=== mxint_circular_sched ===
Fig. 1: mxint_circular_sched, clock wires, drivers and flops
Bar = 20 um.
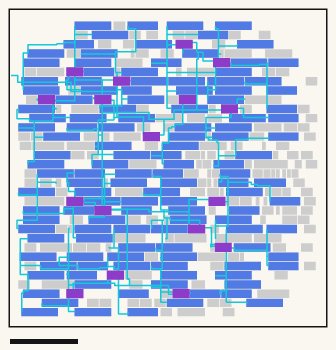
Fig. 2: mxint_circular_sched, cell outlines without signal wires
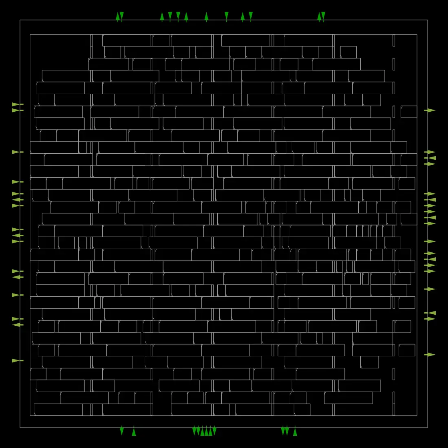
Fig. 3: mxint_circular_sched, placement density heat map
The die is cut into 9 by 9 equal tiles; white is low, dark blue is high, 0 to 100% covered.
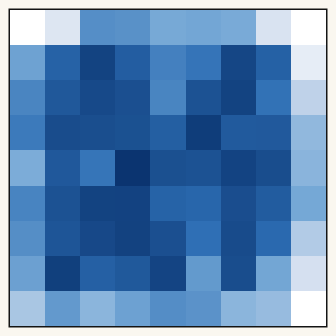
===== src/rtl/mxint_circular_sched.sv =====
// mxint_circular_sched
//   Replay scheduler for MXINT block streams. It captures a group of
//   BUFFER_SIZE MX blocks (IN_NUM mantissas plus one shared exponent each)
//   into register storage. It then replays the group in order REPEAT times
//   on a registered valid/ready output. After that it returns to capture the
//   next group.
//
// Ports
//   clk, rst        clock, asynchronous active-high reset
//   mdata_in        IN_NUM x DATA_PRECISION_0 mantissas (element 0 in LSBs)
//   edata_in        shared exponent
//   data_in_valid   input block valid
//   data_in_ready   high in FILL
//   mdata_out       registered output mantissas
//   edata_out       registered output exponent
//   data_out_valid  registered output valid
//   data_out_ready  consumer accepts block
//   busy            high while in REPLAY
//   pass_idx        replay pass currently being issued
//
// state  | meaning
// FILL   | accepting input blocks into storage; drains a pending output block
// REPLAY | issuing storage[rd_ptr] into the output register, REPEAT passes
module mxint_circular_sched #(
  parameter int DATA_PRECISION_0 = 16,
  parameter int DATA_PRECISION_1 = 8,
  parameter int IN_NUM           = 1,
  parameter int REPEAT           = 8,
  parameter int BUFFER_SIZE      = 4,
  localparam int MW = IN_NUM * DATA_PRECISION_0,
  localparam int AW = (BUFFER_SIZE > 1) ? $clog2(BUFFER_SIZE) : 1,
  localparam int PW = (REPEAT > 1) ? $clog2(REPEAT) : 1
) (
  input  logic                        clk,
  input  logic                        rst,
  input  logic [MW-1:0]               mdata_in,
  input  logic [DATA_PRECISION_1-1:0] edata_in,
  input  logic                        data_in_valid,
  output logic                        data_in_ready,
  output logic [MW-1:0]               mdata_out,
  output logic [DATA_PRECISION_1-1:0] edata_out,
  output logic                        data_out_valid,
  input  logic                        data_out_ready,
  output logic                        busy,
  output logic [PW-1:0]               pass_idx
);

  localparam int DW = MW + DATA_PRECISION_1;

  typedef enum logic {FILL, REPLAY} state_t;

  state_t                      state_q, state_d;
  logic [AW-1:0]               wr_ptr_q, wr_ptr_d;
  logic [AW-1:0]               rd_ptr_q, rd_ptr_d;
  logic [PW-1:0]               pass_q, pass_d;
  logic                        vld_q, vld_d;
  logic [MW-1:0]               mant_q, mant_d;
  logic [DATA_PRECISION_1-1:0] exp_q, exp_d;
  logic [DW-1:0]               mem_q [BUFFER_SIZE];
  logic                        wr_en;
  logic                        load;

  // The output register may be refilled when it is empty or when its
  // current block is being taken this cycle.
  assign load = !vld_q || data_out_ready;

  always_comb begin
    state_d       = state_q;
    wr_ptr_d      = wr_ptr_q;
    rd_ptr_d      = rd_ptr_q;
    pass_d        = pass_q;
    vld_d         = vld_q;
    mant_d        = mant_q;
    exp_d         = exp_q;
    wr_en         = 1'b0;
    data_in_ready = 1'b0;
    case (state_q)
      FILL: begin
        data_in_ready = 1'b1;
        // The last replayed block of the previous group may still be
        // pending here; storage reads are done so overwriting is safe.
        if (vld_q && data_out_ready) vld_d = 1'b0;
        if (data_in_valid) begin
          wr_en = 1'b1;
          if (wr_ptr_q == AW'(BUFFER_SIZE - 1)) begin
            wr_ptr_d = '0;
            rd_ptr_d = '0;
            pass_d   = '0;
            state_d  = REPLAY;
          end else begin
            wr_ptr_d = wr_ptr_q + AW'(1);
          end
        end
      end
      REPLAY: begin
        if (load) begin
          {mant_d, exp_d} = mem_q[rd_ptr_q];
          vld_d           = 1'b1;
          if (rd_ptr_q == AW'(BUFFER_SIZE - 1)) begin
            rd_ptr_d = '0;
            if (pass_q == PW'(REPEAT - 1)) begin
              // pass_idx is left at its final value until the next group.
              state_d  = FILL;
              wr_ptr_d = '0;
            end else begin
              pass_d = pass_q + PW'(1);
            end
          end else begin
            rd_ptr_d = rd_ptr_q + AW'(1);
          end
        end
      end
      default: state_d = FILL;
    endcase
  end

  always_ff @(posedge clk or posedge rst) begin
    if (rst) begin
      state_q  <= FILL;
      wr_ptr_q <= '0;
      rd_ptr_q <= '0;
      pass_q   <= '0;
      vld_q    <= 1'b0;
      mant_q   <= '0;
      exp_q    <= '0;
    end else begin
      state_q  <= state_d;
      wr_ptr_q <= wr_ptr_d;
      rd_ptr_q <= rd_ptr_d;
      pass_q   <= pass_d;
      vld_q    <= vld_d;
      mant_q   <= mant_d;
      exp_q    <= exp_d;
    end
  end

  // Storage needs no reset; its contents are only read after a full fill.
  always_ff @(posedge clk) begin
    if (wr_en) mem_q[wr_ptr_q] <= {mdata_in, edata_in};
  end

  assign mdata_out      = mant_q;
  assign edata_out      = exp_q;
  assign data_out_valid = vld_q;
  assign busy           = (state_q == REPLAY);
  assign pass_idx       = pass_q;

endmodule


===== config.mk =====
export PLATFORM = sky130hd
export DESIGN_NAME = mxint_circular_sched
export DESIGN_NICKNAME = d
export VERILOG_FILES = /design/src/rtl/mxint_circular_sched.sv
export SDC_FILE = /design/constraint.sdc
export NUM_CORES = 1
export LEC_CHECK = 0
export CORE_MARGIN = 2
export CORE_UTILIZATION = 62
export CTS_BUF_LIST = sky130_fd_sc_hd__clkbuf_8
export DETAILED_ROUTE_END_ITERATION = 12
export GPL_TIMING_DRIVEN = 0
export HOLD_SLACK_MARGIN = 0.1
export PLACE_DENSITY = 0.91
export RECOVER_POWER = 50
export REMOVE_ABC_BUFFERS = 1
export SETUP_SLACK_MARGIN = 0.3
export SLEW_MARGIN = 10
export SYNTH_ARGS = -nofsm -noshare
export SYNTH_HDL_FRONTEND = slang
export SYNTH_SLANG_ARGS = --single-unit
export TNS_END_PERCENT = 100

===== constraint.sdc =====
create_clock -name clk -period 4.9 [get_ports clk]
set_input_delay 0.98 -clock clk [delete_from_list [all_inputs] [get_ports clk]]
set_output_delay 0.98 -clock clk [all_outputs]
set_load 0.02 [all_outputs]

==> CHANGELOG.md <==
### Physical design

* Result of the run: completed
* Final worst-path cycle share at 55.98%
* Minimum setup slack in the final design at 2.157 ns
* Final nets at 335
* Cts hold-fix bufs at 0
* Area of all placed cells without fillers at 5952 um2
* Slowest library cell on the worst path: sky130_fd_sc_hd__nand2_1
* Number of DRC violations after detailed-routing iteration 0 at 126
* Power share of the combinational group at 31.2%
* Seq pwr at 1590 uW
* Post-placement cell area at 5588 um2
* Total cells reported by yosys after synthesis at 231
* HPWL after detailed placement at 5074 um
* Crit path launch type: primary input
* Sequential cell area share at 62.33%
* Insertion delay to the later sink of the worst-skew pair at 0.43 ns
* Post-synthesis cell type with the largest instance count: sky130_fd_sc_hd__edfxtp_1
* WL met1 at 3414 um
* Biggest area consumer among synthesized cells: sky130_fd_sc_hd__edfxtp_1
* Max Slew Vio Count at 0
* Rel. slew slack at 6.465%
* Reg2Reg Setup Slack at 2.56 ns
* Internal power summed over all cells at 2459 uW
* Layout overhead on the synthesized area at 21.07%
* Sequential element share of the synthesized area at 75.44%
* Largest combinational cell category by area: multiplexers
* Max capacitance violation total at 0
* Buffer levels on the longest clock path at 2
* Met3 usage in global routing at 6.608%
* Synth top area share at 58.64%
* Number of inverters outside the clock class in the layout at 7
* CP endpoint: mdata_out[1]$_DFFE_PP0P_
* Final total negative setup slack at 0 ns
* Data arrival at the endpoint of the critical path at 3.05 ns
* Most frequently used flop master after synthesis: sky130_fd_sc_hd__edfxtp_1
* Buffer-and-inverter tally for the worst setup path at 1
* Top area cell types: sky130_fd_sc_hd__edfxtp_1 59%, sky130_fd_sc_hd__dfrtp_1 17%, sky130_fd_sc_hd__mux4_2 8.2%, sky130_fd_sc_hd__mux2_2 5.5%, sky130_fd_sc_hd__mux4_1 3.2%
## Picture notes: Fig. 1
Purple is cells driving clock nets, count 17. Cyan is clock wires, length 1280 um. Blue is flip-flops, count 129.
Position of the flops: spread over the die. There are 18 routed clock nets.

## Picture notes: Fig. 2
area of the core: 7687 um2
core occupancy in the finished layout: 77.43%
Fill cells: 427
Cell Count, Final, Fillers Out: 415
tapcells inserted: 102

## Picture notes: Fig. 3
The densest ninth of the die: middle. 3.7% of the tiles are nearly empty. The mean over all tiles is 67%. The fullest tile reaches 98%.


=== unified_mem_arbiter ===
Fig. 4: unified_mem_arbiter, clock wires, drivers and flops
Bar = 20 um.
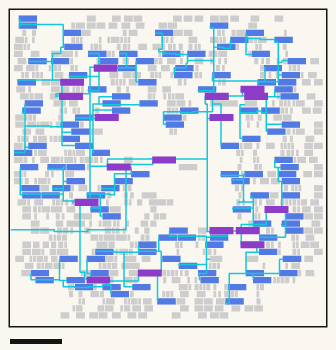
Fig. 5: unified_mem_arbiter, I/O pins on the die edge
Pins as bars across the die edge, other pins in gray.
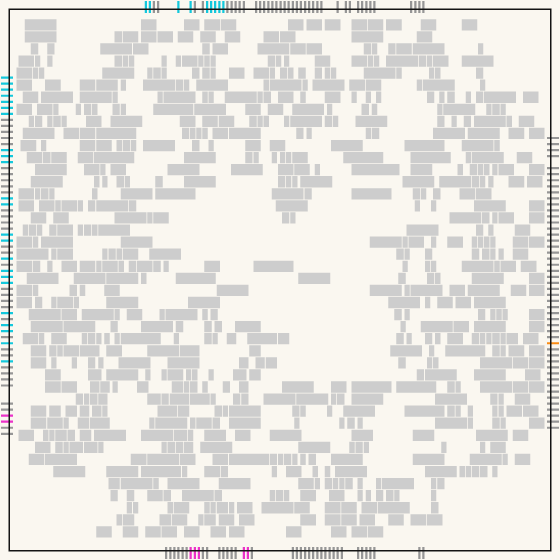
Fig. 6: unified_mem_arbiter, placement density heat map
The die is cut into 12 by 12 equal tiles; white is low, dark blue is high, 0 to 100% covered.
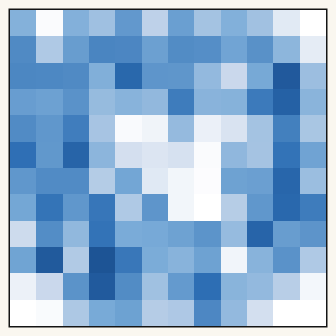
### config.mk
export PLATFORM = sky130hd
export DESIGN_NAME = unified_mem_arbiter
export DESIGN_NICKNAME = d
export VERILOG_FILES = /design/src/rtl/unified_mem_arbiter.sv
export SDC_FILE = /design/constraint.sdc
export NUM_CORES = 1
export LEC_CHECK = 0
export CORE_UTILIZATION = 30
export CTS_CLUSTER_DIAMETER = 80
export DETAILED_ROUTE_END_ITERATION = 16
export SLEW_MARGIN = 20
export SYNTH_ARGS = -nofsm -noshare
export SYNTH_HDL_FRONTEND = slang
export SYNTH_SLANG_ARGS = --single-unit
### constraint.sdc
create_clock -name clk -period 2.2 [get_ports clk]
set_input_delay 0.44 -clock clk [delete_from_list [all_inputs] [get_ports clk]]
set_output_delay 0.44 -clock clk [all_outputs]
set_load 0.005 [all_outputs]
### src/rtl/unified_mem_arbiter.sv
// Arbiter sharing one single-port synchronous RAM between instruction fetch
// and data memory ports. Data accesses win, but fetch is forced through after
// MAX_DM_STREAK consecutive data grants while a fetch is waiting.
module unified_mem_arbiter #(
  parameter int ADDR_W        = 7,
  parameter int DATA_W        = 32,
  parameter int RD_LAT        = 1,
  parameter int MAX_DM_STREAK = 4
) (
  input  logic              clk,
  input  logic              rst,
  input  logic              im_req,
  input  logic [ADDR_W-1:0] im_addr,
  output logic [DATA_W-1:0] im_rdata,
  output logic              im_done,
  input  logic              dm_req,
  input  logic              dm_we,
  input  logic [ADDR_W-1:0] dm_addr,
  input  logic [DATA_W-1:0] dm_wdata,
  output logic [DATA_W-1:0] dm_rdata,
  output logic              dm_done,
  output logic              mem_en,
  output logic              mem_we,
  output logic [ADDR_W-1:0] mem_addr,
  output logic [DATA_W-1:0] mem_din,
  input  logic [DATA_W-1:0] mem_dout,
  output logic [1:0]        grant
);

  localparam int CNT_W = $clog2(RD_LAT + 1);
  localparam int STK_W = $clog2(MAX_DM_STREAK + 1);

  typedef enum logic [1:0] {IDLE, ISSUE, WAIT, DONE} state_t;

  state_t             state;
  logic               owner_dm;
  logic               is_write;
  logic [CNT_W-1:0]   wait_cnt;
  logic [STK_W-1:0]   streak;
  logic               pick_dm;
  logic               streak_full;

  // Grant decision for the IDLE state: DM unless fetch has been starved too long
  always_comb begin
    streak_full = (streak == STK_W'(MAX_DM_STREAK));
    pick_dm     = dm_req && !(im_req && streak_full);
  end

  // Access sequencer: IDLE -> ISSUE -> WAIT (RD_LAT cycles) -> DONE
  always_ff @(posedge clk) begin
    if (rst) begin
      state    <= IDLE;
      owner_dm <= 1'b0;
      is_write <= 1'b0;
      wait_cnt <= '0;
      streak   <= '0;
      im_rdata <= '0;
      dm_rdata <= '0;
      im_done  <= 1'b0;
      dm_done  <= 1'b0;
      mem_en   <= 1'b0;
      mem_we   <= 1'b0;
      mem_addr <= '0;
      mem_din  <= '0;
      grant    <= 2'b00;
    end else begin
      case (state)
        IDLE: begin
          if (im_req || dm_req) begin
            owner_dm <= pick_dm;
            mem_en   <= 1'b1;
            state    <= ISSUE;
            if (pick_dm) begin
              mem_addr <= dm_addr;
              mem_din  <= dm_wdata;
              mem_we   <= dm_we;
              is_write <= dm_we;
              grant    <= 2'b10;
              if (!im_req)
                streak <= '0;
              else if (!streak_full)
                streak <= streak + STK_W'(1);
            end else begin
              mem_addr <= im_addr;
              mem_we   <= 1'b0;
              is_write <= 1'b0;
              grant    <= 2'b01;
              streak   <= '0;
            end
          end
        end
        ISSUE: begin
          mem_en   <= 1'b0;
          mem_we   <= 1'b0;
          wait_cnt <= CNT_W'(RD_LAT);
          state    <= WAIT;
        end
        WAIT: begin
          if (wait_cnt == CNT_W'(1)) begin
            if (!is_write) begin
              if (owner_dm) dm_rdata <= mem_dout;
              else          im_rdata <= mem_dout;
            end
            if (owner_dm) dm_done <= 1'b1;
            else          im_done <= 1'b1;
            state <= DONE;
          end else begin
            wait_cnt <= wait_cnt - CNT_W'(1);
          end
        end
        DONE: begin
          im_done <= 1'b0;
          dm_done <= 1'b0;
          grant   <= 2'b00;
          state   <= IDLE;
        end
        default: state <= IDLE;
      endcase
    end
  end

endmodule

==> CHANGELOG.md <==
### Physical design

* Result of the run: completed
* Wire length of the first global-routing pass at 19710 um
* Final total negative setup slack at 0 ns
* Non-clock buffer share at 29.31%
* Diode count at 0
* Routed vias at 4290
* Pin count of the biggest net entering global routing at 44
* RSZ-0062 raised after global routing: no
* Post-Synthesis Cells at 541
* Met2 track utilization from global routing at 28.41%
* Number of H-tree levels at 4
* Data arrival at the endpoint of the critical path at 2.03 ns
* Fill cells at 1325
* Rel. slew slack at 67.82%
* Cell Count, Final, Fillers Out at 915
* Clock root buffer: sky130_fd_sc_hd__clkbuf_16
* Post-placement setup slack at 0.1923 ns
* Met1 usage in global routing at 19.64%
* Insertion delay to the later sink of the worst-skew pair at 0.40 ns
* Top area cell types: sky130_fd_sc_hd__dfxtp_1 55%, sky130_fd_sc_hd__nand2_1 18%, sky130_fd_sc_hd__a21oi_1 13%, sky130_fd_sc_hd__buf_2 1.7%, sky130_fd_sc_hd__ha_1 1.7%
* Slowest library cell on the worst path: sky130_fd_sc_hd__or3b_2
* Number of sequential cells in the layout at 117
* Simple logic cell fraction of the synthesized area at 22.69%
* Clk. pwr at 2540 uW
* CP max stage delay at 0.54 ns
* Hold path start: im_rdata[15]$_SDFFE_PP0P_
* Number of inverters outside the clock class in the layout at 6
* Commonest cells after routing, fill and taps aside: 206 x sky130_fd_sc_hd__nand2_1, 190 x sky130_fd_sc_hd__clkdlybuf4s50_1, 117 x sky130_fd_sc_hd__dfxtp_1
* IO Port Bufs at 191
* Routability congestion estimate from global placement at 0.7281
* Core occupancy in the finished layout at 49.82%
* Number of nets with antenna violations after detailed routing at 0
* Layout overhead on the synthesized area at 61.61%
* Area occupied by multi-input gates at 1763 um2
* Worst R2R End: state[1]$_SDFFE_PP0P_
* Internal power summed over all cells at 4907 uW
* Netlist area before placement at 4295 um2
* Pin slew with the least headroom to its limit at 0.4827 ns
* Worst Reg2Reg Path Length in Cells at 6
Notes on Fig. 4 above:
Purple is cells driving clock nets, count 17. Cyan is clock wires, length 1410 um. Blue is flip-flops, count 117.
There are 18 routed clock nets. Position of the flops: spread over the die.

Notes on Fig. 5 above:
Orange is rst, pins 1, direction input, edge right. Magenta is mem_addr, pins 7, direction output, edge 5 bottom, 2 left. Cyan is dm_wdata, pins 32, direction input, edge 23 left, 9 top.
All pins by edge: 58 left, 48 right, 47 top, 39 bottom.

Notes on Fig. 6 above:
The fullest tile reaches 86%. 4.2% of the tiles are nearly empty. The emptiest ninth of the die: middle. The densest ninth of the die: left middle.


=== mips32_prog_loader_flat ===
### config.mk
export PLATFORM = sky130hd
export DESIGN_NAME = mips32_prog_loader_flat
export DESIGN_NICKNAME = d
export VERILOG_FILES = /design/src/rtl/mips32_prog_loader_pkg.sv /design/src/rtl/mips32_prog_loader_if.sv /design/src/rtl/mips32_prog_loader_byte_packer.sv /design/src/rtl/mips32_prog_loader.sv /design/src/flat_wrapper.sv
export SDC_FILE = /design/constraint.sdc
export NUM_CORES = 1
export LEC_CHECK = 0
export CORE_MARGIN = 3
export CORE_UTILIZATION = 25
export DETAILED_ROUTE_END_ITERATION = 12
export GPL_TIMING_DRIVEN = 0
export PLACE_DENSITY_LB_ADDON = 0.2
export SLEW_MARGIN = 5
export SYNTH_ARGS = -nofsm -noshare
export SYNTH_HDL_FRONTEND = slang
export SYNTH_SLANG_ARGS = --single-unit
export TNS_END_PERCENT = 20
### constraint.sdc
create_clock -name clk1 -period 3.2 [get_ports clk1]
set_input_delay 0.48 -clock clk1 [delete_from_list [all_inputs] [get_ports clk1]]
set_output_delay 0.48 -clock clk1 [all_outputs]
set_load 0.02 [all_outputs]
### src/rtl/mips32_prog_loader_pkg.sv
// Shared mips32 constants: loader FSM encoding, memory depth default and
// the instruction opcode/type constants used by the pipeline.
package mips32_prog_loader_pkg;

    localparam int MEM_DEPTH_DEF = 1024;

    localparam logic [2:0] ST_IDLE  = 3'd0;
    localparam logic [2:0] ST_RECV  = 3'd1;
    localparam logic [2:0] ST_WRITE = 3'd2;
    localparam logic [2:0] ST_DONE  = 3'd3;
    localparam logic [2:0] ST_ERR   = 3'd4;

    localparam logic [5:0] OP_ADD  = 6'h00;
    localparam logic [5:0] OP_SUB  = 6'h01;
    localparam logic [5:0] OP_LW   = 6'h08;
    localparam logic [5:0] OP_SW   = 6'h09;
    localparam logic [5:0] OP_ADDI = 6'h0A;
    localparam logic [5:0] OP_BEQZ = 6'h0E;
    localparam logic [5:0] OP_HLT  = 6'h3F;

    localparam logic [2:0] TY_RR_ALU = 3'd0;
    localparam logic [2:0] TY_RM_ALU = 3'd1;
    localparam logic [2:0] TY_LOAD   = 3'd2;
    localparam logic [2:0] TY_STORE  = 3'd3;
    localparam logic [2:0] TY_BRANCH = 3'd4;
    localparam logic [2:0] TY_HALT   = 3'd5;

    function automatic logic [5:0] get_opcode(input logic [31:0] instr);
        return instr[31:26];
    endfunction

endpackage

### src/rtl/mips32_prog_loader_if.sv
// Byte-stream input and instruction-memory write port of the program loader.
// A byte moves on a rising clk1 edge where in_valid && in_ready; the source may
// change in_byte only after such an edge, and mem_we is a single-cycle strobe.
interface mips32_prog_loader_if #(
    parameter int ADDR_W = 10
) ();
    logic              in_valid;
    logic [7:0]        in_byte;
    logic              in_ready;
    logic              mem_we;
    logic [ADDR_W-1:0] mem_addr;
    logic [31:0]       mem_wdata;

    modport master (
        output in_valid, in_byte,
        input  in_ready, mem_we, mem_addr, mem_wdata
    );

    modport slave (
        input  in_valid, in_byte,
        output in_ready, mem_we, mem_addr, mem_wdata
    );
endinterface

### src/rtl/mips32_prog_loader_byte_packer.sv
// Shifts incoming bytes into a big-endian 32-bit word; word_valid_o flags the
// cycle in which the fourth byte of a word is being accepted.
module mips32_byte_packer (
    input  logic        clk1,
    input  logic        rst,
    input  logic        clr_i,
    input  logic        byte_en_i,
    input  logic [7:0]  byte_i,
    output logic [31:0] word_o,
    output logic        word_valid_o
);
    logic [1:0]  cnt_q;
    logic [31:0] word_q;

    assign word_o       = word_q;
    assign word_valid_o = byte_en_i && (cnt_q == 2'd3);

    always_ff @(posedge clk1) begin
        if (rst || clr_i) begin
            cnt_q  <= 2'd0;
            word_q <= 32'd0;
        end else if (byte_en_i) begin
            cnt_q  <= cnt_q + 2'd1;
            word_q <= {word_q[23:0], byte_i};
        end
    end
endmodule

### src/rtl/mips32_prog_loader.sv
// Loads a range of instruction memory from a byte stream, holding the core
// until the whole range is written and keeping a running checksum.
module mips32_prog_loader
    import mips32_prog_loader_pkg::*;
#(
    parameter int ADDR_W    = 10,
    parameter int MEM_DEPTH = MEM_DEPTH_DEF
) (
    input  logic                clk1,
    input  logic                rst,
    input  logic                start,
    input  logic [ADDR_W-1:0]   load_base,
    input  logic [ADDR_W:0]     load_count,
    mips32_prog_loader_if.slave bus,
    output logic                core_hold,
    output logic                busy,
    output logic                done,
    output logic                err,
    output logic [31:0]         checksum,
    output logic [2:0]          dbg_state
);
    localparam logic [ADDR_W+1:0] DEPTH_L = (ADDR_W+2)'(MEM_DEPTH);

    logic [2:0]        state_q, state_d;
    logic [ADDR_W-1:0] addr_q, addr_d;
    logic [ADDR_W:0]   remain_q, remain_d;
    logic [31:0]       chk_q, chk_d;
    logic              clr;
    logic              byte_en;
    logic              word_valid;
    logic [31:0]       word;
    logic [ADDR_W+1:0] end_sum;
    logic              range_bad;

    mips32_byte_packer u_packer (
        .clk1         (clk1),
        .rst          (rst),
        .clr_i        (clr),
        .byte_en_i    (byte_en),
        .byte_i       (bus.in_byte),
        .word_o       (word),
        .word_valid_o (word_valid)
    );

    // One bit of headroom so base+count past the end cannot alias back into range.
    assign end_sum   = {2'b00, load_base} + {1'b0, load_count};
    assign range_bad = (load_count == '0) || (end_sum > DEPTH_L);
    assign byte_en   = bus.in_valid && bus.in_ready;

    always_comb begin
        state_d  = state_q;
        addr_d   = addr_q;
        remain_d = remain_q;
        chk_d    = chk_q;
        clr      = 1'b0;
        case (state_q)
            ST_IDLE, ST_DONE, ST_ERR: begin
                if (start) begin
                    if (range_bad) begin
                        state_d = ST_ERR;
                    end else begin
                        state_d  = ST_RECV;
                        addr_d   = load_base;
                        remain_d = load_count;
                        chk_d    = 32'd0;
                        clr      = 1'b1;
                    end
                end
            end
            ST_RECV: begin
                if (word_valid) state_d = ST_WRITE;
            end
            ST_WRITE: begin
                chk_d    = chk_q + word;
                remain_d = remain_q - 1'b1;
                // The address only advances when another word follows, so it never wraps.
                if (remain_q == (ADDR_W+1)'(1)) begin
                    state_d = ST_DONE;
                end else begin
                    state_d = ST_RECV;
                    addr_d  = addr_q + 1'b1;
                end
            end
            default: state_d = ST_IDLE;
        endcase
    end

    always_ff @(posedge clk1) begin
        if (rst) begin
            state_q  <= ST_IDLE;
            addr_q   <= '0;
            remain_q <= '0;
            chk_q    <= 32'd0;
        end else begin
            state_q  <= state_d;
            addr_q   <= addr_d;
            remain_q <= remain_d;
            chk_q    <= chk_d;
        end
    end

    assign bus.in_ready  = (state_q == ST_RECV);
    assign bus.mem_we    = (state_q == ST_WRITE);
    assign bus.mem_addr  = addr_q;
    assign bus.mem_wdata = word;
    assign busy          = (state_q == ST_RECV) || (state_q == ST_WRITE);
    assign done          = (state_q == ST_DONE);
    assign err           = (state_q == ST_ERR);
    assign core_hold     = (state_q != ST_DONE);
    assign checksum      = chk_q;
    assign dbg_state     = state_q;
endmodule

### src/flat_wrapper.sv
// flat-port wrapper written by rule: the top's interface ports become plain ports
module mips32_prog_loader_flat import mips32_prog_loader_pkg::*;
#(
    parameter int ADDR_W    = 10,
    parameter int MEM_DEPTH = MEM_DEPTH_DEF
)
  (clk1, rst, start, load_base, load_count, core_hold, busy, done, err, checksum, dbg_state, bus_in_valid, bus_in_byte, bus_in_ready, bus_mem_we, bus_mem_addr, bus_mem_wdata);
  mips32_prog_loader_if #(.ADDR_W(ADDR_W)) bus_i ();
  input  logic clk1;
  input  logic rst;
  input  logic start;
  input  logic [ADDR_W-1:0] load_base;
  input  logic [ADDR_W:0] load_count;
  output logic core_hold;
  output logic busy;
  output logic done;
  output logic err;
  output logic [31:0] checksum;
  output logic [2:0] dbg_state;
  input wire logic [$bits(bus_i.in_valid)-1:0] bus_in_valid;
  input wire logic [$bits(bus_i.in_byte)-1:0] bus_in_byte;
  output wire logic [$bits(bus_i.in_ready)-1:0] bus_in_ready;
  output wire logic [$bits(bus_i.mem_we)-1:0] bus_mem_we;
  output wire logic [$bits(bus_i.mem_addr)-1:0] bus_mem_addr;
  output wire logic [$bits(bus_i.mem_wdata)-1:0] bus_mem_wdata;
  assign bus_i.in_valid = bus_in_valid;
  assign bus_i.in_byte = bus_in_byte;
  assign bus_in_ready = bus_i.in_ready;
  assign bus_mem_we = bus_i.mem_we;
  assign bus_mem_addr = bus_i.mem_addr;
  assign bus_mem_wdata = bus_i.mem_wdata;
  mips32_prog_loader #(.ADDR_W(ADDR_W), .MEM_DEPTH(MEM_DEPTH)) u_core (.clk1(clk1), .rst(rst), .start(start), .load_base(load_base), .load_count(load_count), .bus(bus_i), .core_hold(core_hold), .busy(busy), .done(done), .err(err), .checksum(checksum), .dbg_state(dbg_state));
endmodule
Fig. 7: mips32_prog_loader_flat, M3 wires
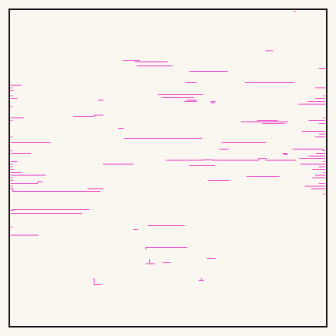
85 nets have wire on it. The layer holds 4.5% of the routed length.

==> CHANGELOG.md <==
### Physical design

* Number of DRC violations after detailed-routing iteration 0 at 308
* Number of nets with antenna violations after detailed routing at 0
* Type of destination of the critical path: output port
* Commonest cells after routing, fill and taps aside: 125 x sky130_fd_sc_hd__nand2_1, 101 x sky130_fd_sc_hd__clkdlybuf4s50_1, 95 x sky130_fd_sc_hd__a21oi_1
* Biggest area consumer among synthesized cells: sky130_fd_sc_hd__dfxtp_1
* Crit path launch type: register
* Max capacitance violation total at 0
* Yosys warning count at 0
* Vertical die dimension at 157.4 um
* Crit Reg-Reg Startpoint: u_core.u_packer.word_o[0]$_SDFFE_PP0P_
* Result of the run: completed
* Internal power summed over all cells at 2212 uW
* Power density cells at 424.3 nW/um2
* Power drawn by the combinational cells at 860 uW
* Number of inverters outside the clock class in the layout at 22
* Non-clock buffer share at 18.15%
* Critical path type: register to output port
* Sw Share at 32.88%
* Hold path depth at 2
* Total clock sinks at 90
* Hold path endpoint: u_core.u_packer.cnt_q[1]$_SDFFE_PP0P_
* Classification of the worst-slack hold path: register to register
* Total number of multi-input combinational cells at 588
* Fill cells at 2377
* Clk. pwr at 1170 uW
* CP Launch Point: u_core.dbg_state[1]$_SDFFE_PP0P_
* Group drawing the most power: registers
* Number of I/O pins at 116
* Dominant class by area: logic gates
* Post-synthesis cell type with the largest instance count: sky130_fd_sc_hd__nand2_1
* Switching Power at 1084 uW
* IO Port Bufs at 115
* XOR/XNOR share of the synthesized area at 4.280%
* Cts hold-fix bufs at 0
* Share of cells above drive strength 1 at 8.631%
* Most frequently used flop master after synthesis: sky130_fd_sc_hd__dfxtp_1
* Overflow left after global routing at 0
* Seq pwr at 1270 uW
* Post-Synthesis Cells at 733
Fig. 8: mips32_prog_loader_flat, clock wires, drivers and flops
Bar = 50 um.
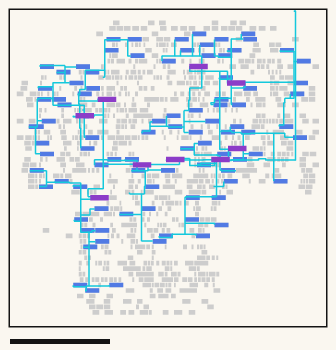
Cyan is clock wires, length 1440 um. Blue is flip-flops, count 90. Purple is cells driving clock nets, count 9.
There are 10 routed clock nets.


=== unit_arbiter ===
File: src/rtl/unit_arbiter.sv
// unit_arbiter: shares one execution-unit port (ALU/MEM) among NUM_THREADS
// thread FSMs. Round-robin grant, same-cycle routing, and an optional grant
// lock so a thread can hold the unit across consecutive cycles.
// Optional build macro: UNIT_ARB_LOCK_TIMEOUT_EN bounds a lock to LOCK_MAX
// consecutive grants; without it locks are unbounded.

package unit_arbiter_pkg;
    typedef enum logic [1:0] {
        UNIT_SEL_NONE = 2'd0,
        UNIT_SEL_ALU  = 2'd1,
        UNIT_SEL_MEM  = 2'd2
    } unit_sel_t;

    localparam int SEL_W = $bits(unit_sel_t);
endpackage

// Per-thread routing slice: forces the thread's request fields to zero
// unless it holds the grant, so the OR-combine downstream never sees
// values (or X) from a non-granted thread.
module unit_arbiter_lane
    import unit_arbiter_pkg::*;
(
    input  logic             gnt,
    input  unit_sel_t        sel,
    input  logic [31:0]      ctrl,
    input  logic [31:0]      in0,
    input  logic [31:0]      in1,
    output logic [SEL_W-1:0] sel_m,
    output logic [31:0]      ctrl_m,
    output logic [31:0]      in0_m,
    output logic [31:0]      in1_m
);
    assign sel_m  = {SEL_W{gnt}} & sel;
    assign ctrl_m = {32{gnt}} & ctrl;
    assign in0_m  = {32{gnt}} & in0;
    assign in1_m  = {32{gnt}} & in1;
endmodule

module unit_arbiter
    import unit_arbiter_pkg::*;
#(
    parameter int NUM_THREADS = 4,
    parameter int IDX_W       = $clog2(NUM_THREADS),
    parameter int LOCK_MAX    = 8
) (
    input  logic                         clk,
    input  logic                         rst,
    input  logic [NUM_THREADS-1:0]       thr_req,
    input  logic [NUM_THREADS-1:0]       thr_lock,
    input  unit_sel_t [NUM_THREADS-1:0]  thr_sel,
    input  logic [NUM_THREADS-1:0][31:0] thr_ctrl,
    input  logic [NUM_THREADS-1:0][31:0] thr_in0,
    input  logic [NUM_THREADS-1:0][31:0] thr_in1,
    output logic [NUM_THREADS-1:0]       thr_gnt,
    output logic [31:0]                  thr_out,
    output unit_sel_t                    unit_sel,
    output logic [31:0]                  unit_ctrl,
    output logic [1:0][31:0]             unit_in,
    input  logic [31:0]                  unit_out,
    output logic [IDX_W-1:0]             owner_idx
);

    if (NUM_THREADS < 2 || NUM_THREADS > 16 || LOCK_MAX < 1) begin : g_bad_param
        $error("unit_arbiter: parameter out of range");
    end

    logic [IDX_W-1:0]              last_idx;
    logic [IDX_W-1:0]              lock_idx;
    logic                          locked;
    logic                          lock_nxt;

    logic [NUM_THREADS-1:0]        req_eff;
    logic                          any_gnt;
    logic [IDX_W-1:0]              gnt_idx;
    logic [IDX_W-1:0]              scan_idx [NUM_THREADS];

    logic [NUM_THREADS-1:0][SEL_W-1:0] sel_m;
    logic [NUM_THREADS-1:0][31:0]      ctrl_m;
    logic [NUM_THREADS-1:0][31:0]      in0_m;
    logic [NUM_THREADS-1:0][31:0]      in1_m;
    logic [SEL_W-1:0]                  sel_or;

    // Requests are ignored while reset is asserted so nothing is granted
    // during reset even though selection is combinational.
    assign req_eff = rst ? '0 : thr_req;

    for (genvar g = 0; g < NUM_THREADS; g++) begin : g_thr
        // scan_idx[g] = (last_idx + 1 + g) mod NUM_THREADS, exact for any
        // thread count, not just powers of two.
        logic [IDX_W:0] sum;
        assign sum = {1'b0, last_idx} + (IDX_W+1)'(g + 1);
        assign scan_idx[g] = (sum >= (IDX_W+1)'(NUM_THREADS))
                           ? IDX_W'(sum - (IDX_W+1)'(NUM_THREADS))
                           : IDX_W'(sum);

        assign thr_gnt[g] = any_gnt && (gnt_idx == IDX_W'(g));

        unit_arbiter_lane u_lane (
            .gnt    (thr_gnt[g]),
            .sel    (thr_sel[g]),
            .ctrl   (thr_ctrl[g]),
            .in0    (thr_in0[g]),
            .in1    (thr_in1[g]),
            .sel_m  (sel_m[g]),
            .ctrl_m (ctrl_m[g]),
            .in0_m  (in0_m[g]),
            .in1_m  (in1_m[g])
        );
    end

    // Winner: lock owner if still requesting, else first requester after last_idx.
    always_comb begin
        any_gnt = 1'b0;
        gnt_idx = last_idx;
        if (locked && req_eff[lock_idx]) begin
            any_gnt = 1'b1;
            gnt_idx = lock_idx;
        end else begin
            for (int k = 0; k < NUM_THREADS; k++) begin
                if (!any_gnt && req_eff[scan_idx[k]]) begin
                    any_gnt = 1'b1;
                    gnt_idx = scan_idx[k];
                end
            end
        end
    end

    // OR-combine the masked lanes; at most one is non-zero, none gives idle values.
    always_comb begin
        sel_or    = '0;
        unit_ctrl = '0;
        unit_in   = '0;
        for (int i = 0; i < NUM_THREADS; i++) begin
            sel_or     = sel_or | sel_m[i];
            unit_ctrl  = unit_ctrl | ctrl_m[i];
            unit_in[0] = unit_in[0] | in0_m[i];
            unit_in[1] = unit_in[1] | in1_m[i];
        end
    end

    assign unit_sel  = unit_sel_t'(sel_or);
    assign thr_out   = unit_out;
    assign owner_idx = any_gnt ? gnt_idx : last_idx;

`ifdef UNIT_ARB_LOCK_TIMEOUT_EN
    localparam int CNT_W = $clog2(LOCK_MAX + 1);

    logic [CNT_W-1:0] lock_cnt;
    logic [CNT_W-1:0] cnt_nxt;
    logic             lock_expire;

    // Count grants within a lock streak; the grant that opens a lock is 0,
    // and hitting LOCK_MAX-1 forces the release at this edge.
    always_comb begin
        cnt_nxt     = (locked && gnt_idx == lock_idx) ? lock_cnt + CNT_W'(1) : '0;
        lock_expire = (cnt_nxt == CNT_W'(LOCK_MAX - 1));
        lock_nxt    = any_gnt && thr_lock[gnt_idx] && !lock_expire;
    end

    // Streak counter clears whenever the lock is not carried forward.
    always_ff @(posedge clk or posedge rst) begin
        if (rst) begin
            lock_cnt <= '0;
        end else begin
            lock_cnt <= lock_nxt ? cnt_nxt : '0;
        end
    end
`else
    assign lock_nxt = any_gnt && thr_lock[gnt_idx];
`endif

    // Round-robin pointer and lock state; a grant always moves the pointer
    // to the winner so a released owner does not get an extra turn.
    always_ff @(posedge clk or posedge rst) begin
        if (rst) begin
            last_idx <= IDX_W'(NUM_THREADS - 1);
            locked   <= 1'b0;
            lock_idx <= '0;
        end else begin
            locked <= lock_nxt;
            if (any_gnt) begin
                last_idx <= gnt_idx;
                lock_idx <= gnt_idx;
            end
        end
    end

endmodule

File: config.mk
export PLATFORM = sky130hd
export DESIGN_NAME = unit_arbiter
export DESIGN_NICKNAME = d
export VERILOG_FILES = /design/src/rtl/unit_arbiter.sv
export SDC_FILE = /design/constraint.sdc
export NUM_CORES = 1
export LEC_CHECK = 0
export ABC_CLOCK_PERIOD_IN_PS = 3300
export CAP_MARGIN = 25
export CORE_AREA = 2 2 225 227
export CTS_BUF_LIST = sky130_fd_sc_hd__clkbuf_16
export DETAILED_ROUTE_END_ITERATION = 7
export DIE_AREA = 0 0 227 229
export PLACE_DENSITY = 0.33
export SLEW_MARGIN = 40
export SYNTH_ARGS = -nofsm -noshare
export SYNTH_HDL_FRONTEND = slang
export SYNTH_HIERARCHICAL = 1
export SYNTH_SLANG_ARGS = --single-unit
File: constraint.sdc
create_clock -name clk -period 3.3 [get_ports clk]
set_clock_uncertainty 0.15 [all_clocks]
set_input_delay 0.66 -clock clk [delete_from_list [all_inputs] [get_ports clk]]
set_output_delay 0.66 -clock clk [all_outputs]
set_load 0.01 [all_outputs]
==> CHANGELOG.md <==
### Physical design

* Post-synthesis chip area from yosys at 4124 um2
* IO Port Bufs at 505
* Leading registers by flop count: last_idx (2), lock_idx (2), locked (1)
* Number of DRC violations after detailed-routing iteration 0 at 124
* Share of async-settable or async-resettable flops after synthesis at 100.0%
* Clk. pwr at 194 uW
* Buffers excl. clock at 648
* Non-clock buffer share at 57.38%
* Overall track demand over capacity in global routing at 13.20%
* Syn_nets at 1048
* Max Slew Vio Count at 0
* TritonCTS clock tree: built
* Data arrival at the endpoint of the critical path at 3.12 ns
* Ranking of synthesized cells by instance count: 392 x sky130_fd_sc_hd__and2_1, 98 x sky130_fd_sc_hd__or4_1, 36 x sky130_fd_sc_hd__buf_4
* Leakage Power at 0.005340 uW
* Final worst-path cycle share at 119.2%
* Pin slew with the least headroom to its limit at 0.3933 ns
* Buffer levels on the longest clock path at 2
* Stages on worst setup path at 16
* Final nets at 1629
* Multiplexer fraction of the synthesized cell area at 0.7888%
* Insertion delay to the later sink of the worst-skew pair at 0.22 ns
* Netlist area before placement at 4124 um2
* Sw Share at 36.61%
* Result of the run: complete, but fails checks
* Synthesized-area fraction occupied by ao, oa, aoi and oai cells at 3.368%
* Dominant class by area: non-clock buffers
* Count of unique library cells instantiated by Yosys at 29
* Routability congestion estimate from global placement at 0.7722
* Top area cell types: sky130_fd_sc_hd__and2_1 59%, sky130_fd_sc_hd__or4_1 18%, sky130_fd_sc_hd__buf_4 6.6%, sky130_fd_sc_hd__buf_2 3.4%, sky130_fd_sc_hd__buf_6 2.2%
* Power drawn by the combinational cells at 7230 uW
* RSZ-0062 raised after global routing: yes
* Number of H-tree levels at 1
* Proportion of cell area spent on the clock network at 0.6249%
* Violated checks: negative setup slack
* Number of setup violations in the final report at 102
* Commonest cells after routing, fill and taps aside: 396 x sky130_fd_sc_hd__clkdlybuf4s50_1, 250 x sky130_fd_sc_hd__and2_1, 148 x sky130_fd_sc_hd__buf_6
* Number of global-route vias before repair at 6993
* Crit Reg-Reg Startpoint: lock_idx[1]$_DFFE_PP0P_
* Diode count at 5
* Number of nets with antenna violations after detailed routing at 0
* Number of placed cells counting well taps at 1762
* Area of the core at 49660 um2
* Top logic cell by instance count in the layout: sky130_fd_sc_hd__clkdlybuf4s50_1
* Largest combinational cell category by area: simple AND/OR/NAND/NOR gates
* Switching Power at 2765 uW
* Minimum setup slack in the final design at -0.6343 ns
* Slowest library cell on the worst path: sky130_fd_sc_hd__or4_4
* Number of enable flip-flop cells at 0
* WL met3 at 3330 um
* Synth top area share at 59.47%
* Pin count of the biggest net entering global routing at 20
* Layout overhead on the synthesized area at 205.9%
Fig. 9: unit_arbiter, cell outlines without signal wires
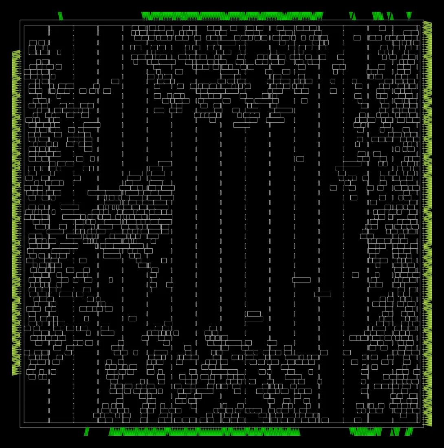
tapcells inserted: 672
Fill cells: 5415
FP Rows: 82
Cell Count, Final, Fillers Out: 1871
sequential cell area share: 1.012%

Fig. 10: unit_arbiter, clock wires, drivers and flops
Bar = 50 um.
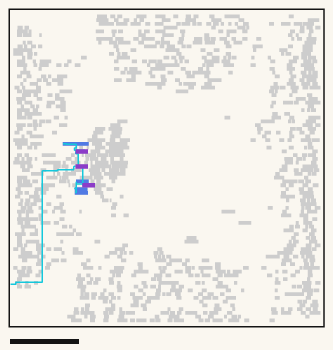
Purple is cells driving clock nets, count 3. Cyan is clock wires, length 208 um. Blue is flip-flops, count 5.
There are 4 routed clock nets.

Fig. 11: unit_arbiter, I/O pins on the die edge
Pins as bars across the die edge, other pins in gray.
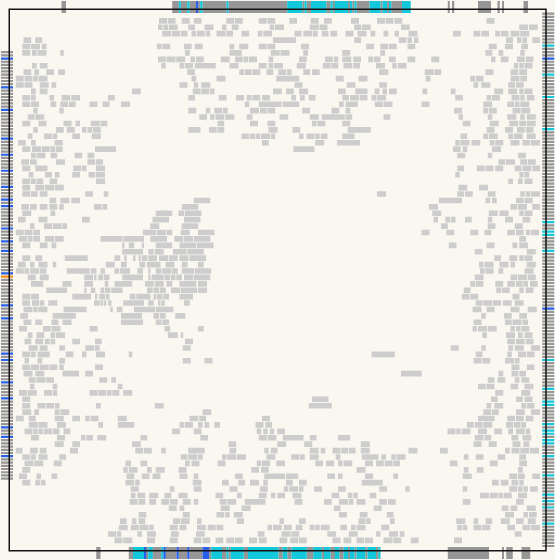
Orange is rst, pins 1, direction input, edge left. Cyan is thr_in0, pins 128, direction input, edge 65 bottom, 40 top, 23 right. Blue is unit_ctrl, pins 32, direction output, edge 22 left, 7 bottom, 2 right, 1 top.
All pins by edge: 167 right, 145 bottom, 134 left, 124 top.


=== ram_arbiter ===
$ cat src/rtl/ram_pkg.sv
// ram_pkg: shared definitions for the SDRAM port arbiter in the 133 MHz domain.
//   - source ids carried through the read tag FIFO
//   - default SDRAM address / burst data widths
//   - word base addresses of the frame buffers in SDRAM
package ram_pkg;

    localparam logic [1:0] SRC_VGA = 2'd0;
    localparam logic [1:0] SRC_CAM = 2'd1;
    localparam logic [1:0] SRC_HDR = 2'd2;

    localparam int RAM_ADDR_W = 25;
    localparam int RAM_DATA_W = 128;

    // Frame buffers are 0xBB800 words apart.
    localparam logic [RAM_ADDR_W-1:0] FB0_BASE = 25'h000_0000;
    localparam logic [RAM_ADDR_W-1:0] FB1_BASE = 25'h00B_B800;
    localparam logic [RAM_ADDR_W-1:0] HDR_BASE = 25'h017_7000;

endpackage

$ cat src/rtl/tag_fifo.sv
// tag_fifo: in-order FIFO of 2-bit source ids for outstanding SDRAM reads.
// Ports:
//   clk, rst_n        clock, async active-low reset
//   push, push_data   write one tag (caller never pushes into a full FIFO
//                     unless it pops in the same cycle)
//   pop               discard the head (ignored when empty)
//   pop_data          current head, valid when empty = 0
//   full, empty       occupancy flags
module tag_fifo #(
    parameter int DEPTH = 8
) (
    input  logic       clk,
    input  logic       rst_n,
    input  logic       push,
    input  logic [1:0] push_data,
    input  logic       pop,
    output logic [1:0] pop_data,
    output logic       full,
    output logic       empty
);

    localparam int PTR_W = (DEPTH > 1) ? $clog2(DEPTH) : 1;
    localparam int CNT_W = PTR_W + 1;
    localparam logic [CNT_W-1:0] FULL_CNT = CNT_W'(DEPTH);

    logic [1:0]       mem [DEPTH];
    logic [PTR_W-1:0] wr_ptr;
    logic [PTR_W-1:0] rd_ptr;
    logic [CNT_W-1:0] count;
    logic             do_pop;

    assign do_pop   = pop & ~empty;
    assign full     = (count == FULL_CNT);
    assign empty    = (count == '0);
    assign pop_data = mem[rd_ptr];

    always_ff @(posedge clk) begin
        if (push) begin
            mem[wr_ptr] <= push_data;
        end
    end

    // DEPTH is a power of two, so the pointers wrap on their own.
    always_ff @(posedge clk or negedge rst_n) begin
        if (!rst_n) begin
            wr_ptr <= '0;
            rd_ptr <= '0;
            count  <= '0;
        end else begin
            if (push) begin
                wr_ptr <= wr_ptr + 1'b1;
            end
            if (do_pop) begin
                rd_ptr <= rd_ptr + 1'b1;
            end
            case ({push, do_pop})
                2'b10:   count <= count + 1'b1;
                2'b01:   count <= count - 1'b1;
                default: count <= count;
            endcase
        end
    end

endmodule

$ cat src/rtl/ram_arbiter.sv
// ram_arbiter: shares one SDRAM controller command port between the VGA row
// reader, the camera frame writer and the HDR engine.
// Ports:
//   clk_133M, rst_n_133M            clock, async active-low reset
//   vga_rd_req/_address, vga_busy   VGA read request, holding-register full
//   vga_rd_valid                    returned beat belongs to VGA
//   cam_wr_req/_address/_data       camera write request
//   cam_busy                        camera holding register full
//   hdr_req/_we/_address/_wr_data   HDR read or write request
//   hdr_busy, hdr_rd_valid          HDR busy, returned beat belongs to HDR
//   rd_data                         mem_rd_data passed through
//   mem_req/_we/_address/_wr_data   registered command to the controller
//   mem_busy                        controller cannot take a command
//   mem_rd_valid/_data              read beat returning
//   tag_err                         sticky: read beat with no tag outstanding
module ram_arbiter
    import ram_pkg::*;
#(
    parameter int TAG_DEPTH = 8,
    parameter int ADDR_W    = RAM_ADDR_W,
    parameter int DATA_W    = RAM_DATA_W
) (
    input  logic              clk_133M,
    input  logic              rst_n_133M,
    input  logic              vga_rd_req,
    input  logic [ADDR_W-1:0] vga_rd_address,
    output logic              vga_busy,
    output logic              vga_rd_valid,
    input  logic              cam_wr_req,
    input  logic [ADDR_W-1:0] cam_wr_address,
    input  logic [DATA_W-1:0] cam_wr_data,
    output logic              cam_busy,
    input  logic              hdr_req,
    input  logic              hdr_we,
    input  logic [ADDR_W-1:0] hdr_address,
    input  logic [DATA_W-1:0] hdr_wr_data,
    output logic              hdr_busy,
    output logic              hdr_rd_valid,
    output logic [DATA_W-1:0] rd_data,
    output logic              mem_req,
    output logic              mem_we,
    output logic [ADDR_W-1:0] mem_address,
    output logic [DATA_W-1:0] mem_wr_data,
    input  logic              mem_busy,
    input  logic              mem_rd_valid,
    input  logic [DATA_W-1:0] mem_rd_data,
    output logic              tag_err
);

    logic              vga_pending, cam_pending, hdr_pending;
    logic [ADDR_W-1:0] vga_addr_q, cam_addr_q, hdr_addr_q;
    logic [DATA_W-1:0] cam_data_q, hdr_data_q;
    logic              hdr_we_q;
    logic              rr_hdr;     // 0: camera wins a tie, 1: HDR wins a tie
    logic              fifo_full, fifo_empty;
    logic [1:0]        head_src;
    logic              tag_push, tag_pop;
    logic              vga_elig, cam_elig, hdr_elig, can_issue, contested;
    logic              sel_vga, sel_cam, sel_hdr;

    assign vga_elig  = vga_pending & ~fifo_full;
    assign cam_elig  = cam_pending;
    assign hdr_elig  = hdr_pending & (hdr_we_q | ~fifo_full);
    // mem_req is the registered "issued last cycle" flag, which spaces
    // commands so the controller's mem_busy is fresh for every decision.
    assign can_issue = ~mem_busy & ~mem_req;
    assign contested = cam_elig & hdr_elig;

    always_comb begin
        sel_vga = 1'b0;
        sel_cam = 1'b0;
        sel_hdr = 1'b0;
        if (can_issue) begin
            if (vga_elig) begin
                sel_vga = 1'b1;
            end else if (contested) begin
                sel_hdr = rr_hdr;
                sel_cam = ~rr_hdr;
            end else if (cam_elig) begin
                sel_cam = 1'b1;
            end else if (hdr_elig) begin
                sel_hdr = 1'b1;
            end
        end
    end

    assign tag_push     = sel_vga | (sel_hdr & ~hdr_we_q);
    assign tag_pop      = mem_rd_valid & ~fifo_empty;
    assign vga_rd_valid = tag_pop & (head_src == SRC_VGA);
    assign hdr_rd_valid = tag_pop & (head_src == SRC_HDR);
    assign rd_data      = mem_rd_data;

    assign vga_busy = vga_pending | fifo_full;
    assign cam_busy = cam_pending;
    // When not pending, the next HDR request is a read if hdr_we is low now.
    assign hdr_busy = hdr_pending | (fifo_full & ~hdr_we);

    tag_fifo #(
        .DEPTH (TAG_DEPTH)
    ) u_tag_fifo (
        .clk       (clk_133M),
        .rst_n     (rst_n_133M),
        .push      (tag_push),
        .push_data (sel_vga ? SRC_VGA : SRC_HDR),
        .pop       (mem_rd_valid),
        .pop_data  (head_src),
        .full      (fifo_full),
        .empty     (fifo_empty)
    );

    // Holding registers. Capture needs pending = 0 and issue needs
    // pending = 1, so the two never collide on one edge.
    always_ff @(posedge clk_133M or negedge rst_n_133M) begin
        if (!rst_n_133M) begin
            vga_pending <= 1'b0;
            cam_pending <= 1'b0;
            hdr_pending <= 1'b0;
            vga_addr_q  <= '0;
            cam_addr_q  <= '0;
            hdr_addr_q  <= '0;
            cam_data_q  <= '0;
            hdr_data_q  <= '0;
            hdr_we_q    <= 1'b0;
        end else begin
            if (vga_rd_req && !vga_pending) begin
                vga_pending <= 1'b1;
                vga_addr_q  <= vga_rd_address;
            end else if (sel_vga) begin
                vga_pending <= 1'b0;
            end
            if (cam_wr_req && !cam_pending) begin
                cam_pending <= 1'b1;
                cam_addr_q  <= cam_wr_address;
                cam_data_q  <= cam_wr_data;
            end else if (sel_cam) begin
                cam_pending <= 1'b0;
            end
            if (hdr_req && !hdr_pending) begin
                hdr_pending <= 1'b1;
                hdr_we_q    <= hdr_we;
                hdr_addr_q  <= hdr_address;
                hdr_data_q  <= hdr_wr_data;
            end else if (sel_hdr) begin
                hdr_pending <= 1'b0;
            end
        end
    end

    // Command register, round-robin pointer and tag error flag.
    always_ff @(posedge clk_133M or negedge rst_n_133M) begin
        if (!rst_n_133M) begin
            mem_req     <= 1'b0;
            mem_we      <= 1'b0;
            mem_address <= '0;
            mem_wr_data <= '0;
            rr_hdr      <= 1'b0;
            tag_err     <= 1'b0;
        end else begin
            mem_req <= sel_vga | sel_cam | sel_hdr;
            if (sel_vga) begin
                mem_we      <= 1'b0;
                mem_address <= vga_addr_q;
                mem_wr_data <= '0;
            end else if (sel_cam) begin
                mem_we      <= 1'b1;
                mem_address <= cam_addr_q;
                mem_wr_data <= cam_data_q;
            end else if (sel_hdr) begin
                mem_we      <= hdr_we_q;
                mem_address <= hdr_addr_q;
                mem_wr_data <= hdr_data_q;
            end
            // Rotate only when camera and HDR actually competed; an
            // uncontested win leaves the tie-break where it was.
            if ((sel_cam | sel_hdr) && contested) begin
                rr_hdr <= ~rr_hdr;
            end
            if (mem_rd_valid && fifo_empty) begin
                tag_err <= 1'b1;
            end
        end
    end

endmodule
$ cat config.mk
export PLATFORM = sky130hd
export DESIGN_NAME = ram_arbiter
export DESIGN_NICKNAME = d
export VERILOG_FILES = /design/src/rtl/ram_pkg.sv /design/src/rtl/tag_fifo.sv /design/src/rtl/ram_arbiter.sv
export SDC_FILE = /design/constraint.sdc
export NUM_CORES = 1
export LEC_CHECK = 0
export CORE_AREA = 2 2 297 299
export CTS_CLUSTER_DIAMETER = 120
export DETAILED_ROUTE_END_ITERATION = 10
export DIE_AREA = 0 0 299 301
export GPL_TIMING_DRIVEN = 0
export PLACE_DENSITY = 0.57
export SYNTH_ARGS = -nofsm -noshare
export SYNTH_HDL_FRONTEND = slang
export SYNTH_SLANG_ARGS = --single-unit
$ cat constraint.sdc
create_clock -name clk_133M -period 5.05 [get_ports clk_133M]
set_clock_uncertainty 0.1 [all_clocks]
set_input_delay 0.7575 -clock clk_133M [delete_from_list [all_inputs] [get_ports clk_133M]]
set_output_delay 0.7575 -clock clk_133M [all_outputs]
set_load 0.02 [all_outputs]
==> CHANGELOG.md <==
### Physical design

* Met2 track utilization from global routing at 27.77%
* Hold path depth at 1
* Synth top area share at 58.58%
* Result of the run: completed
* Amount of wire on met2 after detailed routing at 37840 um
* Worst R2R End: mem_wr_data[86]$_DFFE_PN0P_
* Met3 usage in global routing at 4.675%
* Overall track demand over capacity in global routing at 15.96%
* Max capacitance violation total at 0
* Pin count of the biggest net entering global routing at 118
* Drt total wl at 74690 um
* Top logic cell by instance count in the layout: sky130_fd_sc_hd__clkdlybuf4s50_1
* Yosys warning count at 0
* Non-clock buffer share at 25.19%
* Hold path endpoint: u_tag_fifo.rd_ptr[2]$_DFFE_PN0P_
* Post-synthesis chip area from yosys at 21450 um2
* Number of placed cells counting well taps at 3310
* Layout overhead on the synthesized area at 46.38%
Fig. 12: ram_arbiter, placement density heat map
The die is cut into 30 by 30 equal tiles; white is low, dark blue is high, 0 to 100% covered.
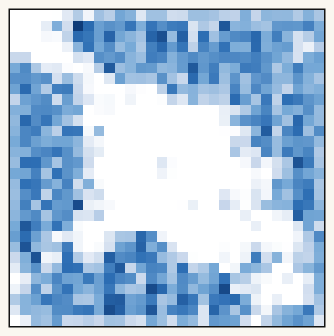
5.4% of the tiles are over 75% full. The fullest tile reaches 95%. The mean over all tiles is 33%. The emptiest ninth of the die: middle. 26% of the tiles are nearly empty.

Fig. 13: ram_arbiter, cell outlines without signal wires
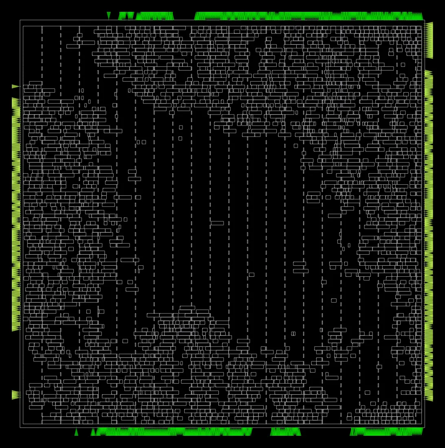
core occupancy in the finished layout: 36.30%
tapcells inserted: 1155
FP Rows: 108


=== poly_cmd_loader_flat ===
Fig. 14: poly_cmd_loader_flat, clock wires, drivers and flops
Bar = 20 um.
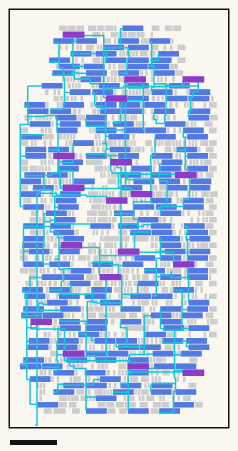
Fig. 15: poly_cmd_loader_flat, placement density heat map
The die is cut into 9 by 18 equal tiles; white is low, dark blue is high, 0 to 100% covered.
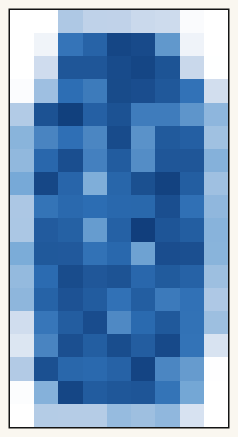
[src/rtl/poly_cfg_pkg.sv]
// Shared definitions for the polygon command loader: field widths, command
// opcodes, loader state encoding and the per-slot polygon descriptor.
package poly_cfg_pkg;

  localparam int NUM_POLY = 2;
  localparam int XW       = 7;
  localparam int YW       = 6;
  localparam int CW       = 6;
  localparam int DW       = 3;

  // Header opcodes, taken from bits [7:6] of a header byte
  localparam logic [1:0] OP_SET_BG     = 2'b00;
  localparam logic [1:0] OP_WRITE_POLY = 2'b01;
  localparam logic [1:0] OP_DISABLE    = 2'b10;
  localparam logic [1:0] OP_COMMIT     = 2'b11;

  // Index of the final data byte (depth) of a WRITE_POLY command
  localparam logic [2:0] LAST_DATA_IDX = 3'd7;

  typedef enum logic [1:0] {
    ST_IDLE      = 2'b00,
    ST_DATA      = 2'b01,
    ST_WAIT_SWAP = 2'b10
  } load_state_e;

  typedef struct packed {
    logic [XW-1:0] v0_x;
    logic [YW-1:0] v0_y;
    logic [XW-1:0] v1_x;
    logic [YW-1:0] v1_y;
    logic [XW-1:0] v2_x;
    logic [YW-1:0] v2_y;
    logic [CW-1:0] color;
    logic [DW-1:0] depth;
    logic          en;
  } poly_desc_t;

  // Opcode field of a header byte
  function automatic logic [1:0] hdr_opcode(input logic [7:0] hdr);
    return hdr[7:6];
  endfunction

endpackage

[src/rtl/poly_cmd_loader_if.sv]
// Byte-wide valid/ready command stream feeding the polygon loader.
interface poly_cmd_loader_if;
  logic       in_valid;
  logic       in_ready;
  logic [7:0] in_data;

  modport master (output in_valid, output in_data, input  in_ready);
  modport slave  (input  in_valid, input  in_data, output in_ready);
endinterface

[src/rtl/poly_slot_regs.sv]
// Shadow + active descriptor pair for one polygon slot. The shadow copy is
// edited byte-by-byte; the active copy only changes on a commit so the
// rasterizer always sees a complete descriptor.
module poly_slot_regs
  import poly_cfg_pkg::*;
(
  input  logic       clk,
  input  logic       rst_n,
  input  logic       wr_en,
  input  logic [2:0] wr_idx,
  input  logic [7:0] wr_data,
  input  logic       dis_en,
  input  logic       commit,
  output poly_desc_t active_desc
);

  poly_desc_t shadow_r;
  poly_desc_t shadow_nxt_s;
  poly_desc_t active_r;

  // Next shadow value: one field per data byte, depth byte also enables the slot
  always_comb begin
    shadow_nxt_s = shadow_r;
    if (wr_en) begin
      case (wr_idx)
        3'd0: shadow_nxt_s.v0_x  = wr_data[XW-1:0];
        3'd1: shadow_nxt_s.v0_y  = wr_data[YW-1:0];
        3'd2: shadow_nxt_s.v1_x  = wr_data[XW-1:0];
        3'd3: shadow_nxt_s.v1_y  = wr_data[YW-1:0];
        3'd4: shadow_nxt_s.v2_x  = wr_data[XW-1:0];
        3'd5: shadow_nxt_s.v2_y  = wr_data[YW-1:0];
        3'd6: shadow_nxt_s.color = wr_data[CW-1:0];
        3'd7: begin
          shadow_nxt_s.depth = wr_data[DW-1:0];
          shadow_nxt_s.en    = 1'b1;
        end
        default: shadow_nxt_s = shadow_r;
      endcase
    end else if (dis_en) begin
      shadow_nxt_s.en = 1'b0;
    end else begin
      shadow_nxt_s = shadow_r;
    end
  end

  // Shadow descriptor register
  always_ff @(posedge clk or negedge rst_n) begin
    if (!rst_n) begin
      shadow_r <= '0;
    end else begin
      shadow_r <= shadow_nxt_s;
    end
  end

  // Active descriptor register, loaded whole from the shadow on commit
  always_ff @(posedge clk or negedge rst_n) begin
    if (!rst_n) begin
      active_r <= '0;
    end else if (commit) begin
      active_r <= shadow_r;
    end else begin
      active_r <= active_r;
    end
  end

  assign active_desc = active_r;

endmodule

[src/rtl/poly_cmd_loader.sv]
// Command front-end for the pixel core: parses the byte stream into shadow
// polygon/background registers and swaps them into the active set only at
// a frame boundary after a COMMIT.
module poly_cmd_loader
  import poly_cfg_pkg::*;
(
  input  logic                  clk,
  input  logic                  rst_n,
  poly_cmd_loader_if.slave      cmd,
  input  logic                  frame_start,
  output logic                  commit_pending,
  output logic                  frame_committed,
  output logic [NUM_POLY-1:0]   cmp_en,
  output logic [CW-1:0]         background_color,
  output logic [2*CW-1:0]       poly_color,
  output logic [2*XW-1:0]       v0_x,
  output logic [2*XW-1:0]       v1_x,
  output logic [2*XW-1:0]       v2_x,
  output logic [2*YW-1:0]       v0_y,
  output logic [2*YW-1:0]       v1_y,
  output logic [2*YW-1:0]       v2_y,
  output logic [2*DW-1:0]       poly_depth
);

  load_state_e         state_r;
  load_state_e         state_nxt_s;
  logic [2:0]          cnt_r;
  logic [2:0]          cnt_nxt_s;
  logic                slot_r;
  logic                slot_nxt_s;
  logic [CW-1:0]       bg_shadow_r;
  logic [CW-1:0]       bg_shadow_nxt_s;
  logic [CW-1:0]       bg_active_r;
  logic                frame_committed_r;
  logic                in_ready_s;
  logic                accept_s;
  logic [1:0]          opcode_s;
  logic [NUM_POLY-1:0] wr_en_s;
  logic [NUM_POLY-1:0] dis_en_s;
  logic                commit_s;
  poly_desc_t          slot_a_s;
  poly_desc_t          slot_b_s;

  // Ready is a pure decode of the state register
  assign in_ready_s   = (state_r != ST_WAIT_SWAP);
  assign cmd.in_ready = in_ready_s;
  assign accept_s     = cmd.in_valid && in_ready_s;
  assign opcode_s     = hdr_opcode(cmd.in_data);

  // Next-state, byte-routing and commit decode
  always_comb begin
    state_nxt_s     = state_r;
    cnt_nxt_s       = cnt_r;
    slot_nxt_s      = slot_r;
    bg_shadow_nxt_s = bg_shadow_r;
    wr_en_s         = {NUM_POLY{1'b0}};
    dis_en_s        = {NUM_POLY{1'b0}};
    commit_s        = 1'b0;
    case (state_r)
      ST_IDLE: begin
        if (accept_s) begin
          case (opcode_s)
            OP_SET_BG: begin
              bg_shadow_nxt_s = cmd.in_data[CW-1:0];
            end
            OP_WRITE_POLY: begin
              slot_nxt_s  = cmd.in_data[0];
              cnt_nxt_s   = 3'd0;
              state_nxt_s = ST_DATA;
            end
            OP_DISABLE: begin
              dis_en_s[cmd.in_data[0]] = 1'b1;
            end
            OP_COMMIT: begin
              // frame_start in this same cycle is deliberately not honoured
              state_nxt_s = ST_WAIT_SWAP;
            end
            default: begin
              state_nxt_s = ST_IDLE;
            end
          endcase
        end else begin
          state_nxt_s = ST_IDLE;
        end
      end
      ST_DATA: begin
        if (accept_s) begin
          wr_en_s[slot_r] = 1'b1;
          if (cnt_r == LAST_DATA_IDX) begin
            cnt_nxt_s   = 3'd0;
            state_nxt_s = ST_IDLE;
          end else begin
            cnt_nxt_s = cnt_r + 3'd1;
          end
        end else begin
          state_nxt_s = ST_DATA;
        end
      end
      ST_WAIT_SWAP: begin
        if (frame_start) begin
          commit_s    = 1'b1;
          state_nxt_s = ST_IDLE;
        end else begin
          state_nxt_s = ST_WAIT_SWAP;
        end
      end
      default: begin
        state_nxt_s = ST_IDLE;
        cnt_nxt_s   = 3'd0;
      end
    endcase
  end

  // Loader state, data-byte counter, target slot and shadow background
  always_ff @(posedge clk or negedge rst_n) begin
    if (!rst_n) begin
      state_r     <= ST_IDLE;
      cnt_r       <= 3'd0;
      slot_r      <= 1'b0;
      bg_shadow_r <= {CW{1'b0}};
    end else begin
      state_r     <= state_nxt_s;
      cnt_r       <= cnt_nxt_s;
      slot_r      <= slot_nxt_s;
      bg_shadow_r <= bg_shadow_nxt_s;
    end
  end

  // Active background and the one-cycle post-swap pulse
  always_ff @(posedge clk or negedge rst_n) begin
    if (!rst_n) begin
      bg_active_r       <= {CW{1'b0}};
      frame_committed_r <= 1'b0;
    end else begin
      bg_active_r       <= commit_s ? bg_shadow_r : bg_active_r;
      frame_committed_r <= commit_s;
    end
  end

  poly_slot_regs u_slot_a (
    .clk         (clk),
    .rst_n       (rst_n),
    .wr_en       (wr_en_s[0]),
    .wr_idx      (cnt_r),
    .wr_data     (cmd.in_data),
    .dis_en      (dis_en_s[0]),
    .commit      (commit_s),
    .active_desc (slot_a_s)
  );

  poly_slot_regs u_slot_b (
    .clk         (clk),
    .rst_n       (rst_n),
    .wr_en       (wr_en_s[1]),
    .wr_idx      (cnt_r),
    .wr_data     (cmd.in_data),
    .dis_en      (dis_en_s[1]),
    .commit      (commit_s),
    .active_desc (slot_b_s)
  );

  // Slot 0 in the low half, slot 1 in the high half of every packed bus
  assign commit_pending   = (state_r == ST_WAIT_SWAP);
  assign frame_committed  = frame_committed_r;
  assign background_color = bg_active_r;
  assign cmp_en           = {slot_b_s.en, slot_a_s.en};
  assign poly_color       = {slot_b_s.color, slot_a_s.color};
  assign v0_x             = {slot_b_s.v0_x, slot_a_s.v0_x};
  assign v1_x             = {slot_b_s.v1_x, slot_a_s.v1_x};
  assign v2_x             = {slot_b_s.v2_x, slot_a_s.v2_x};
  assign v0_y             = {slot_b_s.v0_y, slot_a_s.v0_y};
  assign v1_y             = {slot_b_s.v1_y, slot_a_s.v1_y};
  assign v2_y             = {slot_b_s.v2_y, slot_a_s.v2_y};
  assign poly_depth       = {slot_b_s.depth, slot_a_s.depth};

endmodule

[src/flat_wrapper.sv]
// flat-port wrapper written by rule: the top's interface ports become plain ports
module poly_cmd_loader_flat import poly_cfg_pkg::*;
  (clk, rst_n, frame_start, commit_pending, frame_committed, cmp_en, background_color, poly_color, v0_x, v1_x, v2_x, v0_y, v1_y, v2_y, poly_depth, cmd_in_valid, cmd_in_data, cmd_in_ready);
  poly_cmd_loader_if cmd_i ();
  input  logic clk;
  input  logic rst_n;
  input  logic frame_start;
  output logic commit_pending;
  output logic frame_committed;
  output logic [NUM_POLY-1:0] cmp_en;
  output logic [CW-1:0] background_color;
  output logic [2*CW-1:0] poly_color;
  output logic [2*XW-1:0] v0_x;
  output logic [2*XW-1:0] v1_x;
  output logic [2*XW-1:0] v2_x;
  output logic [2*YW-1:0] v0_y;
  output logic [2*YW-1:0] v1_y;
  output logic [2*YW-1:0] v2_y;
  output logic [2*DW-1:0] poly_depth;
  input wire logic [$bits(cmd_i.in_valid)-1:0] cmd_in_valid;
  input wire logic [$bits(cmd_i.in_data)-1:0] cmd_in_data;
  output wire logic [$bits(cmd_i.in_ready)-1:0] cmd_in_ready;
  assign cmd_i.in_valid = cmd_in_valid;
  assign cmd_i.in_data = cmd_in_data;
  assign cmd_in_ready = cmd_i.in_ready;
  poly_cmd_loader u_core (.clk(clk), .rst_n(rst_n), .cmd(cmd_i), .frame_start(frame_start), .commit_pending(commit_pending), .frame_committed(frame_committed), .cmp_en(cmp_en), .background_color(background_color), .poly_color(poly_color), .v0_x(v0_x), .v1_x(v1_x), .v2_x(v2_x), .v0_y(v0_y), .v1_y(v1_y), .v2_y(v2_y), .poly_depth(poly_depth));
endmodule
[config.mk]
export PLATFORM = sky130hd
export DESIGN_NAME = poly_cmd_loader_flat
export DESIGN_NICKNAME = d
export VERILOG_FILES = /design/src/rtl/poly_cfg_pkg.sv /design/src/rtl/poly_cmd_loader_if.sv /design/src/rtl/poly_slot_regs.sv /design/src/rtl/poly_cmd_loader.sv /design/src/flat_wrapper.sv
export SDC_FILE = /design/constraint.sdc
export NUM_CORES = 1
export LEC_CHECK = 0
export ABC_AREA = 1
export CAP_MARGIN = 5
export CORE_ASPECT_RATIO = 2
export CORE_MARGIN = 4
export CORE_UTILIZATION = 58
export DETAILED_ROUTE_END_ITERATION = 12
export GPL_ROUTABILITY_DRIVEN = 0
export PLACE_DENSITY = 0.84
export SYNTH_ARGS = -nofsm -noshare
export SYNTH_HDL_FRONTEND = slang
export SYNTH_SLANG_ARGS = --single-unit
[constraint.sdc]
create_clock -name clk -period 3.6 [get_ports clk]
set_input_delay 1.08 -clock clk [delete_from_list [all_inputs] [get_ports clk]]
set_output_delay 1.08 -clock clk [all_outputs]
set_load 0.01 [all_outputs]
==> CHANGELOG.md <==
### Physical design

* Amount of wire on met2 after detailed routing at 9885 um
* Cell Count, Final, Fillers Out at 1181
* Post-placement cell area at 9604 um2
* Power drawn by the combinational cells at 1750 uW
* WL met1 at 7216 um
* Post-Synthesis Cells at 881
* Netlist area before placement at 8362 um2
* Chip width at 92.90 um
* Number of placed cells counting well taps at 1150
* Clock power share at 27.0%
* Power density cells at 700.5 nW/um2
* Type of destination of the critical path: output port
* Number of setup violations in the final report at 0
* Synth top area share at 64.34%
* Number of nets with antenna violations after detailed routing at 0
* Minimum setup slack in the final design at 0.6946 ns
* Cts bufs inserted at 18
* Post-synthesis cell type with the largest instance count: sky130_fd_sc_hd__nand2_1
* Final Hold Vio Count at 0
* Vertical die dimension at 177.8 um
* Final total negative setup slack at 0 ns
* Diode count at 2
* Ordered cell list for the critical path: nor2_4, inv_1, clkdlybuf4s50_1
* Share of cells above drive strength 1 at 7.071%
* Group drawing the most power: registers
* Stages on worst setup path at 3
* Worst R2R End: u_core.u_slot_a.active_desc[41]$_DFFE_PN0P_
* Area of the core at 14040 um2
* CP Launch Point: u_core.state_r[0]$_DFFE_PN0P_
* OpenROAD warnings at 32
* Seq pwr at 3470 uW
* Setup skew after layout at 0.01409 ns
* Area occupied by multi-input gates at 2609 um2
* Max Freq at 344.2 MHz
* Total cells reported by yosys after synthesis at 881
* Fp_density at 59.54%
* Sw Share at 29.86%
* Classification of the worst-slack hold path: register to register
* Simple logic cell fraction of the synthesized area at 23.30%
* Power share of the combinational group at 24.5%
* Peak supply drop at 553.9 uV
* Highest Signal Layer: met4
* Crit Reg-Reg Startpoint: u_core.state_r[0]$_DFFE_PN0P_
* GR peak layer: met2
* Met2 track utilization from global routing at 40.72%
* Post-CTS repair timing setup buffer count at 0
* Ranking of synthesized cells by instance count: 457 x sky130_fd_sc_hd__nand2_1, 215 x sky130_fd_sc_hd__dfrtp_1, 75 x sky130_fd_sc_hd__o21ai_1
* Routed vias at 6186
* Result of the run: completed
* Area of all placed cells without fillers at 10180 um2
* Switching Power at 2130 uW
* CP max stage delay at 0.58 ns
* Count of unique library cells instantiated by Yosys at 22
* Dominant class by area: sequential cells
Notes on Fig. 14 above:
Blue is flip-flops, count 215. Purple is cells driving clock nets, count 18. Cyan is clock wires, length 2240 um.
There are 19 routed clock nets. Position of the flops: spread over the die.

Notes on Fig. 15 above:
The mean over all tiles is 60%. The fullest tile reaches 94%. 8.0% of the tiles are nearly empty.


=== ocm_access_arbiter ===
### src/rtl/ocm_access_arbiter.sv
// Round-robin arbiter sharing one AXI4-Lite master port (PS OCM slave) between NREQ PL requesters.
// One single-beat transaction in flight at a time; every output is driven straight from a flop.
module ocm_access_arbiter #(
   parameter int NREQ   = 4,
   parameter int ADDR_W = 32,
   parameter int DATA_W = 32
) (
   input  logic                     ACLK,
   input  logic                     ARESET,
   input  logic [NREQ-1:0]          req_valid,
   input  logic [NREQ-1:0]          req_write,
   input  logic [NREQ*ADDR_W-1:0]   req_addr,
   input  logic [NREQ*DATA_W-1:0]   req_wdata,
   output logic [NREQ-1:0]          req_ready,
   output logic [NREQ-1:0]          rsp_valid,
   output logic [DATA_W-1:0]        rsp_rdata,
   output logic                     rsp_err,
   output logic [ADDR_W-1:0]        m_axi_awaddr,
   output logic                     m_axi_awvalid,
   input  logic                     m_axi_awready,
   output logic [DATA_W-1:0]        m_axi_wdata,
   output logic                     m_axi_wvalid,
   input  logic                     m_axi_wready,
   input  logic [1:0]               m_axi_bresp,
   input  logic                     m_axi_bvalid,
   output logic                     m_axi_bready,
   output logic [ADDR_W-1:0]        m_axi_araddr,
   output logic                     m_axi_arvalid,
   input  logic                     m_axi_arready,
   input  logic [DATA_W-1:0]        m_axi_rdata,
   input  logic [1:0]               m_axi_rresp,
   input  logic                     m_axi_rvalid,
   output logic                     m_axi_rready
);
   localparam int GW = $clog2(NREQ);

   typedef enum logic [2:0] {
      S_IDLE  = 3'd0,
      S_WADDR = 3'd1,
      S_WRESP = 3'd2,
      S_RADDR = 3'd3,
      S_RDATA = 3'd4,
      S_RESP  = 3'd5
   } state_t;

   state_t              state_q, state_d;
   logic [GW-1:0]       last_grant_q, last_grant_d;
   logic [GW-1:0]       grant_q, grant_d;
   logic                aw_done_q, aw_done_d;
   logic                w_done_q, w_done_d;
   logic [NREQ-1:0]     req_ready_q, req_ready_d;
   logic [NREQ-1:0]     rsp_valid_q, rsp_valid_d;
   logic [DATA_W-1:0]   rsp_rdata_q, rsp_rdata_d;
   logic                rsp_err_q, rsp_err_d;
   logic [ADDR_W-1:0]   awaddr_q, awaddr_d;
   logic [DATA_W-1:0]   wdata_q, wdata_d;
   logic [ADDR_W-1:0]   araddr_q, araddr_d;
   logic                awvalid_q, awvalid_d;
   logic                wvalid_q, wvalid_d;
   logic                bready_q, bready_d;
   logic                arvalid_q, arvalid_d;
   logic                rready_q, rready_d;
   logic [GW:0]         pick_s;
   logic [GW-1:0]       gidx_s;

   // Returns {found, index} of the first valid requester after 'last', wrapping modulo NREQ.
   function automatic logic [GW:0] rr_pick(input logic [NREQ-1:0] valid, input logic [GW-1:0] last);
      logic [GW:0]   res;
      logic [GW-1:0] sel;
      int            idx;
      res = '0;
      for (int k = 1; k <= NREQ; k++) begin
         idx = int'(last) + k;
         if (idx >= NREQ) begin
            idx = idx - NREQ;
         end else begin
            idx = idx;
         end
         sel = GW'(idx);
         if (!res[GW] && valid[sel]) begin
            res = {1'b1, sel};
         end else begin
            res = res;
         end
      end
      return res;
   endfunction

   // Next-state and next-output logic; RESP also arbitrates so a new grant follows the completion pulse.
   always_comb begin
      state_d      = state_q;
      last_grant_d = last_grant_q;
      grant_d      = grant_q;
      aw_done_d    = aw_done_q;
      w_done_d     = w_done_q;
      req_ready_d  = '0;
      rsp_valid_d  = '0;
      rsp_rdata_d  = rsp_rdata_q;
      rsp_err_d    = rsp_err_q;
      awaddr_d     = awaddr_q;
      wdata_d      = wdata_q;
      araddr_d     = araddr_q;
      awvalid_d    = 1'b0;
      wvalid_d     = 1'b0;
      bready_d     = 1'b0;
      arvalid_d    = 1'b0;
      rready_d     = 1'b0;
      pick_s       = rr_pick(req_valid, last_grant_q);
      gidx_s       = pick_s[GW-1:0];
      case (state_q)
         S_IDLE, S_RESP: begin
            if (pick_s[GW]) begin
               grant_d      = gidx_s;
               last_grant_d = gidx_s;
               req_ready_d  = {{(NREQ-1){1'b0}}, 1'b1} << gidx_s;
               aw_done_d    = 1'b0;
               w_done_d     = 1'b0;
               if (req_write[gidx_s]) begin
                  state_d  = S_WADDR;
                  awaddr_d = ADDR_W'(req_addr >> (int'(gidx_s) * ADDR_W));
                  wdata_d  = DATA_W'(req_wdata >> (int'(gidx_s) * DATA_W));
               end else begin
                  state_d  = S_RADDR;
                  araddr_d = ADDR_W'(req_addr >> (int'(gidx_s) * ADDR_W));
               end
            end else begin
               state_d = S_IDLE;
            end
         end
         S_WADDR: begin
            // AW and W complete independently; each valid drops right after its own handshake.
            aw_done_d = aw_done_q | (awvalid_q & m_axi_awready);
            w_done_d  = w_done_q | (wvalid_q & m_axi_wready);
            awvalid_d = ~aw_done_d;
            wvalid_d  = ~w_done_d;
            if (aw_done_d && w_done_d) begin
               state_d  = S_WRESP;
               bready_d = 1'b1;
            end else begin
               state_d = S_WADDR;
            end
         end
         S_WRESP: begin
            if (bready_q && m_axi_bvalid) begin
               state_d     = S_RESP;
               rsp_valid_d = {{(NREQ-1){1'b0}}, 1'b1} << grant_q;
               rsp_err_d   = (m_axi_bresp != 2'b00);
               rsp_rdata_d = '0;
            end else begin
               bready_d = 1'b1;
            end
         end
         S_RADDR: begin
            if (arvalid_q && m_axi_arready) begin
               state_d  = S_RDATA;
               rready_d = 1'b1;
            end else begin
               arvalid_d = 1'b1;
            end
         end
         S_RDATA: begin
            if (rready_q && m_axi_rvalid) begin
               state_d     = S_RESP;
               rsp_valid_d = {{(NREQ-1){1'b0}}, 1'b1} << grant_q;
               rsp_err_d   = (m_axi_rresp != 2'b00);
               rsp_rdata_d = m_axi_rdata;
            end else begin
               rready_d = 1'b1;
            end
         end
         default: begin
            state_d = S_IDLE;
         end
      endcase
   end

   // State and output registers; reset aborts any transaction without a completion pulse.
   always_ff @(posedge ACLK) begin
      if (ARESET) begin
         state_q      <= S_IDLE;
         last_grant_q <= GW'(NREQ - 1);
         grant_q      <= '0;
         aw_done_q    <= 1'b0;
         w_done_q     <= 1'b0;
         req_ready_q  <= '0;
         rsp_valid_q  <= '0;
         rsp_rdata_q  <= '0;
         rsp_err_q    <= 1'b0;
         awaddr_q     <= '0;
         wdata_q      <= '0;
         araddr_q     <= '0;
         awvalid_q    <= 1'b0;
         wvalid_q     <= 1'b0;
         bready_q     <= 1'b0;
         arvalid_q    <= 1'b0;
         rready_q     <= 1'b0;
      end else begin
         state_q      <= state_d;
         last_grant_q <= last_grant_d;
         grant_q      <= grant_d;
         aw_done_q    <= aw_done_d;
         w_done_q     <= w_done_d;
         req_ready_q  <= req_ready_d;
         rsp_valid_q  <= rsp_valid_d;
         rsp_rdata_q  <= rsp_rdata_d;
         rsp_err_q    <= rsp_err_d;
         awaddr_q     <= awaddr_d;
         wdata_q      <= wdata_d;
         araddr_q     <= araddr_d;
         awvalid_q    <= awvalid_d;
         wvalid_q     <= wvalid_d;
         bready_q     <= bready_d;
         arvalid_q    <= arvalid_d;
         rready_q     <= rready_d;
      end
   end

   assign req_ready     = req_ready_q;
   assign rsp_valid     = rsp_valid_q;
   assign rsp_rdata     = rsp_rdata_q;
   assign rsp_err       = rsp_err_q;
   assign m_axi_awaddr  = awaddr_q;
   assign m_axi_awvalid = awvalid_q;
   assign m_axi_wdata   = wdata_q;
   assign m_axi_wvalid  = wvalid_q;
   assign m_axi_bready  = bready_q;
   assign m_axi_araddr  = araddr_q;
   assign m_axi_arvalid = arvalid_q;
   assign m_axi_rready  = rready_q;
endmodule
### config.mk
export PLATFORM = sky130hd
export DESIGN_NAME = ocm_access_arbiter
export DESIGN_NICKNAME = d
export VERILOG_FILES = /design/src/rtl/ocm_access_arbiter.sv
export SDC_FILE = /design/constraint.sdc
export NUM_CORES = 1
export LEC_CHECK = 0
export ABC_AREA = 1
export CAP_MARGIN = 30
export CORE_AREA = 2 2 173 175
export CTS_CLUSTER_SIZE = 14
export DETAILED_ROUTE_END_ITERATION = 10
export DIE_AREA = 0 0 175 177
export GPL_ROUTABILITY_DRIVEN = 1
export PLACE_DENSITY = 0.71
export SYNTH_ARGS = -nofsm -noshare
export SYNTH_HDL_FRONTEND = slang
export SYNTH_SLANG_ARGS = --single-unit
### constraint.sdc
create_clock -name ACLK -period 2.9 [get_ports ACLK]
set_input_delay 0.435 -clock ACLK [delete_from_list [all_inputs] [get_ports ACLK]]
set_output_delay 0.435 -clock ACLK [all_outputs]
set_load 0.02 [all_outputs]
Fig. 16: ocm_access_arbiter, placement density heat map
The die is cut into 18 by 18 equal tiles; white is low, dark blue is high, 0 to 100% covered.
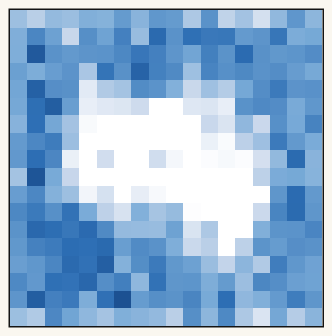
6.2% of the tiles are over 75% full. The fullest tile reaches 87%. 14% of the tiles are nearly empty. The densest ninth of the die: bottom left.

Fig. 17: ocm_access_arbiter, M3 wires
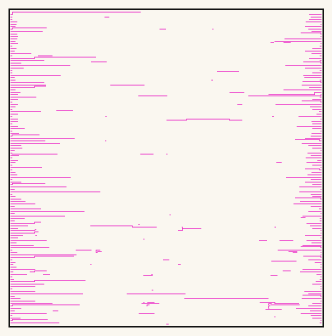
The layer holds 8.4% of the routed length. 295 nets have wire on it. The layer carries 2790 um of wire.

==> CHANGELOG.md <==
### Physical design

* Post-placement cell area at 13610 um2
* Non-clock buffer share at 33.62%
* Diode count at 1
* Cell Count, Final, Fillers Out at 2294
* Number of nets with antenna violations after detailed routing at 0
* Number of inverters outside the clock class in the layout at 225
* CP max stage delay at 0.57 ns
* Avg WL per Cell at 14.50 um
* Overflow left after global routing at 0
* Power density cells at 1217 nW/um2
* Mean Syn Cell Area at 5.975 um2
* Proportion of cell area spent on the clock network at 4.284%
* Area of all placed cells without fillers at 14220 um2
* Sequential cell area in the final layout at 3023 um2
* Antenna violations before repair at 5
* Final Hold Vio Count at 0
* Area of the core at 29240 um2
* Number of sequential cells in the layout at 151
* Amount of wire on met2 after detailed routing at 15960 um
* Layout overhead on the synthesized area at 60.20%
* Group drawing the most power: combinational cells
* Result of the run: completed
* Post-DR vias/cell at 4.429
* Count of unique library cells instantiated by Yosys at 31
* Post-CTS repair timing setup buffer count at 0
* WL met1 at 14020 um
* Hold path depth at 2
* Fill cells at 2895
* Core occupancy in the finished layout at 48.64%
* Area occupied by multi-input gates at 4468 um2
* Cts hold-fix bufs at 0
* Netlist area before placement at 8879 um2
* Number of placed cells counting well taps at 2262
* Worst R2R End: m_axi_wdata[1]$_SDFFE_PP0P_
* Buffers excl. clock at 471
* CP endpoint: m_axi_wdata[1]$_SDFFE_PP0P_
* WL met3 at 2792 um
* Leakage Power at 0.006688 uW
* Routed vias at 10160
* Fraction of area in multi-input gates at 31.41%
* Pin count of the biggest net entering global routing at 73
* Switching Power at 8948 uW
* Post-Synthesis Cells at 1486
* Data required time at the worst endpoint at 3.27 ns
* Fp_density at 30.36%
* Hold path endpoint: rsp_rdata[25]$_SDFFE_PP0P_
* Classification of the worst-slack hold path: register to register
* Number of enable flip-flop cells at 0
* FP Rows at 63
* Number of iterations in the first detailed-routing pass at 6
* Stages on worst setup path at 16
* Vertical die dimension at 177 um
* Sequential element share of the synthesized area at 34.05%
* Top logic cell by instance count in the layout: sky130_fd_sc_hd__nand2_1
* Syn_nets at 1793
* Most common cell on crit path: sky130_fd_sc_hd__nor2_1
* Cts bufs inserted at 17
* RSZ-0062 raised after global routing: no
* Number of remaining DRC errors at 0
* Number of I/O pins at 449
* Seq pwr at 2910 uW
* Clock root buffer: sky130_fd_sc_hd__clkbuf_16

=== pixel_readout_rx_flat ===
Fig. 18: pixel_readout_rx_flat, placement density heat map
The die is cut into 7 by 7 equal tiles; white is low, dark blue is high, 0 to 100% covered.
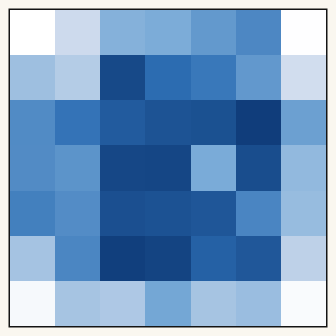
Fig. 19: pixel_readout_rx_flat, cell outlines without signal wires
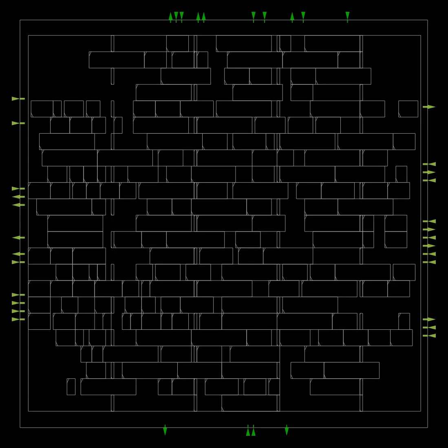
$ cat src/rtl/cam_pkg.sv
// ============================================================================
// Module      : cam_pkg
// Description : Shared types and constants for the pixel readout receiver.
// Revision    : 1.0 - initial release
// ============================================================================
`default_nettype none

package cam_pkg;

   localparam int DEFAULT_ADC_W = 8;
   localparam int DEFAULT_COLS  = 2;

   localparam logic ROW0 = 1'b0;
   localparam logic ROW1 = 1'b1;

   typedef enum logic [1:0] {
      ST_IDLE   = 2'd0,
      ST_EXPOSE = 2'd1,
      ST_ROW0   = 2'd2,
      ST_ROW1   = 2'd3
   } rx_state_t;

endpackage

`default_nettype wire

$ cat src/rtl/pixel_readout_rx_if.sv
// ============================================================================
// Module      : pixel_readout_rx_if
// Description : Per-pixel valid/ready stream from the receiver to the frame sink.
// Revision    : 1.0 - initial release
// ============================================================================
`default_nettype none

interface pixel_readout_rx_if #(
   parameter int ADC_W = 8,
   parameter int COLS  = 2
);
   localparam int COL_W = (COLS > 1) ? $clog2(COLS) : 1;

   logic             out_valid;
   logic             out_ready;
   logic [ADC_W-1:0] out_data;
   logic             out_row;
   logic [COL_W-1:0] out_col;
   logic             out_last;

   modport master (
      output out_valid, out_data, out_row, out_col, out_last,
      input  out_ready
   );

   modport slave (
      input  out_valid, out_data, out_row, out_col, out_last,
      output out_ready
   );
endinterface

`default_nettype wire

$ cat src/rtl/row_fifo.sv
// ============================================================================
// Module      : row_fifo
// Description : Two-entry row buffer; a full FIFO still accepts a write when
//               the head row is popped in the same cycle.
// Revision    : 1.0 - initial release
// ============================================================================
`default_nettype none

module row_fifo #(
   parameter int ADC_W = 8,
   parameter int COLS  = 2
) (
   input  wire logic                       clk,
   input  wire logic                       reset,
   input  wire logic                       push,
   input  wire logic [COLS-1:0][ADC_W-1:0] push_data,
   input  wire logic                       push_row,
   input  wire logic                       push_last,
   input  wire logic                       pop,
   output logic                            can_push,
   output logic                            head_valid,
   output logic [COLS-1:0][ADC_W-1:0]      head_data,
   output logic                            head_row,
   output logic                            head_last
);

   typedef struct packed {
      logic [COLS-1:0][ADC_W-1:0] data;
      logic                       row;
      logic                       last;
   } entry_t;

   entry_t     r_mem [2];
   logic       r_wr_ptr;
   logic       r_rd_ptr;
   logic [1:0] r_count;

   always_ff @(posedge clk or posedge reset) begin
      if (reset) begin
         r_mem[0] <= '0;
         r_mem[1] <= '0;
         r_wr_ptr <= 1'b0;
         r_rd_ptr <= 1'b0;
         r_count  <= 2'd0;
      end else begin
         if (push) begin
            r_mem[r_wr_ptr] <= '{data: push_data, row: push_row, last: push_last};
            r_wr_ptr        <= ~r_wr_ptr;
         end
         if (pop) begin
            r_rd_ptr <= ~r_rd_ptr;
         end
         case ({push, pop})
            2'b10:   r_count <= r_count + 2'd1;
            2'b01:   r_count <= r_count - 2'd1;
            default: r_count <= r_count;
         endcase
      end
   end

   assign can_push   = (r_count != 2'd2) | pop;
   assign head_valid = (r_count != 2'd0);
   assign head_data  = r_mem[r_rd_ptr].data;
   assign head_row   = r_mem[r_rd_ptr].row;
   assign head_last  = r_mem[r_rd_ptr].last;

endmodule

`default_nettype wire

$ cat src/rtl/pixel_readout_rx.sv
// ============================================================================
// Module      : pixel_readout_rx
// Description : Readout receiver: ADC edge detect, sequencing FSM, row capture,
//               two-row buffering and per-pixel serialisation.
// Revision    : 1.0 - initial release
// ============================================================================
`default_nettype none

module pixel_readout_rx
   import cam_pkg::*;
#(
   parameter int ADC_W = DEFAULT_ADC_W,
   parameter int COLS  = DEFAULT_COLS
) (
   input  wire logic                  clk,
   input  wire logic                  reset,
   input  wire logic                  Expose,
   input  wire logic                  Erase,
   input  wire logic                  NRE_1,
   input  wire logic                  NRE_2,
   input  wire logic                  ADC,
   input  wire logic [COLS*ADC_W-1:0] adc_data,
   pixel_readout_rx_if.master         pix,
   output logic                       frame_done,
   output logic                       err_seq,
   output logic                       err_ovf
);

   localparam int               COL_W      = (COLS > 1) ? $clog2(COLS) : 1;
   localparam logic [COL_W-1:0] c_LAST_COL = COL_W'(COLS - 1);

   rx_state_t                  r_state;
   rx_state_t                  w_state_nxt;
   logic                       r_adc_q;
   logic [COL_W-1:0]           r_col;
   logic                       r_frame_done;
   logic                       r_err_seq;
   logic                       r_err_ovf;

   logic                       w_strobe;
   logic                       w_row_ok;
   logic                       w_row_sel;
   logic                       w_row_match;
   logic                       w_capture_req;
   logic                       w_can_push;
   logic                       w_push;
   logic                       w_pop;
   logic                       w_at_last_col;
   logic                       w_head_valid;
   logic [COLS-1:0][ADC_W-1:0] w_head_data;
   logic                       w_head_row;
   logic                       w_head_last;

   assign w_strobe  = ADC & ~r_adc_q;
   // Exactly one active-low enable selects a row; NRE_1 low means row 0.
   assign w_row_ok  = NRE_1 ^ NRE_2;
   assign w_row_sel = NRE_1 ? ROW1 : ROW0;

   assign w_row_match   = ((r_state == ST_ROW0) && (w_row_sel == ROW0)) ||
                          ((r_state == ST_ROW1) && (w_row_sel == ROW1));
   assign w_capture_req = w_strobe & w_row_ok & w_row_match;
   assign w_push        = w_capture_req & w_can_push;

   assign w_at_last_col = (r_col == c_LAST_COL);
   assign w_pop         = w_head_valid & pix.out_ready & w_at_last_col;

   row_fifo #(
      .ADC_W (ADC_W),
      .COLS  (COLS)
   ) u_row_fifo (
      .clk        (clk),
      .reset      (reset),
      .push       (w_push),
      .push_data  (adc_data),
      .push_row   (w_row_sel),
      .push_last  (r_state == ST_ROW1),
      .pop        (w_pop),
      .can_push   (w_can_push),
      .head_valid (w_head_valid),
      .head_data  (w_head_data),
      .head_row   (w_head_row),
      .head_last  (w_head_last)
   );

   // Capture is evaluated before abort, so a row-1 capture with Erase still ends the frame.
   always_comb begin
      w_state_nxt = r_state;
      case (r_state)
         ST_IDLE:   if (Expose) w_state_nxt = ST_EXPOSE;
         ST_EXPOSE: begin
            if (Erase)        w_state_nxt = ST_IDLE;
            else if (!Expose) w_state_nxt = ST_ROW0;
         end
         ST_ROW0: begin
            if (Erase)        w_state_nxt = ST_IDLE;
            else if (w_push)  w_state_nxt = ST_ROW1;
         end
         ST_ROW1:   if (Erase || w_push) w_state_nxt = ST_IDLE;
         default:   w_state_nxt = ST_IDLE;
      endcase
   end

   always_ff @(posedge clk or posedge reset) begin
      if (reset) begin
         r_state      <= ST_IDLE;
         r_adc_q      <= 1'b0;
         r_col        <= '0;
         r_frame_done <= 1'b0;
         r_err_seq    <= 1'b0;
         r_err_ovf    <= 1'b0;
      end else begin
         r_state      <= w_state_nxt;
         r_adc_q      <= ADC;
         r_frame_done <= w_pop & w_head_last;
         r_err_seq    <= w_strobe & ~w_capture_req;
         r_err_ovf    <= w_capture_req & ~w_can_push;
         if (w_head_valid && pix.out_ready) begin
            r_col <= w_at_last_col ? '0 : r_col + 1'b1;
         end
      end
   end

   assign pix.out_valid = w_head_valid;
   assign pix.out_data  = w_head_data[r_col];
   assign pix.out_row   = w_head_row;
   assign pix.out_col   = r_col;
   assign pix.out_last  = w_head_valid & w_head_last & w_at_last_col;

   assign frame_done = r_frame_done;
   assign err_seq    = r_err_seq;
   assign err_ovf    = r_err_ovf;

endmodule

`default_nettype wire

$ cat src/flat_wrapper.sv
// flat-port wrapper written by rule: the top's interface ports become plain ports
module pixel_readout_rx_flat import cam_pkg::*;
#(
   parameter int ADC_W = DEFAULT_ADC_W,
   parameter int COLS  = DEFAULT_COLS
)
  (clk, reset, Expose, Erase, NRE_1, NRE_2, ADC, adc_data, frame_done, err_seq, err_ovf, pix_out_valid, pix_out_data, pix_out_row, pix_out_col, pix_out_last, pix_out_ready);
  pixel_readout_rx_if #(.ADC_W(ADC_W), .COLS(COLS)) pix_i ();
  input  wire logic clk;
  input  wire logic reset;
  input  wire logic Expose;
  input  wire logic Erase;
  input  wire logic NRE_1;
  input  wire logic NRE_2;
  input  wire logic ADC;
  input  wire logic [COLS*ADC_W-1:0] adc_data;
  output logic frame_done;
  output logic err_seq;
  output logic err_ovf;
  output wire logic [$bits(pix_i.out_valid)-1:0] pix_out_valid;
  output wire logic [$bits(pix_i.out_data)-1:0] pix_out_data;
  output wire logic [$bits(pix_i.out_row)-1:0] pix_out_row;
  output wire logic [$bits(pix_i.out_col)-1:0] pix_out_col;
  output wire logic [$bits(pix_i.out_last)-1:0] pix_out_last;
  input wire logic [$bits(pix_i.out_ready)-1:0] pix_out_ready;
  assign pix_out_valid = pix_i.out_valid;
  assign pix_out_data = pix_i.out_data;
  assign pix_out_row = pix_i.out_row;
  assign pix_out_col = pix_i.out_col;
  assign pix_out_last = pix_i.out_last;
  assign pix_i.out_ready = pix_out_ready;
  pixel_readout_rx #(.ADC_W(ADC_W), .COLS(COLS)) u_core (.clk(clk), .reset(reset), .Expose(Expose), .Erase(Erase), .NRE_1(NRE_1), .NRE_2(NRE_2), .ADC(ADC), .adc_data(adc_data), .pix(pix_i), .frame_done(frame_done), .err_seq(err_seq), .err_ovf(err_ovf));
endmodule
$ cat config.mk
export PLATFORM = sky130hd
export DESIGN_NAME = pixel_readout_rx_flat
export DESIGN_NICKNAME = d
export VERILOG_FILES = /design/src/rtl/cam_pkg.sv /design/src/rtl/pixel_readout_rx_if.sv /design/src/rtl/row_fifo.sv /design/src/rtl/pixel_readout_rx.sv /design/src/flat_wrapper.sv
export SDC_FILE = /design/constraint.sdc
export NUM_CORES = 1
export LEC_CHECK = 0
export CAP_MARGIN = 10
export CORE_MARGIN = 1
export CORE_UTILIZATION = 49
export CTS_BUF_LIST = sky130_fd_sc_hd__clkbuf_8
export CTS_CLUSTER_DIAMETER = 30
export DETAILED_ROUTE_END_ITERATION = 12
export PLACE_DENSITY = 0.83
export SLEW_MARGIN = 20
export SYNTH_ARGS = -nofsm -noshare
export SYNTH_HDL_FRONTEND = slang
export SYNTH_SLANG_ARGS = --single-unit
$ cat constraint.sdc
create_clock -name clk -period 2 [get_ports clk]
set_input_delay 0.3 -clock clk [delete_from_list [all_inputs] [get_ports clk]]
set_output_delay 0.3 -clock clk [all_outputs]
set_load 0.02 [all_outputs]
==> CHANGELOG.md <==
### Physical design

* Synthesized-area fraction occupied by ao, oa, aoi and oai cells at 2.179%
* Top area cell types: sky130_fd_sc_hd__dfrtp_1 55%, sky130_fd_sc_hd__mux2_2 15%, sky130_fd_sc_hd__mux4_2 8.5%, sky130_fd_sc_hd__mux2_4 6.4%, sky130_fd_sc_hd__xnor2_1 2.1%
* Post-synthesis cell type with the largest instance count: sky130_fd_sc_hd__dfrtp_1
* Pin slew with the least headroom to its limit at 0.3974 ns
* Leading registers by flop count: u_core.u_row_fifo.r_mem (36), u_core.r_state (2), u_core.u_row_fifo.r_count (2)
* Final worst-path cycle share at 96.72%
* CLK BUF at 6
* Post-placement setup slack at -0.1571 ns
* Sequential element share of the synthesized area at 55.36%
* Post-Synthesis Cells at 137
* Chip width at 67.85 um
* Routability congestion estimate from global placement at 0.7480
* Setup skew after layout at 0.004767 ns
* Sequential fraction of design power at 46.2%
* Tapcells inserted at 50
* Final total negative setup slack at 0 ns
* Final Total Pwr at 2724 uW
* Critical-path maximum fanout at 5
* Power density cells at 1004 nW/um2
* Post-synthesis chip area from yosys at 2125 um2
* Sequential cell area in the final layout at 1177 um2
* Fa+ha+maj area frac at 0.5889%
* Result of the run: completed
* Final Hold Vio Count at 0
* Critical path type: register to output port
* Area of all placed cells without fillers at 2714 um2
* Cts hold-fix bufs at 0
* Worst Reg2Reg Path Length in Cells at 5
* Number of nets with antenna violations after detailed routing at 0
* Clk. pwr at 582 uW
* Routed vias at 1259
* XOR/XNOR share of the synthesized area at 2.886%
* Vertical die dimension at 67.85 um
* FP Rows at 23
* Final nets at 213
* IO Port Bufs at 38
* Total clock sinks at 47
* OpenROAD warnings at 26
* Post-CTS repair timing setup buffer count at 0
* Slowest library cell on the worst path: sky130_fd_sc_hd__clkdlybuf4s50_1
* Diode count at 0
* Area occupied by multi-input gates at 888.4 um2
* Max capacitance violation total at 0
* Met2 track utilization from global routing at 33.29%
* Number of flip-flops and latches in the synthesized netlist at 47
* Buffer-and-inverter tally for the worst setup path at 1
* Fp_density at 51.99%
* Cts bufs inserted at 5
* Ranking of synthesized cells by instance count: 47 x sky130_fd_sc_hd__dfrtp_1, 28 x sky130_fd_sc_hd__mux2_2, 9 x sky130_fd_sc_hd__mux2_4
* Biggest area consumer among synthesized cells: sky130_fd_sc_hd__dfrtp_1
* Share of async-settable or async-resettable flops after synthesis at 100.0%
* Yosys warning count at 0
* Number of setup violations in the final report at 0
* Number of H-tree levels at 2
* CP endpoint: pix_out_row
* Power drawn by the combinational cells at 885 uW
* Simple logic cell fraction of the synthesized area at 6.243%
* Sw Share at 30.13%
* Total of cells resized after clock tree synthesis at 17
* Proportion of cell area spent on the clock network at 3.504%
* Area of the die at 4603 um2
* Overflow left after global routing at 0
* Worst R2R End: u_core.u_row_fifo.r_mem[9]$_DFFE_PP0P_
* Final critical path time including I/O delays and setup at 1.934 ns
* Peak supply drop at 722.5 uV
* Dominant class by area: sequential cells
* Largest combinational cell category by area: multiplexers
* Reg2Reg Setup Slack at 0.17 ns
About Fig. 18:
The densest ninth of the die: middle. The fullest tile reaches 95%. The mean over all tiles is 58%. 33% of the tiles are over 75% full. The emptiest ninth of the die: top left.

About Fig. 19:
area of the core: 4086 um2
core occupancy in the finished layout: 66.41%
sequential cell area share: 43.38%
number of sequential cells in the layout: 47
Fill cells: 295


=== fast_pixel_ingress_flat ===
Fig. 20: fast_pixel_ingress_flat, cell outlines without signal wires
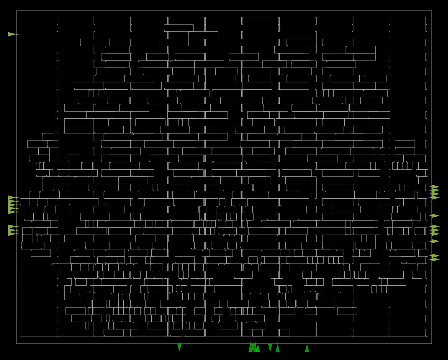
Fig. 21: fast_pixel_ingress_flat, clock wires, drivers and flops
Bar = 50 um.
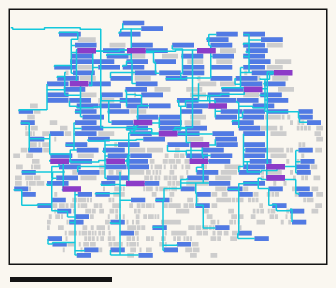
==> src/rtl/fast_pixel_ingress_if.sv <==
// AXI4-Stream pixel beat bundle between the DMA and fast_pixel_ingress.
interface fast_pixel_ingress_if #(
  parameter int unsigned PIXEL_WIDTH = 8
);
  logic [PIXEL_WIDTH-1:0] tdata;
  logic                   tvalid;
  logic                   tready;
  logic                   tuser;
  logic                   tlast;

  modport master (output tdata, output tvalid, output tuser, output tlast, input tready);
  modport slave  (input tdata, input tvalid, input tuser, input tlast, output tready);
endinterface

==> src/rtl/fast_pixel_ingress.sv <==
// Pixel ingress for the FAST 7x7 patch stage: SOF/EOL framing checks, elastic FIFO, resync on error.
// Define FAST_INGRESS_STATS_EN to add the frame_cnt / drop_cnt statistics outputs.
module fast_pixel_ingress #(
  parameter int unsigned COL_NUM     = 640,
  parameter int unsigned ROW_NUM     = 480,
  parameter int unsigned PIXEL_WIDTH = 8,
  parameter int unsigned FIFO_DEPTH  = 16
) (
  input  logic                   clk,
  input  logic                   rst,
  fast_pixel_ingress_if.slave    s_axis,
  input  logic                   hold,
  output logic [PIXEL_WIDTH-1:0] pix_data,
  output logic                   pix_ce,
  output logic                   pipe_rst,
  output logic                   frame_done,
  output logic                   err_sof,
  output logic                   err_eol
`ifdef FAST_INGRESS_STATS_EN
  ,
  output logic [15:0]            frame_cnt,
  output logic [15:0]            drop_cnt
`endif
);

  localparam int unsigned AW = $clog2(FIFO_DEPTH);
  localparam int unsigned CW = (COL_NUM > 1) ? $clog2(COL_NUM) : 1;
  localparam int unsigned RW = (ROW_NUM > 1) ? $clog2(ROW_NUM) : 1;
  localparam logic [CW-1:0] COL_LAST = CW'(COL_NUM - 1);
  localparam logic [RW-1:0] ROW_LAST = RW'(ROW_NUM - 1);

  typedef enum logic [1:0] {S_IDLE, S_STREAM, S_DROP, S_FLUSH} state_t;

  state_t r_state, w_next;

  logic [PIXEL_WIDTH-1:0] r_mem [FIFO_DEPTH];
  logic [AW:0]            r_wr_ptr, r_rd_ptr;
  logic [CW-1:0]          r_col;
  logic [RW-1:0]          r_row;
  logic [PIXEL_WIDTH-1:0] r_sof_data;
  logic [PIXEL_WIDTH-1:0] r_pix_data;
  logic                   r_pix_ce, r_frame_done, r_err_sof, r_err_eol;

  logic w_full, w_empty, w_tready, w_acc;
  logic w_col_last, w_row_last, w_framed, w_sof_bad, w_eol_bad;
  logic w_push, w_keep, w_pop, w_frame_end, w_set_sof, w_set_eol, w_pipe_rst;

  assign w_full  = (r_wr_ptr[AW] != r_rd_ptr[AW]) && (r_wr_ptr[AW-1:0] == r_rd_ptr[AW-1:0]);
  assign w_empty = (r_wr_ptr == r_rd_ptr);

  // DROP discards everything except the next SOF, which FLUSH absorbs, so it never needs FIFO room.
  assign w_tready = !rst && (r_state != S_FLUSH) && ((r_state == S_DROP) || !w_full);
  assign s_axis.tready = w_tready;
  assign w_acc = s_axis.tvalid && w_tready;

  // Col/row are always (0,0) in IDLE, so an IDLE SOF beat is checked exactly like a STREAM beat.
  assign w_col_last = (r_col == COL_LAST);
  assign w_row_last = (r_row == ROW_LAST);
  assign w_framed   = (r_state == S_STREAM) || ((r_state == S_IDLE) && s_axis.tuser);
  assign w_sof_bad  = s_axis.tuser && !((r_col == '0) && (r_row == '0));
  assign w_eol_bad  = (s_axis.tlast != w_col_last);

  always_ff @(posedge clk) begin
    if (rst) r_state <= S_IDLE;
    else     r_state <= w_next;
  end

  always_comb begin
    w_next = r_state;
    unique case (r_state)
      S_IDLE, S_STREAM: begin
        if (w_acc && w_framed) begin
          if (w_sof_bad)                     w_next = S_FLUSH;
          else if (w_eol_bad)                w_next = S_DROP;
          else if (w_col_last && w_row_last) w_next = S_IDLE;
          else                               w_next = S_STREAM;
        end
      end
      S_DROP:  if (w_acc && s_axis.tuser) w_next = S_FLUSH;
      S_FLUSH: w_next = S_STREAM;
      default: w_next = S_IDLE;
    endcase
  end

  // Pops stop as soon as an error is decided so no stale pixel reaches the patch stage around pipe_rst.
  always_comb begin
    w_push      = w_acc && w_framed && !w_sof_bad && !w_eol_bad;
    w_keep      = w_acc && ((w_framed && w_sof_bad) || ((r_state == S_DROP) && s_axis.tuser));
    w_set_sof   = w_acc && w_framed && w_sof_bad;
    w_set_eol   = w_acc && w_framed && w_eol_bad;
    w_frame_end = w_push && w_col_last && w_row_last;
    w_pop       = !w_empty && !hold &&
                  ((r_state == S_IDLE) || (r_state == S_STREAM)) &&
                  ((w_next == S_IDLE) || (w_next == S_STREAM));
    w_pipe_rst  = (r_state == S_FLUSH);
  end

  always_ff @(posedge clk) begin
    if (r_state == S_FLUSH) r_mem[0] <= r_sof_data;
    else if (w_push)        r_mem[r_wr_ptr[AW-1:0]] <= s_axis.tdata;
  end

  always_ff @(posedge clk) begin
    if (rst) begin
      r_wr_ptr     <= '0;
      r_rd_ptr     <= '0;
      r_col        <= '0;
      r_row        <= '0;
      r_sof_data   <= '0;
      r_pix_data   <= '0;
      r_pix_ce     <= 1'b0;
      r_frame_done <= 1'b0;
      r_err_sof    <= 1'b0;
      r_err_eol    <= 1'b0;
    end else begin
      r_pix_ce     <= w_pop;
      r_frame_done <= w_frame_end;
      if (w_pop)     r_pix_data <= r_mem[r_rd_ptr[AW-1:0]];
      if (w_keep)    r_sof_data <= s_axis.tdata;
      if (w_set_sof) r_err_sof  <= 1'b1;
      if (w_set_eol) r_err_eol  <= 1'b1;
      if (r_state == S_FLUSH) begin
        r_rd_ptr <= '0;
        r_wr_ptr <= (AW+1)'(1);
        r_col    <= CW'(1);
        r_row    <= '0;
      end else begin
        if (w_pop)  r_rd_ptr <= r_rd_ptr + (AW+1)'(1);
        if (w_push) begin
          r_wr_ptr <= r_wr_ptr + (AW+1)'(1);
          if (w_col_last) begin
            r_col <= '0;
            r_row <= w_row_last ? '0 : r_row + RW'(1);
          end else begin
            r_col <= r_col + CW'(1);
          end
        end
      end
    end
  end

  assign pix_data   = r_pix_data;
  assign pix_ce     = r_pix_ce;
  assign pipe_rst   = w_pipe_rst;
  assign frame_done = r_frame_done;
  assign err_sof    = r_err_sof;
  assign err_eol    = r_err_eol;

`ifdef FAST_INGRESS_STATS_EN
  logic        w_drop;
  logic [15:0] r_frame_cnt, r_drop_cnt;

  assign w_drop = w_acc && !w_push && !w_keep;

  always_ff @(posedge clk) begin
    if (rst) begin
      r_frame_cnt <= '0;
      r_drop_cnt  <= '0;
    end else begin
      if (w_frame_end) r_frame_cnt <= r_frame_cnt + 16'd1;
      if (w_drop && (r_drop_cnt != '1)) r_drop_cnt <= r_drop_cnt + 16'd1;
    end
  end

  assign frame_cnt = r_frame_cnt;
  assign drop_cnt  = r_drop_cnt;
`endif

endmodule
==> src/flat_wrapper.sv <==
// flat-port wrapper written by rule: the top's interface ports become plain ports
module fast_pixel_ingress_flat 
#(
  parameter int unsigned COL_NUM     = 640,
  parameter int unsigned ROW_NUM     = 480,
  parameter int unsigned PIXEL_WIDTH = 8,
  parameter int unsigned FIFO_DEPTH  = 16
)
  (clk, rst, hold, pix_data, pix_ce, pipe_rst, frame_done, err_sof, err_eol, s_axis_tdata, s_axis_tvalid, s_axis_tuser, s_axis_tlast, s_axis_tready);
  fast_pixel_ingress_if #(.PIXEL_WIDTH(PIXEL_WIDTH)) s_axis_i ();
  input  logic clk;
  input  logic rst;
  input  logic hold;
  output logic [PIXEL_WIDTH-1:0] pix_data;
  output logic pix_ce;
  output logic pipe_rst;
  output logic frame_done;
  output logic err_sof;
  output logic err_eol;
  input wire logic [$bits(s_axis_i.tdata)-1:0] s_axis_tdata;
  input wire logic [$bits(s_axis_i.tvalid)-1:0] s_axis_tvalid;
  input wire logic [$bits(s_axis_i.tuser)-1:0] s_axis_tuser;
  input wire logic [$bits(s_axis_i.tlast)-1:0] s_axis_tlast;
  output wire logic [$bits(s_axis_i.tready)-1:0] s_axis_tready;
  assign s_axis_i.tdata = s_axis_tdata;
  assign s_axis_i.tvalid = s_axis_tvalid;
  assign s_axis_i.tuser = s_axis_tuser;
  assign s_axis_i.tlast = s_axis_tlast;
  assign s_axis_tready = s_axis_i.tready;
  fast_pixel_ingress #(.COL_NUM(COL_NUM), .ROW_NUM(ROW_NUM), .PIXEL_WIDTH(PIXEL_WIDTH), .FIFO_DEPTH(FIFO_DEPTH)) u_core (.clk(clk), .rst(rst), .s_axis(s_axis_i), .hold(hold), .pix_data(pix_data), .pix_ce(pix_ce), .pipe_rst(pipe_rst), .frame_done(frame_done), .err_sof(err_sof), .err_eol(err_eol));
endmodule
==> config.mk <==
export PLATFORM = sky130hd
export DESIGN_NAME = fast_pixel_ingress_flat
export DESIGN_NICKNAME = d
export VERILOG_FILES = /design/src/rtl/fast_pixel_ingress_if.sv /design/src/rtl/fast_pixel_ingress.sv /design/src/flat_wrapper.sv
export SDC_FILE = /design/constraint.sdc
export NUM_CORES = 1
export LEC_CHECK = 0
export ABC_CLOCK_PERIOD_IN_PS = 4100
export CAP_MARGIN = 30
export CORE_ASPECT_RATIO = 0.8
export CORE_UTILIZATION = 40
export DETAILED_ROUTE_END_ITERATION = 16
export GPL_ROUTABILITY_DRIVEN = 0
export HOLD_SLACK_MARGIN = 0.1
export PLACE_DENSITY_LB_ADDON = 0.2
export SLEW_MARGIN = 15
export SYNTH_ARGS = -nofsm -noshare
export SYNTH_HDL_FRONTEND = slang
export SYNTH_SLANG_ARGS = --single-unit
==> constraint.sdc <==
create_clock -name clk -period 4.1 [get_ports clk]
set_input_delay 1.025 -clock clk [delete_from_list [all_inputs] [get_ports clk]]
set_output_delay 1.025 -clock clk [all_outputs]
set_load 0.005 [all_outputs]
==> CHANGELOG.md <==
### Physical design

* Number of placed cells counting well taps at 769
* Slowest library cell on the worst path: sky130_fd_sc_hd__dfxtp_1
* Post-synthesis chip area from yosys at 7530 um2
* Worst slack on hold paths at 0.4720 ns
* Netlist area before placement at 7530 um2
* Hold path endpoint: u_core.pix_data[4]$_SDFFE_PP0P_
* Final worst-path cycle share at 84.50%
* Result of the run: completed
* Number of inverters outside the clock class in the layout at 8
* OpenROAD warnings at 28
* Drt total wl at 15640 um
* Leading registers by flop count: u_core.r_mem (128), u_core.r_col (10), u_core.r_row (9)
* Post-DR vias/cell at 5.375
* Type of destination of the critical path: output port
* Simple logic cell fraction of the synthesized area at 9.887%
* Antenna violations before repair at 0
* Final Total Pwr at 3656 uW
* Number of H-tree levels at 4
* XOR/XNOR share of the synthesized area at 2.326%
* Met2 track utilization from global routing at 23.05%
* CP max stage delay at 0.89 ns
* TritonCTS clock tree: built
* Vertical die dimension at 124.7 um
* Chip width at 155.4 um
* Commonest cells after routing, fill and taps aside: 128 x sky130_fd_sc_hd__edfxtp_1, 50 x sky130_fd_sc_hd__dfxtp_1, 42 x sky130_fd_sc_hd__nor2_1
* Post-placement cell area at 8144 um2
* Yosys warning count at 0
* Met3 usage in global routing at 3.827%
* Final total negative setup slack at 0 ns
* Classification of the worst-slack hold path: register to register
* Highest Signal Layer: met4
* Core occupancy in the finished layout at 47.67%
* Share of cells above drive strength 1 at 20.80%
* Area of all placed cells without fillers at 8712 um2
* IO Port Bufs at 27
* Clock power share at 42.5%
* Sequential element share of the synthesized area at 64.61%
* Top area cell types: sky130_fd_sc_hd__edfxtp_1 51%, sky130_fd_sc_hd__dfxtp_1 14%, sky130_fd_sc_hd__mux4_2 12%, sky130_fd_sc_hd__nor2_1 2.1%, sky130_fd_sc_hd__mux2i_1 1.6%
* Number of remaining DRC errors at 0
* Seq pwr at 1940 uW
* Total cells reported by yosys after synthesis at 492
* Routed vias at 4305
* Crit path launch type: register
* Syn_nets at 512
* Fraction of area in multi-input gates at 28.48%
* Switching Power at 741.1 uW
* Most frequently used flop master after synthesis: sky130_fd_sc_hd__edfxtp_1
* Ranking of synthesized cells by instance count: 128 x sky130_fd_sc_hd__edfxtp_1, 51 x sky130_fd_sc_hd__dfxtp_1, 42 x sky130_fd_sc_hd__nor2_1
* Share of async-settable or async-resettable flops after synthesis at 0%
* Number of DRC violations after detailed-routing iteration 0 at 335
* Area of the die at 19380 um2
* Area occupied by multi-input gates at 2481 um2
* Clock root buffer: sky130_fd_sc_hd__clkbuf_16
About Fig. 20:
Cell Count, Final, Fillers Out: 801
Fill cells: 1614
FP Rows: 44
area of the core: 18280 um2
tapcells inserted: 253

About Fig. 21:
Cyan is clock wires, length 1990 um. Blue is flip-flops, count 179. Purple is cells driving clock nets, count 17.
Position of the flops: spread over the die. There are 18 routed clock nets.


=== imem_loader ===
Fig. 22: imem_loader, placement density heat map
The die is cut into 11 by 11 equal tiles; white is low, dark blue is high, 0 to 100% covered.
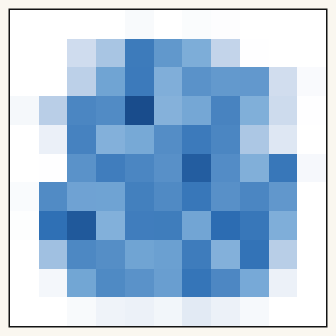
$ cat src/rtl/imem_loader_pkg.sv
// imem_loader_pkg: loader states, stream framing constants and address width
package imem_loader_pkg;
   localparam int LOADER_ADDR_W  = 16;
   localparam int LEN_BYTES      = 2;
   localparam int BYTES_PER_WORD = 2;
   typedef enum logic [3:0] {
      S_IDLE, S_LEN_LO, S_LEN_HI, S_DAT_LO, S_DAT_HI,
      S_WRITE, S_CSUM_LO, S_CSUM_HI, S_DONE, S_ERROR
   } state_t;
endpackage

$ cat src/rtl/imem_loader_le_word_assembler.sv
// le_word_assembler: joins a low byte and a later high byte into a little-endian word
module le_word_assembler import imem_loader_pkg::*; (
   input  logic                          i_clk,
   input  logic                          i_reset,
   input  logic                          i_lo_en,
   input  logic                          i_hi_en,
   input  logic [7:0]                    i_byte,
   output logic [8*BYTES_PER_WORD-1:0]   o_peek,
   output logic [8*BYTES_PER_WORD-1:0]   o_word,
   output logic                          o_valid
);
   logic [7:0]                  r_lo;
   logic [8*BYTES_PER_WORD-1:0] r_word;
   logic                        r_valid;
   assign o_peek  = {i_byte, r_lo};
   assign o_word  = r_word;
   assign o_valid = r_valid;
   // latch the low byte, then register the full word with a one-cycle valid
   always_ff @(posedge i_clk) begin
      if (i_reset) begin
         r_lo    <= '0;
         r_word  <= '0;
         r_valid <= 1'b0;
      end else begin
         if (i_lo_en) r_lo <= i_byte;
         if (i_hi_en) r_word <= o_peek;
         r_valid <= i_hi_en;
      end
   end
endmodule

$ cat src/rtl/imem_loader.sv
// imem_loader: boot loader writing a LE word stream into instruction RAM; IMEM_LOADER_CHECKSUM_EN adds a trailing checksum
module imem_loader import imem_loader_pkg::*; #(
   parameter logic [15:0] BASE_ADDR = 16'h0000,
   parameter int          MAX_WORDS = 1024
) (
   input  logic        i_clk,
   input  logic        i_reset,
   input  logic        i_start,
   input  logic [7:0]  i_rx_data,
   input  logic        i_rx_valid,
   output logic        o_rx_ready,
   output logic [15:0] o_mem_address,
   output logic [15:0] o_mem_data_write,
   output logic        o_mem_write_enable,
   output logic        o_cpu_reset,
   output logic        o_busy,
   output logic        o_done,
   output logic        o_error
);
   localparam int HDR_W = 8*LEN_BYTES;
   localparam logic [HDR_W-1:0] MAXW = HDR_W'(MAX_WORDS);
`ifdef IMEM_LOADER_CHECKSUM_EN
   localparam state_t TAIL = S_CSUM_LO;
`else
   localparam state_t TAIL = S_DONE;
`endif
   state_t                   r_state, w_next;
   logic [HDR_W-1:0]         r_len;
   logic [LOADER_ADDR_W-1:0] r_index;
   logic [15:0]              w_peek, w_word;
   logic                     w_word_valid, w_xfer, w_go, w_we, w_lo_en, w_hi_en;
   assign w_xfer     = i_rx_valid & o_rx_ready;
   assign w_go       = i_start & (r_state inside {S_IDLE, S_DONE, S_ERROR});
   assign w_lo_en    = w_xfer & (r_state inside {S_LEN_LO, S_DAT_LO, S_CSUM_LO});
   assign w_hi_en    = w_xfer & (r_state inside {S_LEN_HI, S_DAT_HI, S_CSUM_HI});
   assign w_we       = (r_state == S_WRITE) & w_word_valid;
   assign o_rx_ready = r_state inside {S_LEN_LO, S_LEN_HI, S_DAT_LO, S_DAT_HI, S_CSUM_LO, S_CSUM_HI};
   assign o_busy     = !(r_state inside {S_IDLE, S_DONE, S_ERROR});
   assign o_done     = r_state == S_DONE;
   assign o_error    = r_state == S_ERROR;
   assign o_cpu_reset        = r_state != S_DONE;
   assign o_mem_write_enable = w_we;
   assign o_mem_address      = w_we ? BASE_ADDR + r_index : '0;
   assign o_mem_data_write   = w_we ? w_word : '0;
   le_word_assembler u_asm (
      .i_clk   (i_clk),
      .i_reset (i_reset),
      .i_lo_en (w_lo_en),
      .i_hi_en (w_hi_en),
      .i_byte  (i_rx_data),
      .o_peek  (w_peek),
      .o_word  (w_word),
      .o_valid (w_word_valid)
   );
`ifdef IMEM_LOADER_CHECKSUM_EN
   logic [15:0] r_sum;
   // running modulo-2^16 sum of the data words actually written
   always_ff @(posedge i_clk) begin
      if (i_reset || w_go) r_sum <= '0;
      else if (w_we) r_sum <= r_sum + w_word;
   end
`endif
   // next-state decode; the header length is checked as its high byte arrives
   always_comb begin
      w_next = r_state;
      case (r_state)
         S_IDLE, S_DONE, S_ERROR: w_next = i_start ? S_LEN_LO : r_state;
         S_LEN_LO: w_next = w_xfer ? S_LEN_HI : r_state;
         S_LEN_HI: w_next = !w_xfer ? r_state : (w_peek > MAXW) ? S_ERROR : (w_peek == '0) ? TAIL : S_DAT_LO;
         S_DAT_LO: w_next = w_xfer ? S_DAT_HI : r_state;
         S_DAT_HI: w_next = w_xfer ? S_WRITE : r_state;
         S_WRITE:  w_next = (r_index + 1'b1 < r_len) ? S_DAT_LO : TAIL;
`ifdef IMEM_LOADER_CHECKSUM_EN
         S_CSUM_LO: w_next = w_xfer ? S_CSUM_HI : r_state;
         S_CSUM_HI: w_next = !w_xfer ? r_state : (w_peek == r_sum) ? S_DONE : S_ERROR;
`endif
         default:  w_next = S_IDLE;
      endcase
   end
   // state, word index and latched image length
   always_ff @(posedge i_clk) begin
      if (i_reset) begin
         r_state <= S_IDLE;
         r_index <= '0;
         r_len   <= '0;
      end else begin
         r_state <= w_next;
         if (w_go) r_index <= '0;
         else if (w_we) r_index <= r_index + 1'b1;
         if (r_state == S_LEN_HI && w_xfer) r_len <= w_peek;
      end
   end
endmodule

$ cat config.mk
export PLATFORM = sky130hd
export DESIGN_NAME = imem_loader
export DESIGN_NICKNAME = d
export VERILOG_FILES = /design/src/rtl/imem_loader_pkg.sv /design/src/rtl/imem_loader_le_word_assembler.sv /design/src/rtl/imem_loader.sv
export SDC_FILE = /design/constraint.sdc
export NUM_CORES = 1
export LEC_CHECK = 0
export CAP_MARGIN = 30
export CORE_MARGIN = 8
export CORE_UTILIZATION = 39
export CTS_CLUSTER_DIAMETER = 120
export CTS_CLUSTER_SIZE = 16
export DETAILED_ROUTE_END_ITERATION = 8
export GPL_ROUTABILITY_DRIVEN = 0
export GPL_TIMING_DRIVEN = 0
export REMOVE_ABC_BUFFERS = 1
export SETUP_SLACK_MARGIN = 0.5
export SLEW_MARGIN = 0
export SYNTH_ARGS = -nofsm -noshare
export SYNTH_HDL_FRONTEND = slang
export SYNTH_SLANG_ARGS = --single-unit
$ cat constraint.sdc
create_clock -name i_clk -period 3.6 [get_ports i_clk]
set_input_delay 1.08 -clock i_clk [delete_from_list [all_inputs] [get_ports i_clk]]
set_output_delay 1.08 -clock i_clk [all_outputs]
set_load 0.02 [all_outputs]
==> CHANGELOG.md <==
### Physical design

* Result of the run: completed
* Dominant class by area: logic gates
* Data arrival at the endpoint of the critical path at 1.97 ns
* Final worst-path cycle share at 84.80%
* HPWL after detailed placement at 5648 um
* Final Hold Vio Count at 0
* Pin slew with the least headroom to its limit at 0.8711 ns
* Ranking of synthesized cells by instance count: 61 x sky130_fd_sc_hd__dfxtp_1, 50 x sky130_fd_sc_hd__nand2_1, 49 x sky130_fd_sc_hd__nor2_1
* Number of remaining DRC errors at 0
* Reg2Reg Setup Slack at 0.76 ns
* Number of global-route vias before repair at 2914
* Vertical die dimension at 109.6 um
* Proportion of cell area spent on the clock network at 5.365%
* Synth top area share at 35.71%
* Area of the die at 12020 um2
* Crit Reg-Reg Startpoint: r_index[1]$_SDFFE_PP0P_
* Wire length of the first global-routing pass at 14690 um
* Total of cells resized after clock tree synthesis at 31
* Post-Synthesis Cells at 412
* Share of cells above drive strength 1 at 12.42%
* Buffer-and-inverter tally for the worst setup path at 3
* Classification of the worst-slack hold path: register to register
* Drt total wl at 8677 um
* Met1 usage in global routing at 19.38%
* WL met3 at 334 um
* Area occupied by multi-input gates at 2029 um2
* Data required time at the worst endpoint at 2.52 ns
* Pin count of the biggest net entering global routing at 48
* Crit path launch type: register
* Insertion delay to the later sink of the worst-skew pair at 0.34 ns
* Post-DR vias/cell at 5.223
* Worst R2R End: r_state[1]$_SDFFE_PP0P_
* RSZ-0062 raised after global routing: yes
* Total clock sinks at 61
* Non-clock buffer share at 14.04%
* Fa+ha+maj area frac at 5.854%
* Total number of multi-input combinational cells at 307
* Slowest library cell on the worst path: sky130_fd_sc_hd__and4bb_4
* Count of unique library cells instantiated by Yosys at 55
* Synthesized-area fraction occupied by ao, oa, aoi and oai cells at 10.28%
* Number of I/O pins at 50
* Share of async-settable or async-resettable flops after synthesis at 0%
* Overflow left after global routing at 0
* WL met1 at 4037 um
* Peak supply drop at 191.8 uV
* Clk. pwr at 711 uW
About Fig. 22:
The densest ninth of the die: middle. The mean over all tiles is 35%. 3.3% of the tiles are over 75% full. 26% of the tiles are nearly empty. The fullest tile reaches 89%.



==> layout pictures side by side <==
Placement density heat map.
Plate I
The die is cut into 16 by 12 equal tiles; white is low, dark blue is high, 0 to 100% covered.
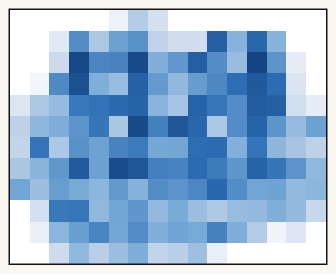
Plate II
The die is cut into 16 by 16 equal tiles; white is low, dark blue is high, 0 to 100% covered.
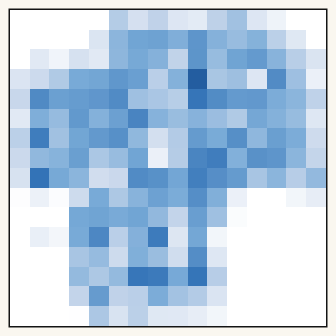
Plate III
The die is cut into 23 by 23 equal tiles; white is low, dark blue is high, 0 to 100% covered.
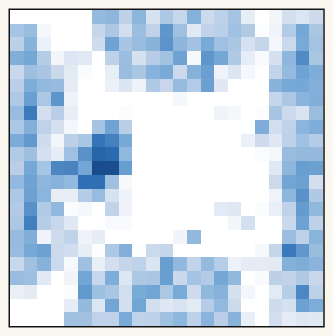
- mips32_prog_loader_flat = Plate II
- fast_pixel_ingress_flat = Plate I
- unit_arbiter = Plate III


==> gallery <==
M3 wires.
shot_01.png
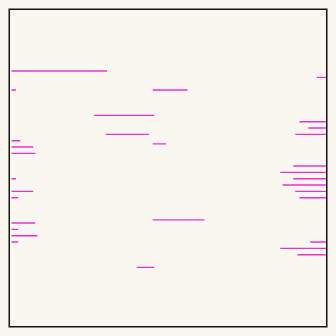
shot_02.png
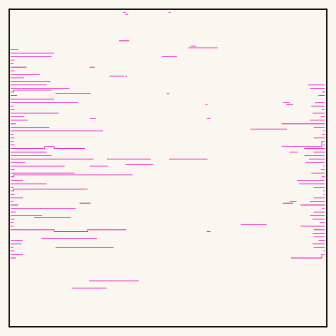
shot_03.png
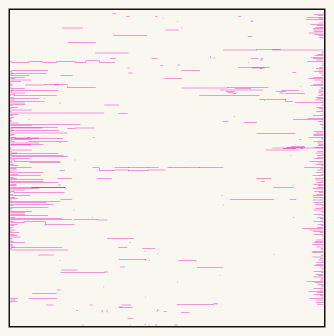
shot_04.png
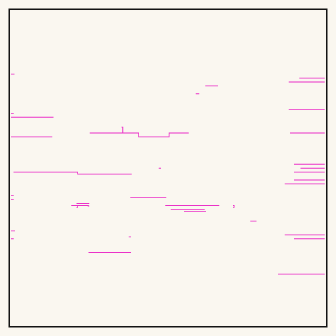
shot_05.png
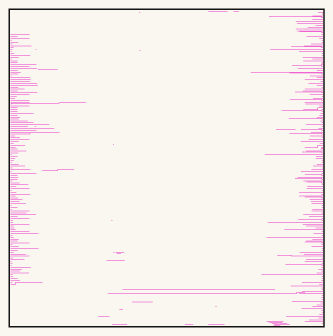
shot_06.png
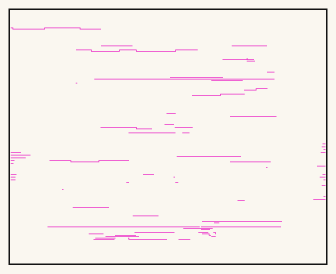
shot_06.png comes from fast_pixel_ingress_flat.
shot_04.png comes from imem_loader.
shot_01.png comes from pixel_readout_rx_flat.
shot_05.png comes from unit_arbiter.
shot_02.png comes from unified_mem_arbiter.
shot_03.png comes from ram_arbiter.

Key to shot_04.png:
The layer holds 3.9% of the routed length. The wires run mostly horizontal.

Power figures rest on the tool's default switching activity, not on a simulated workload.
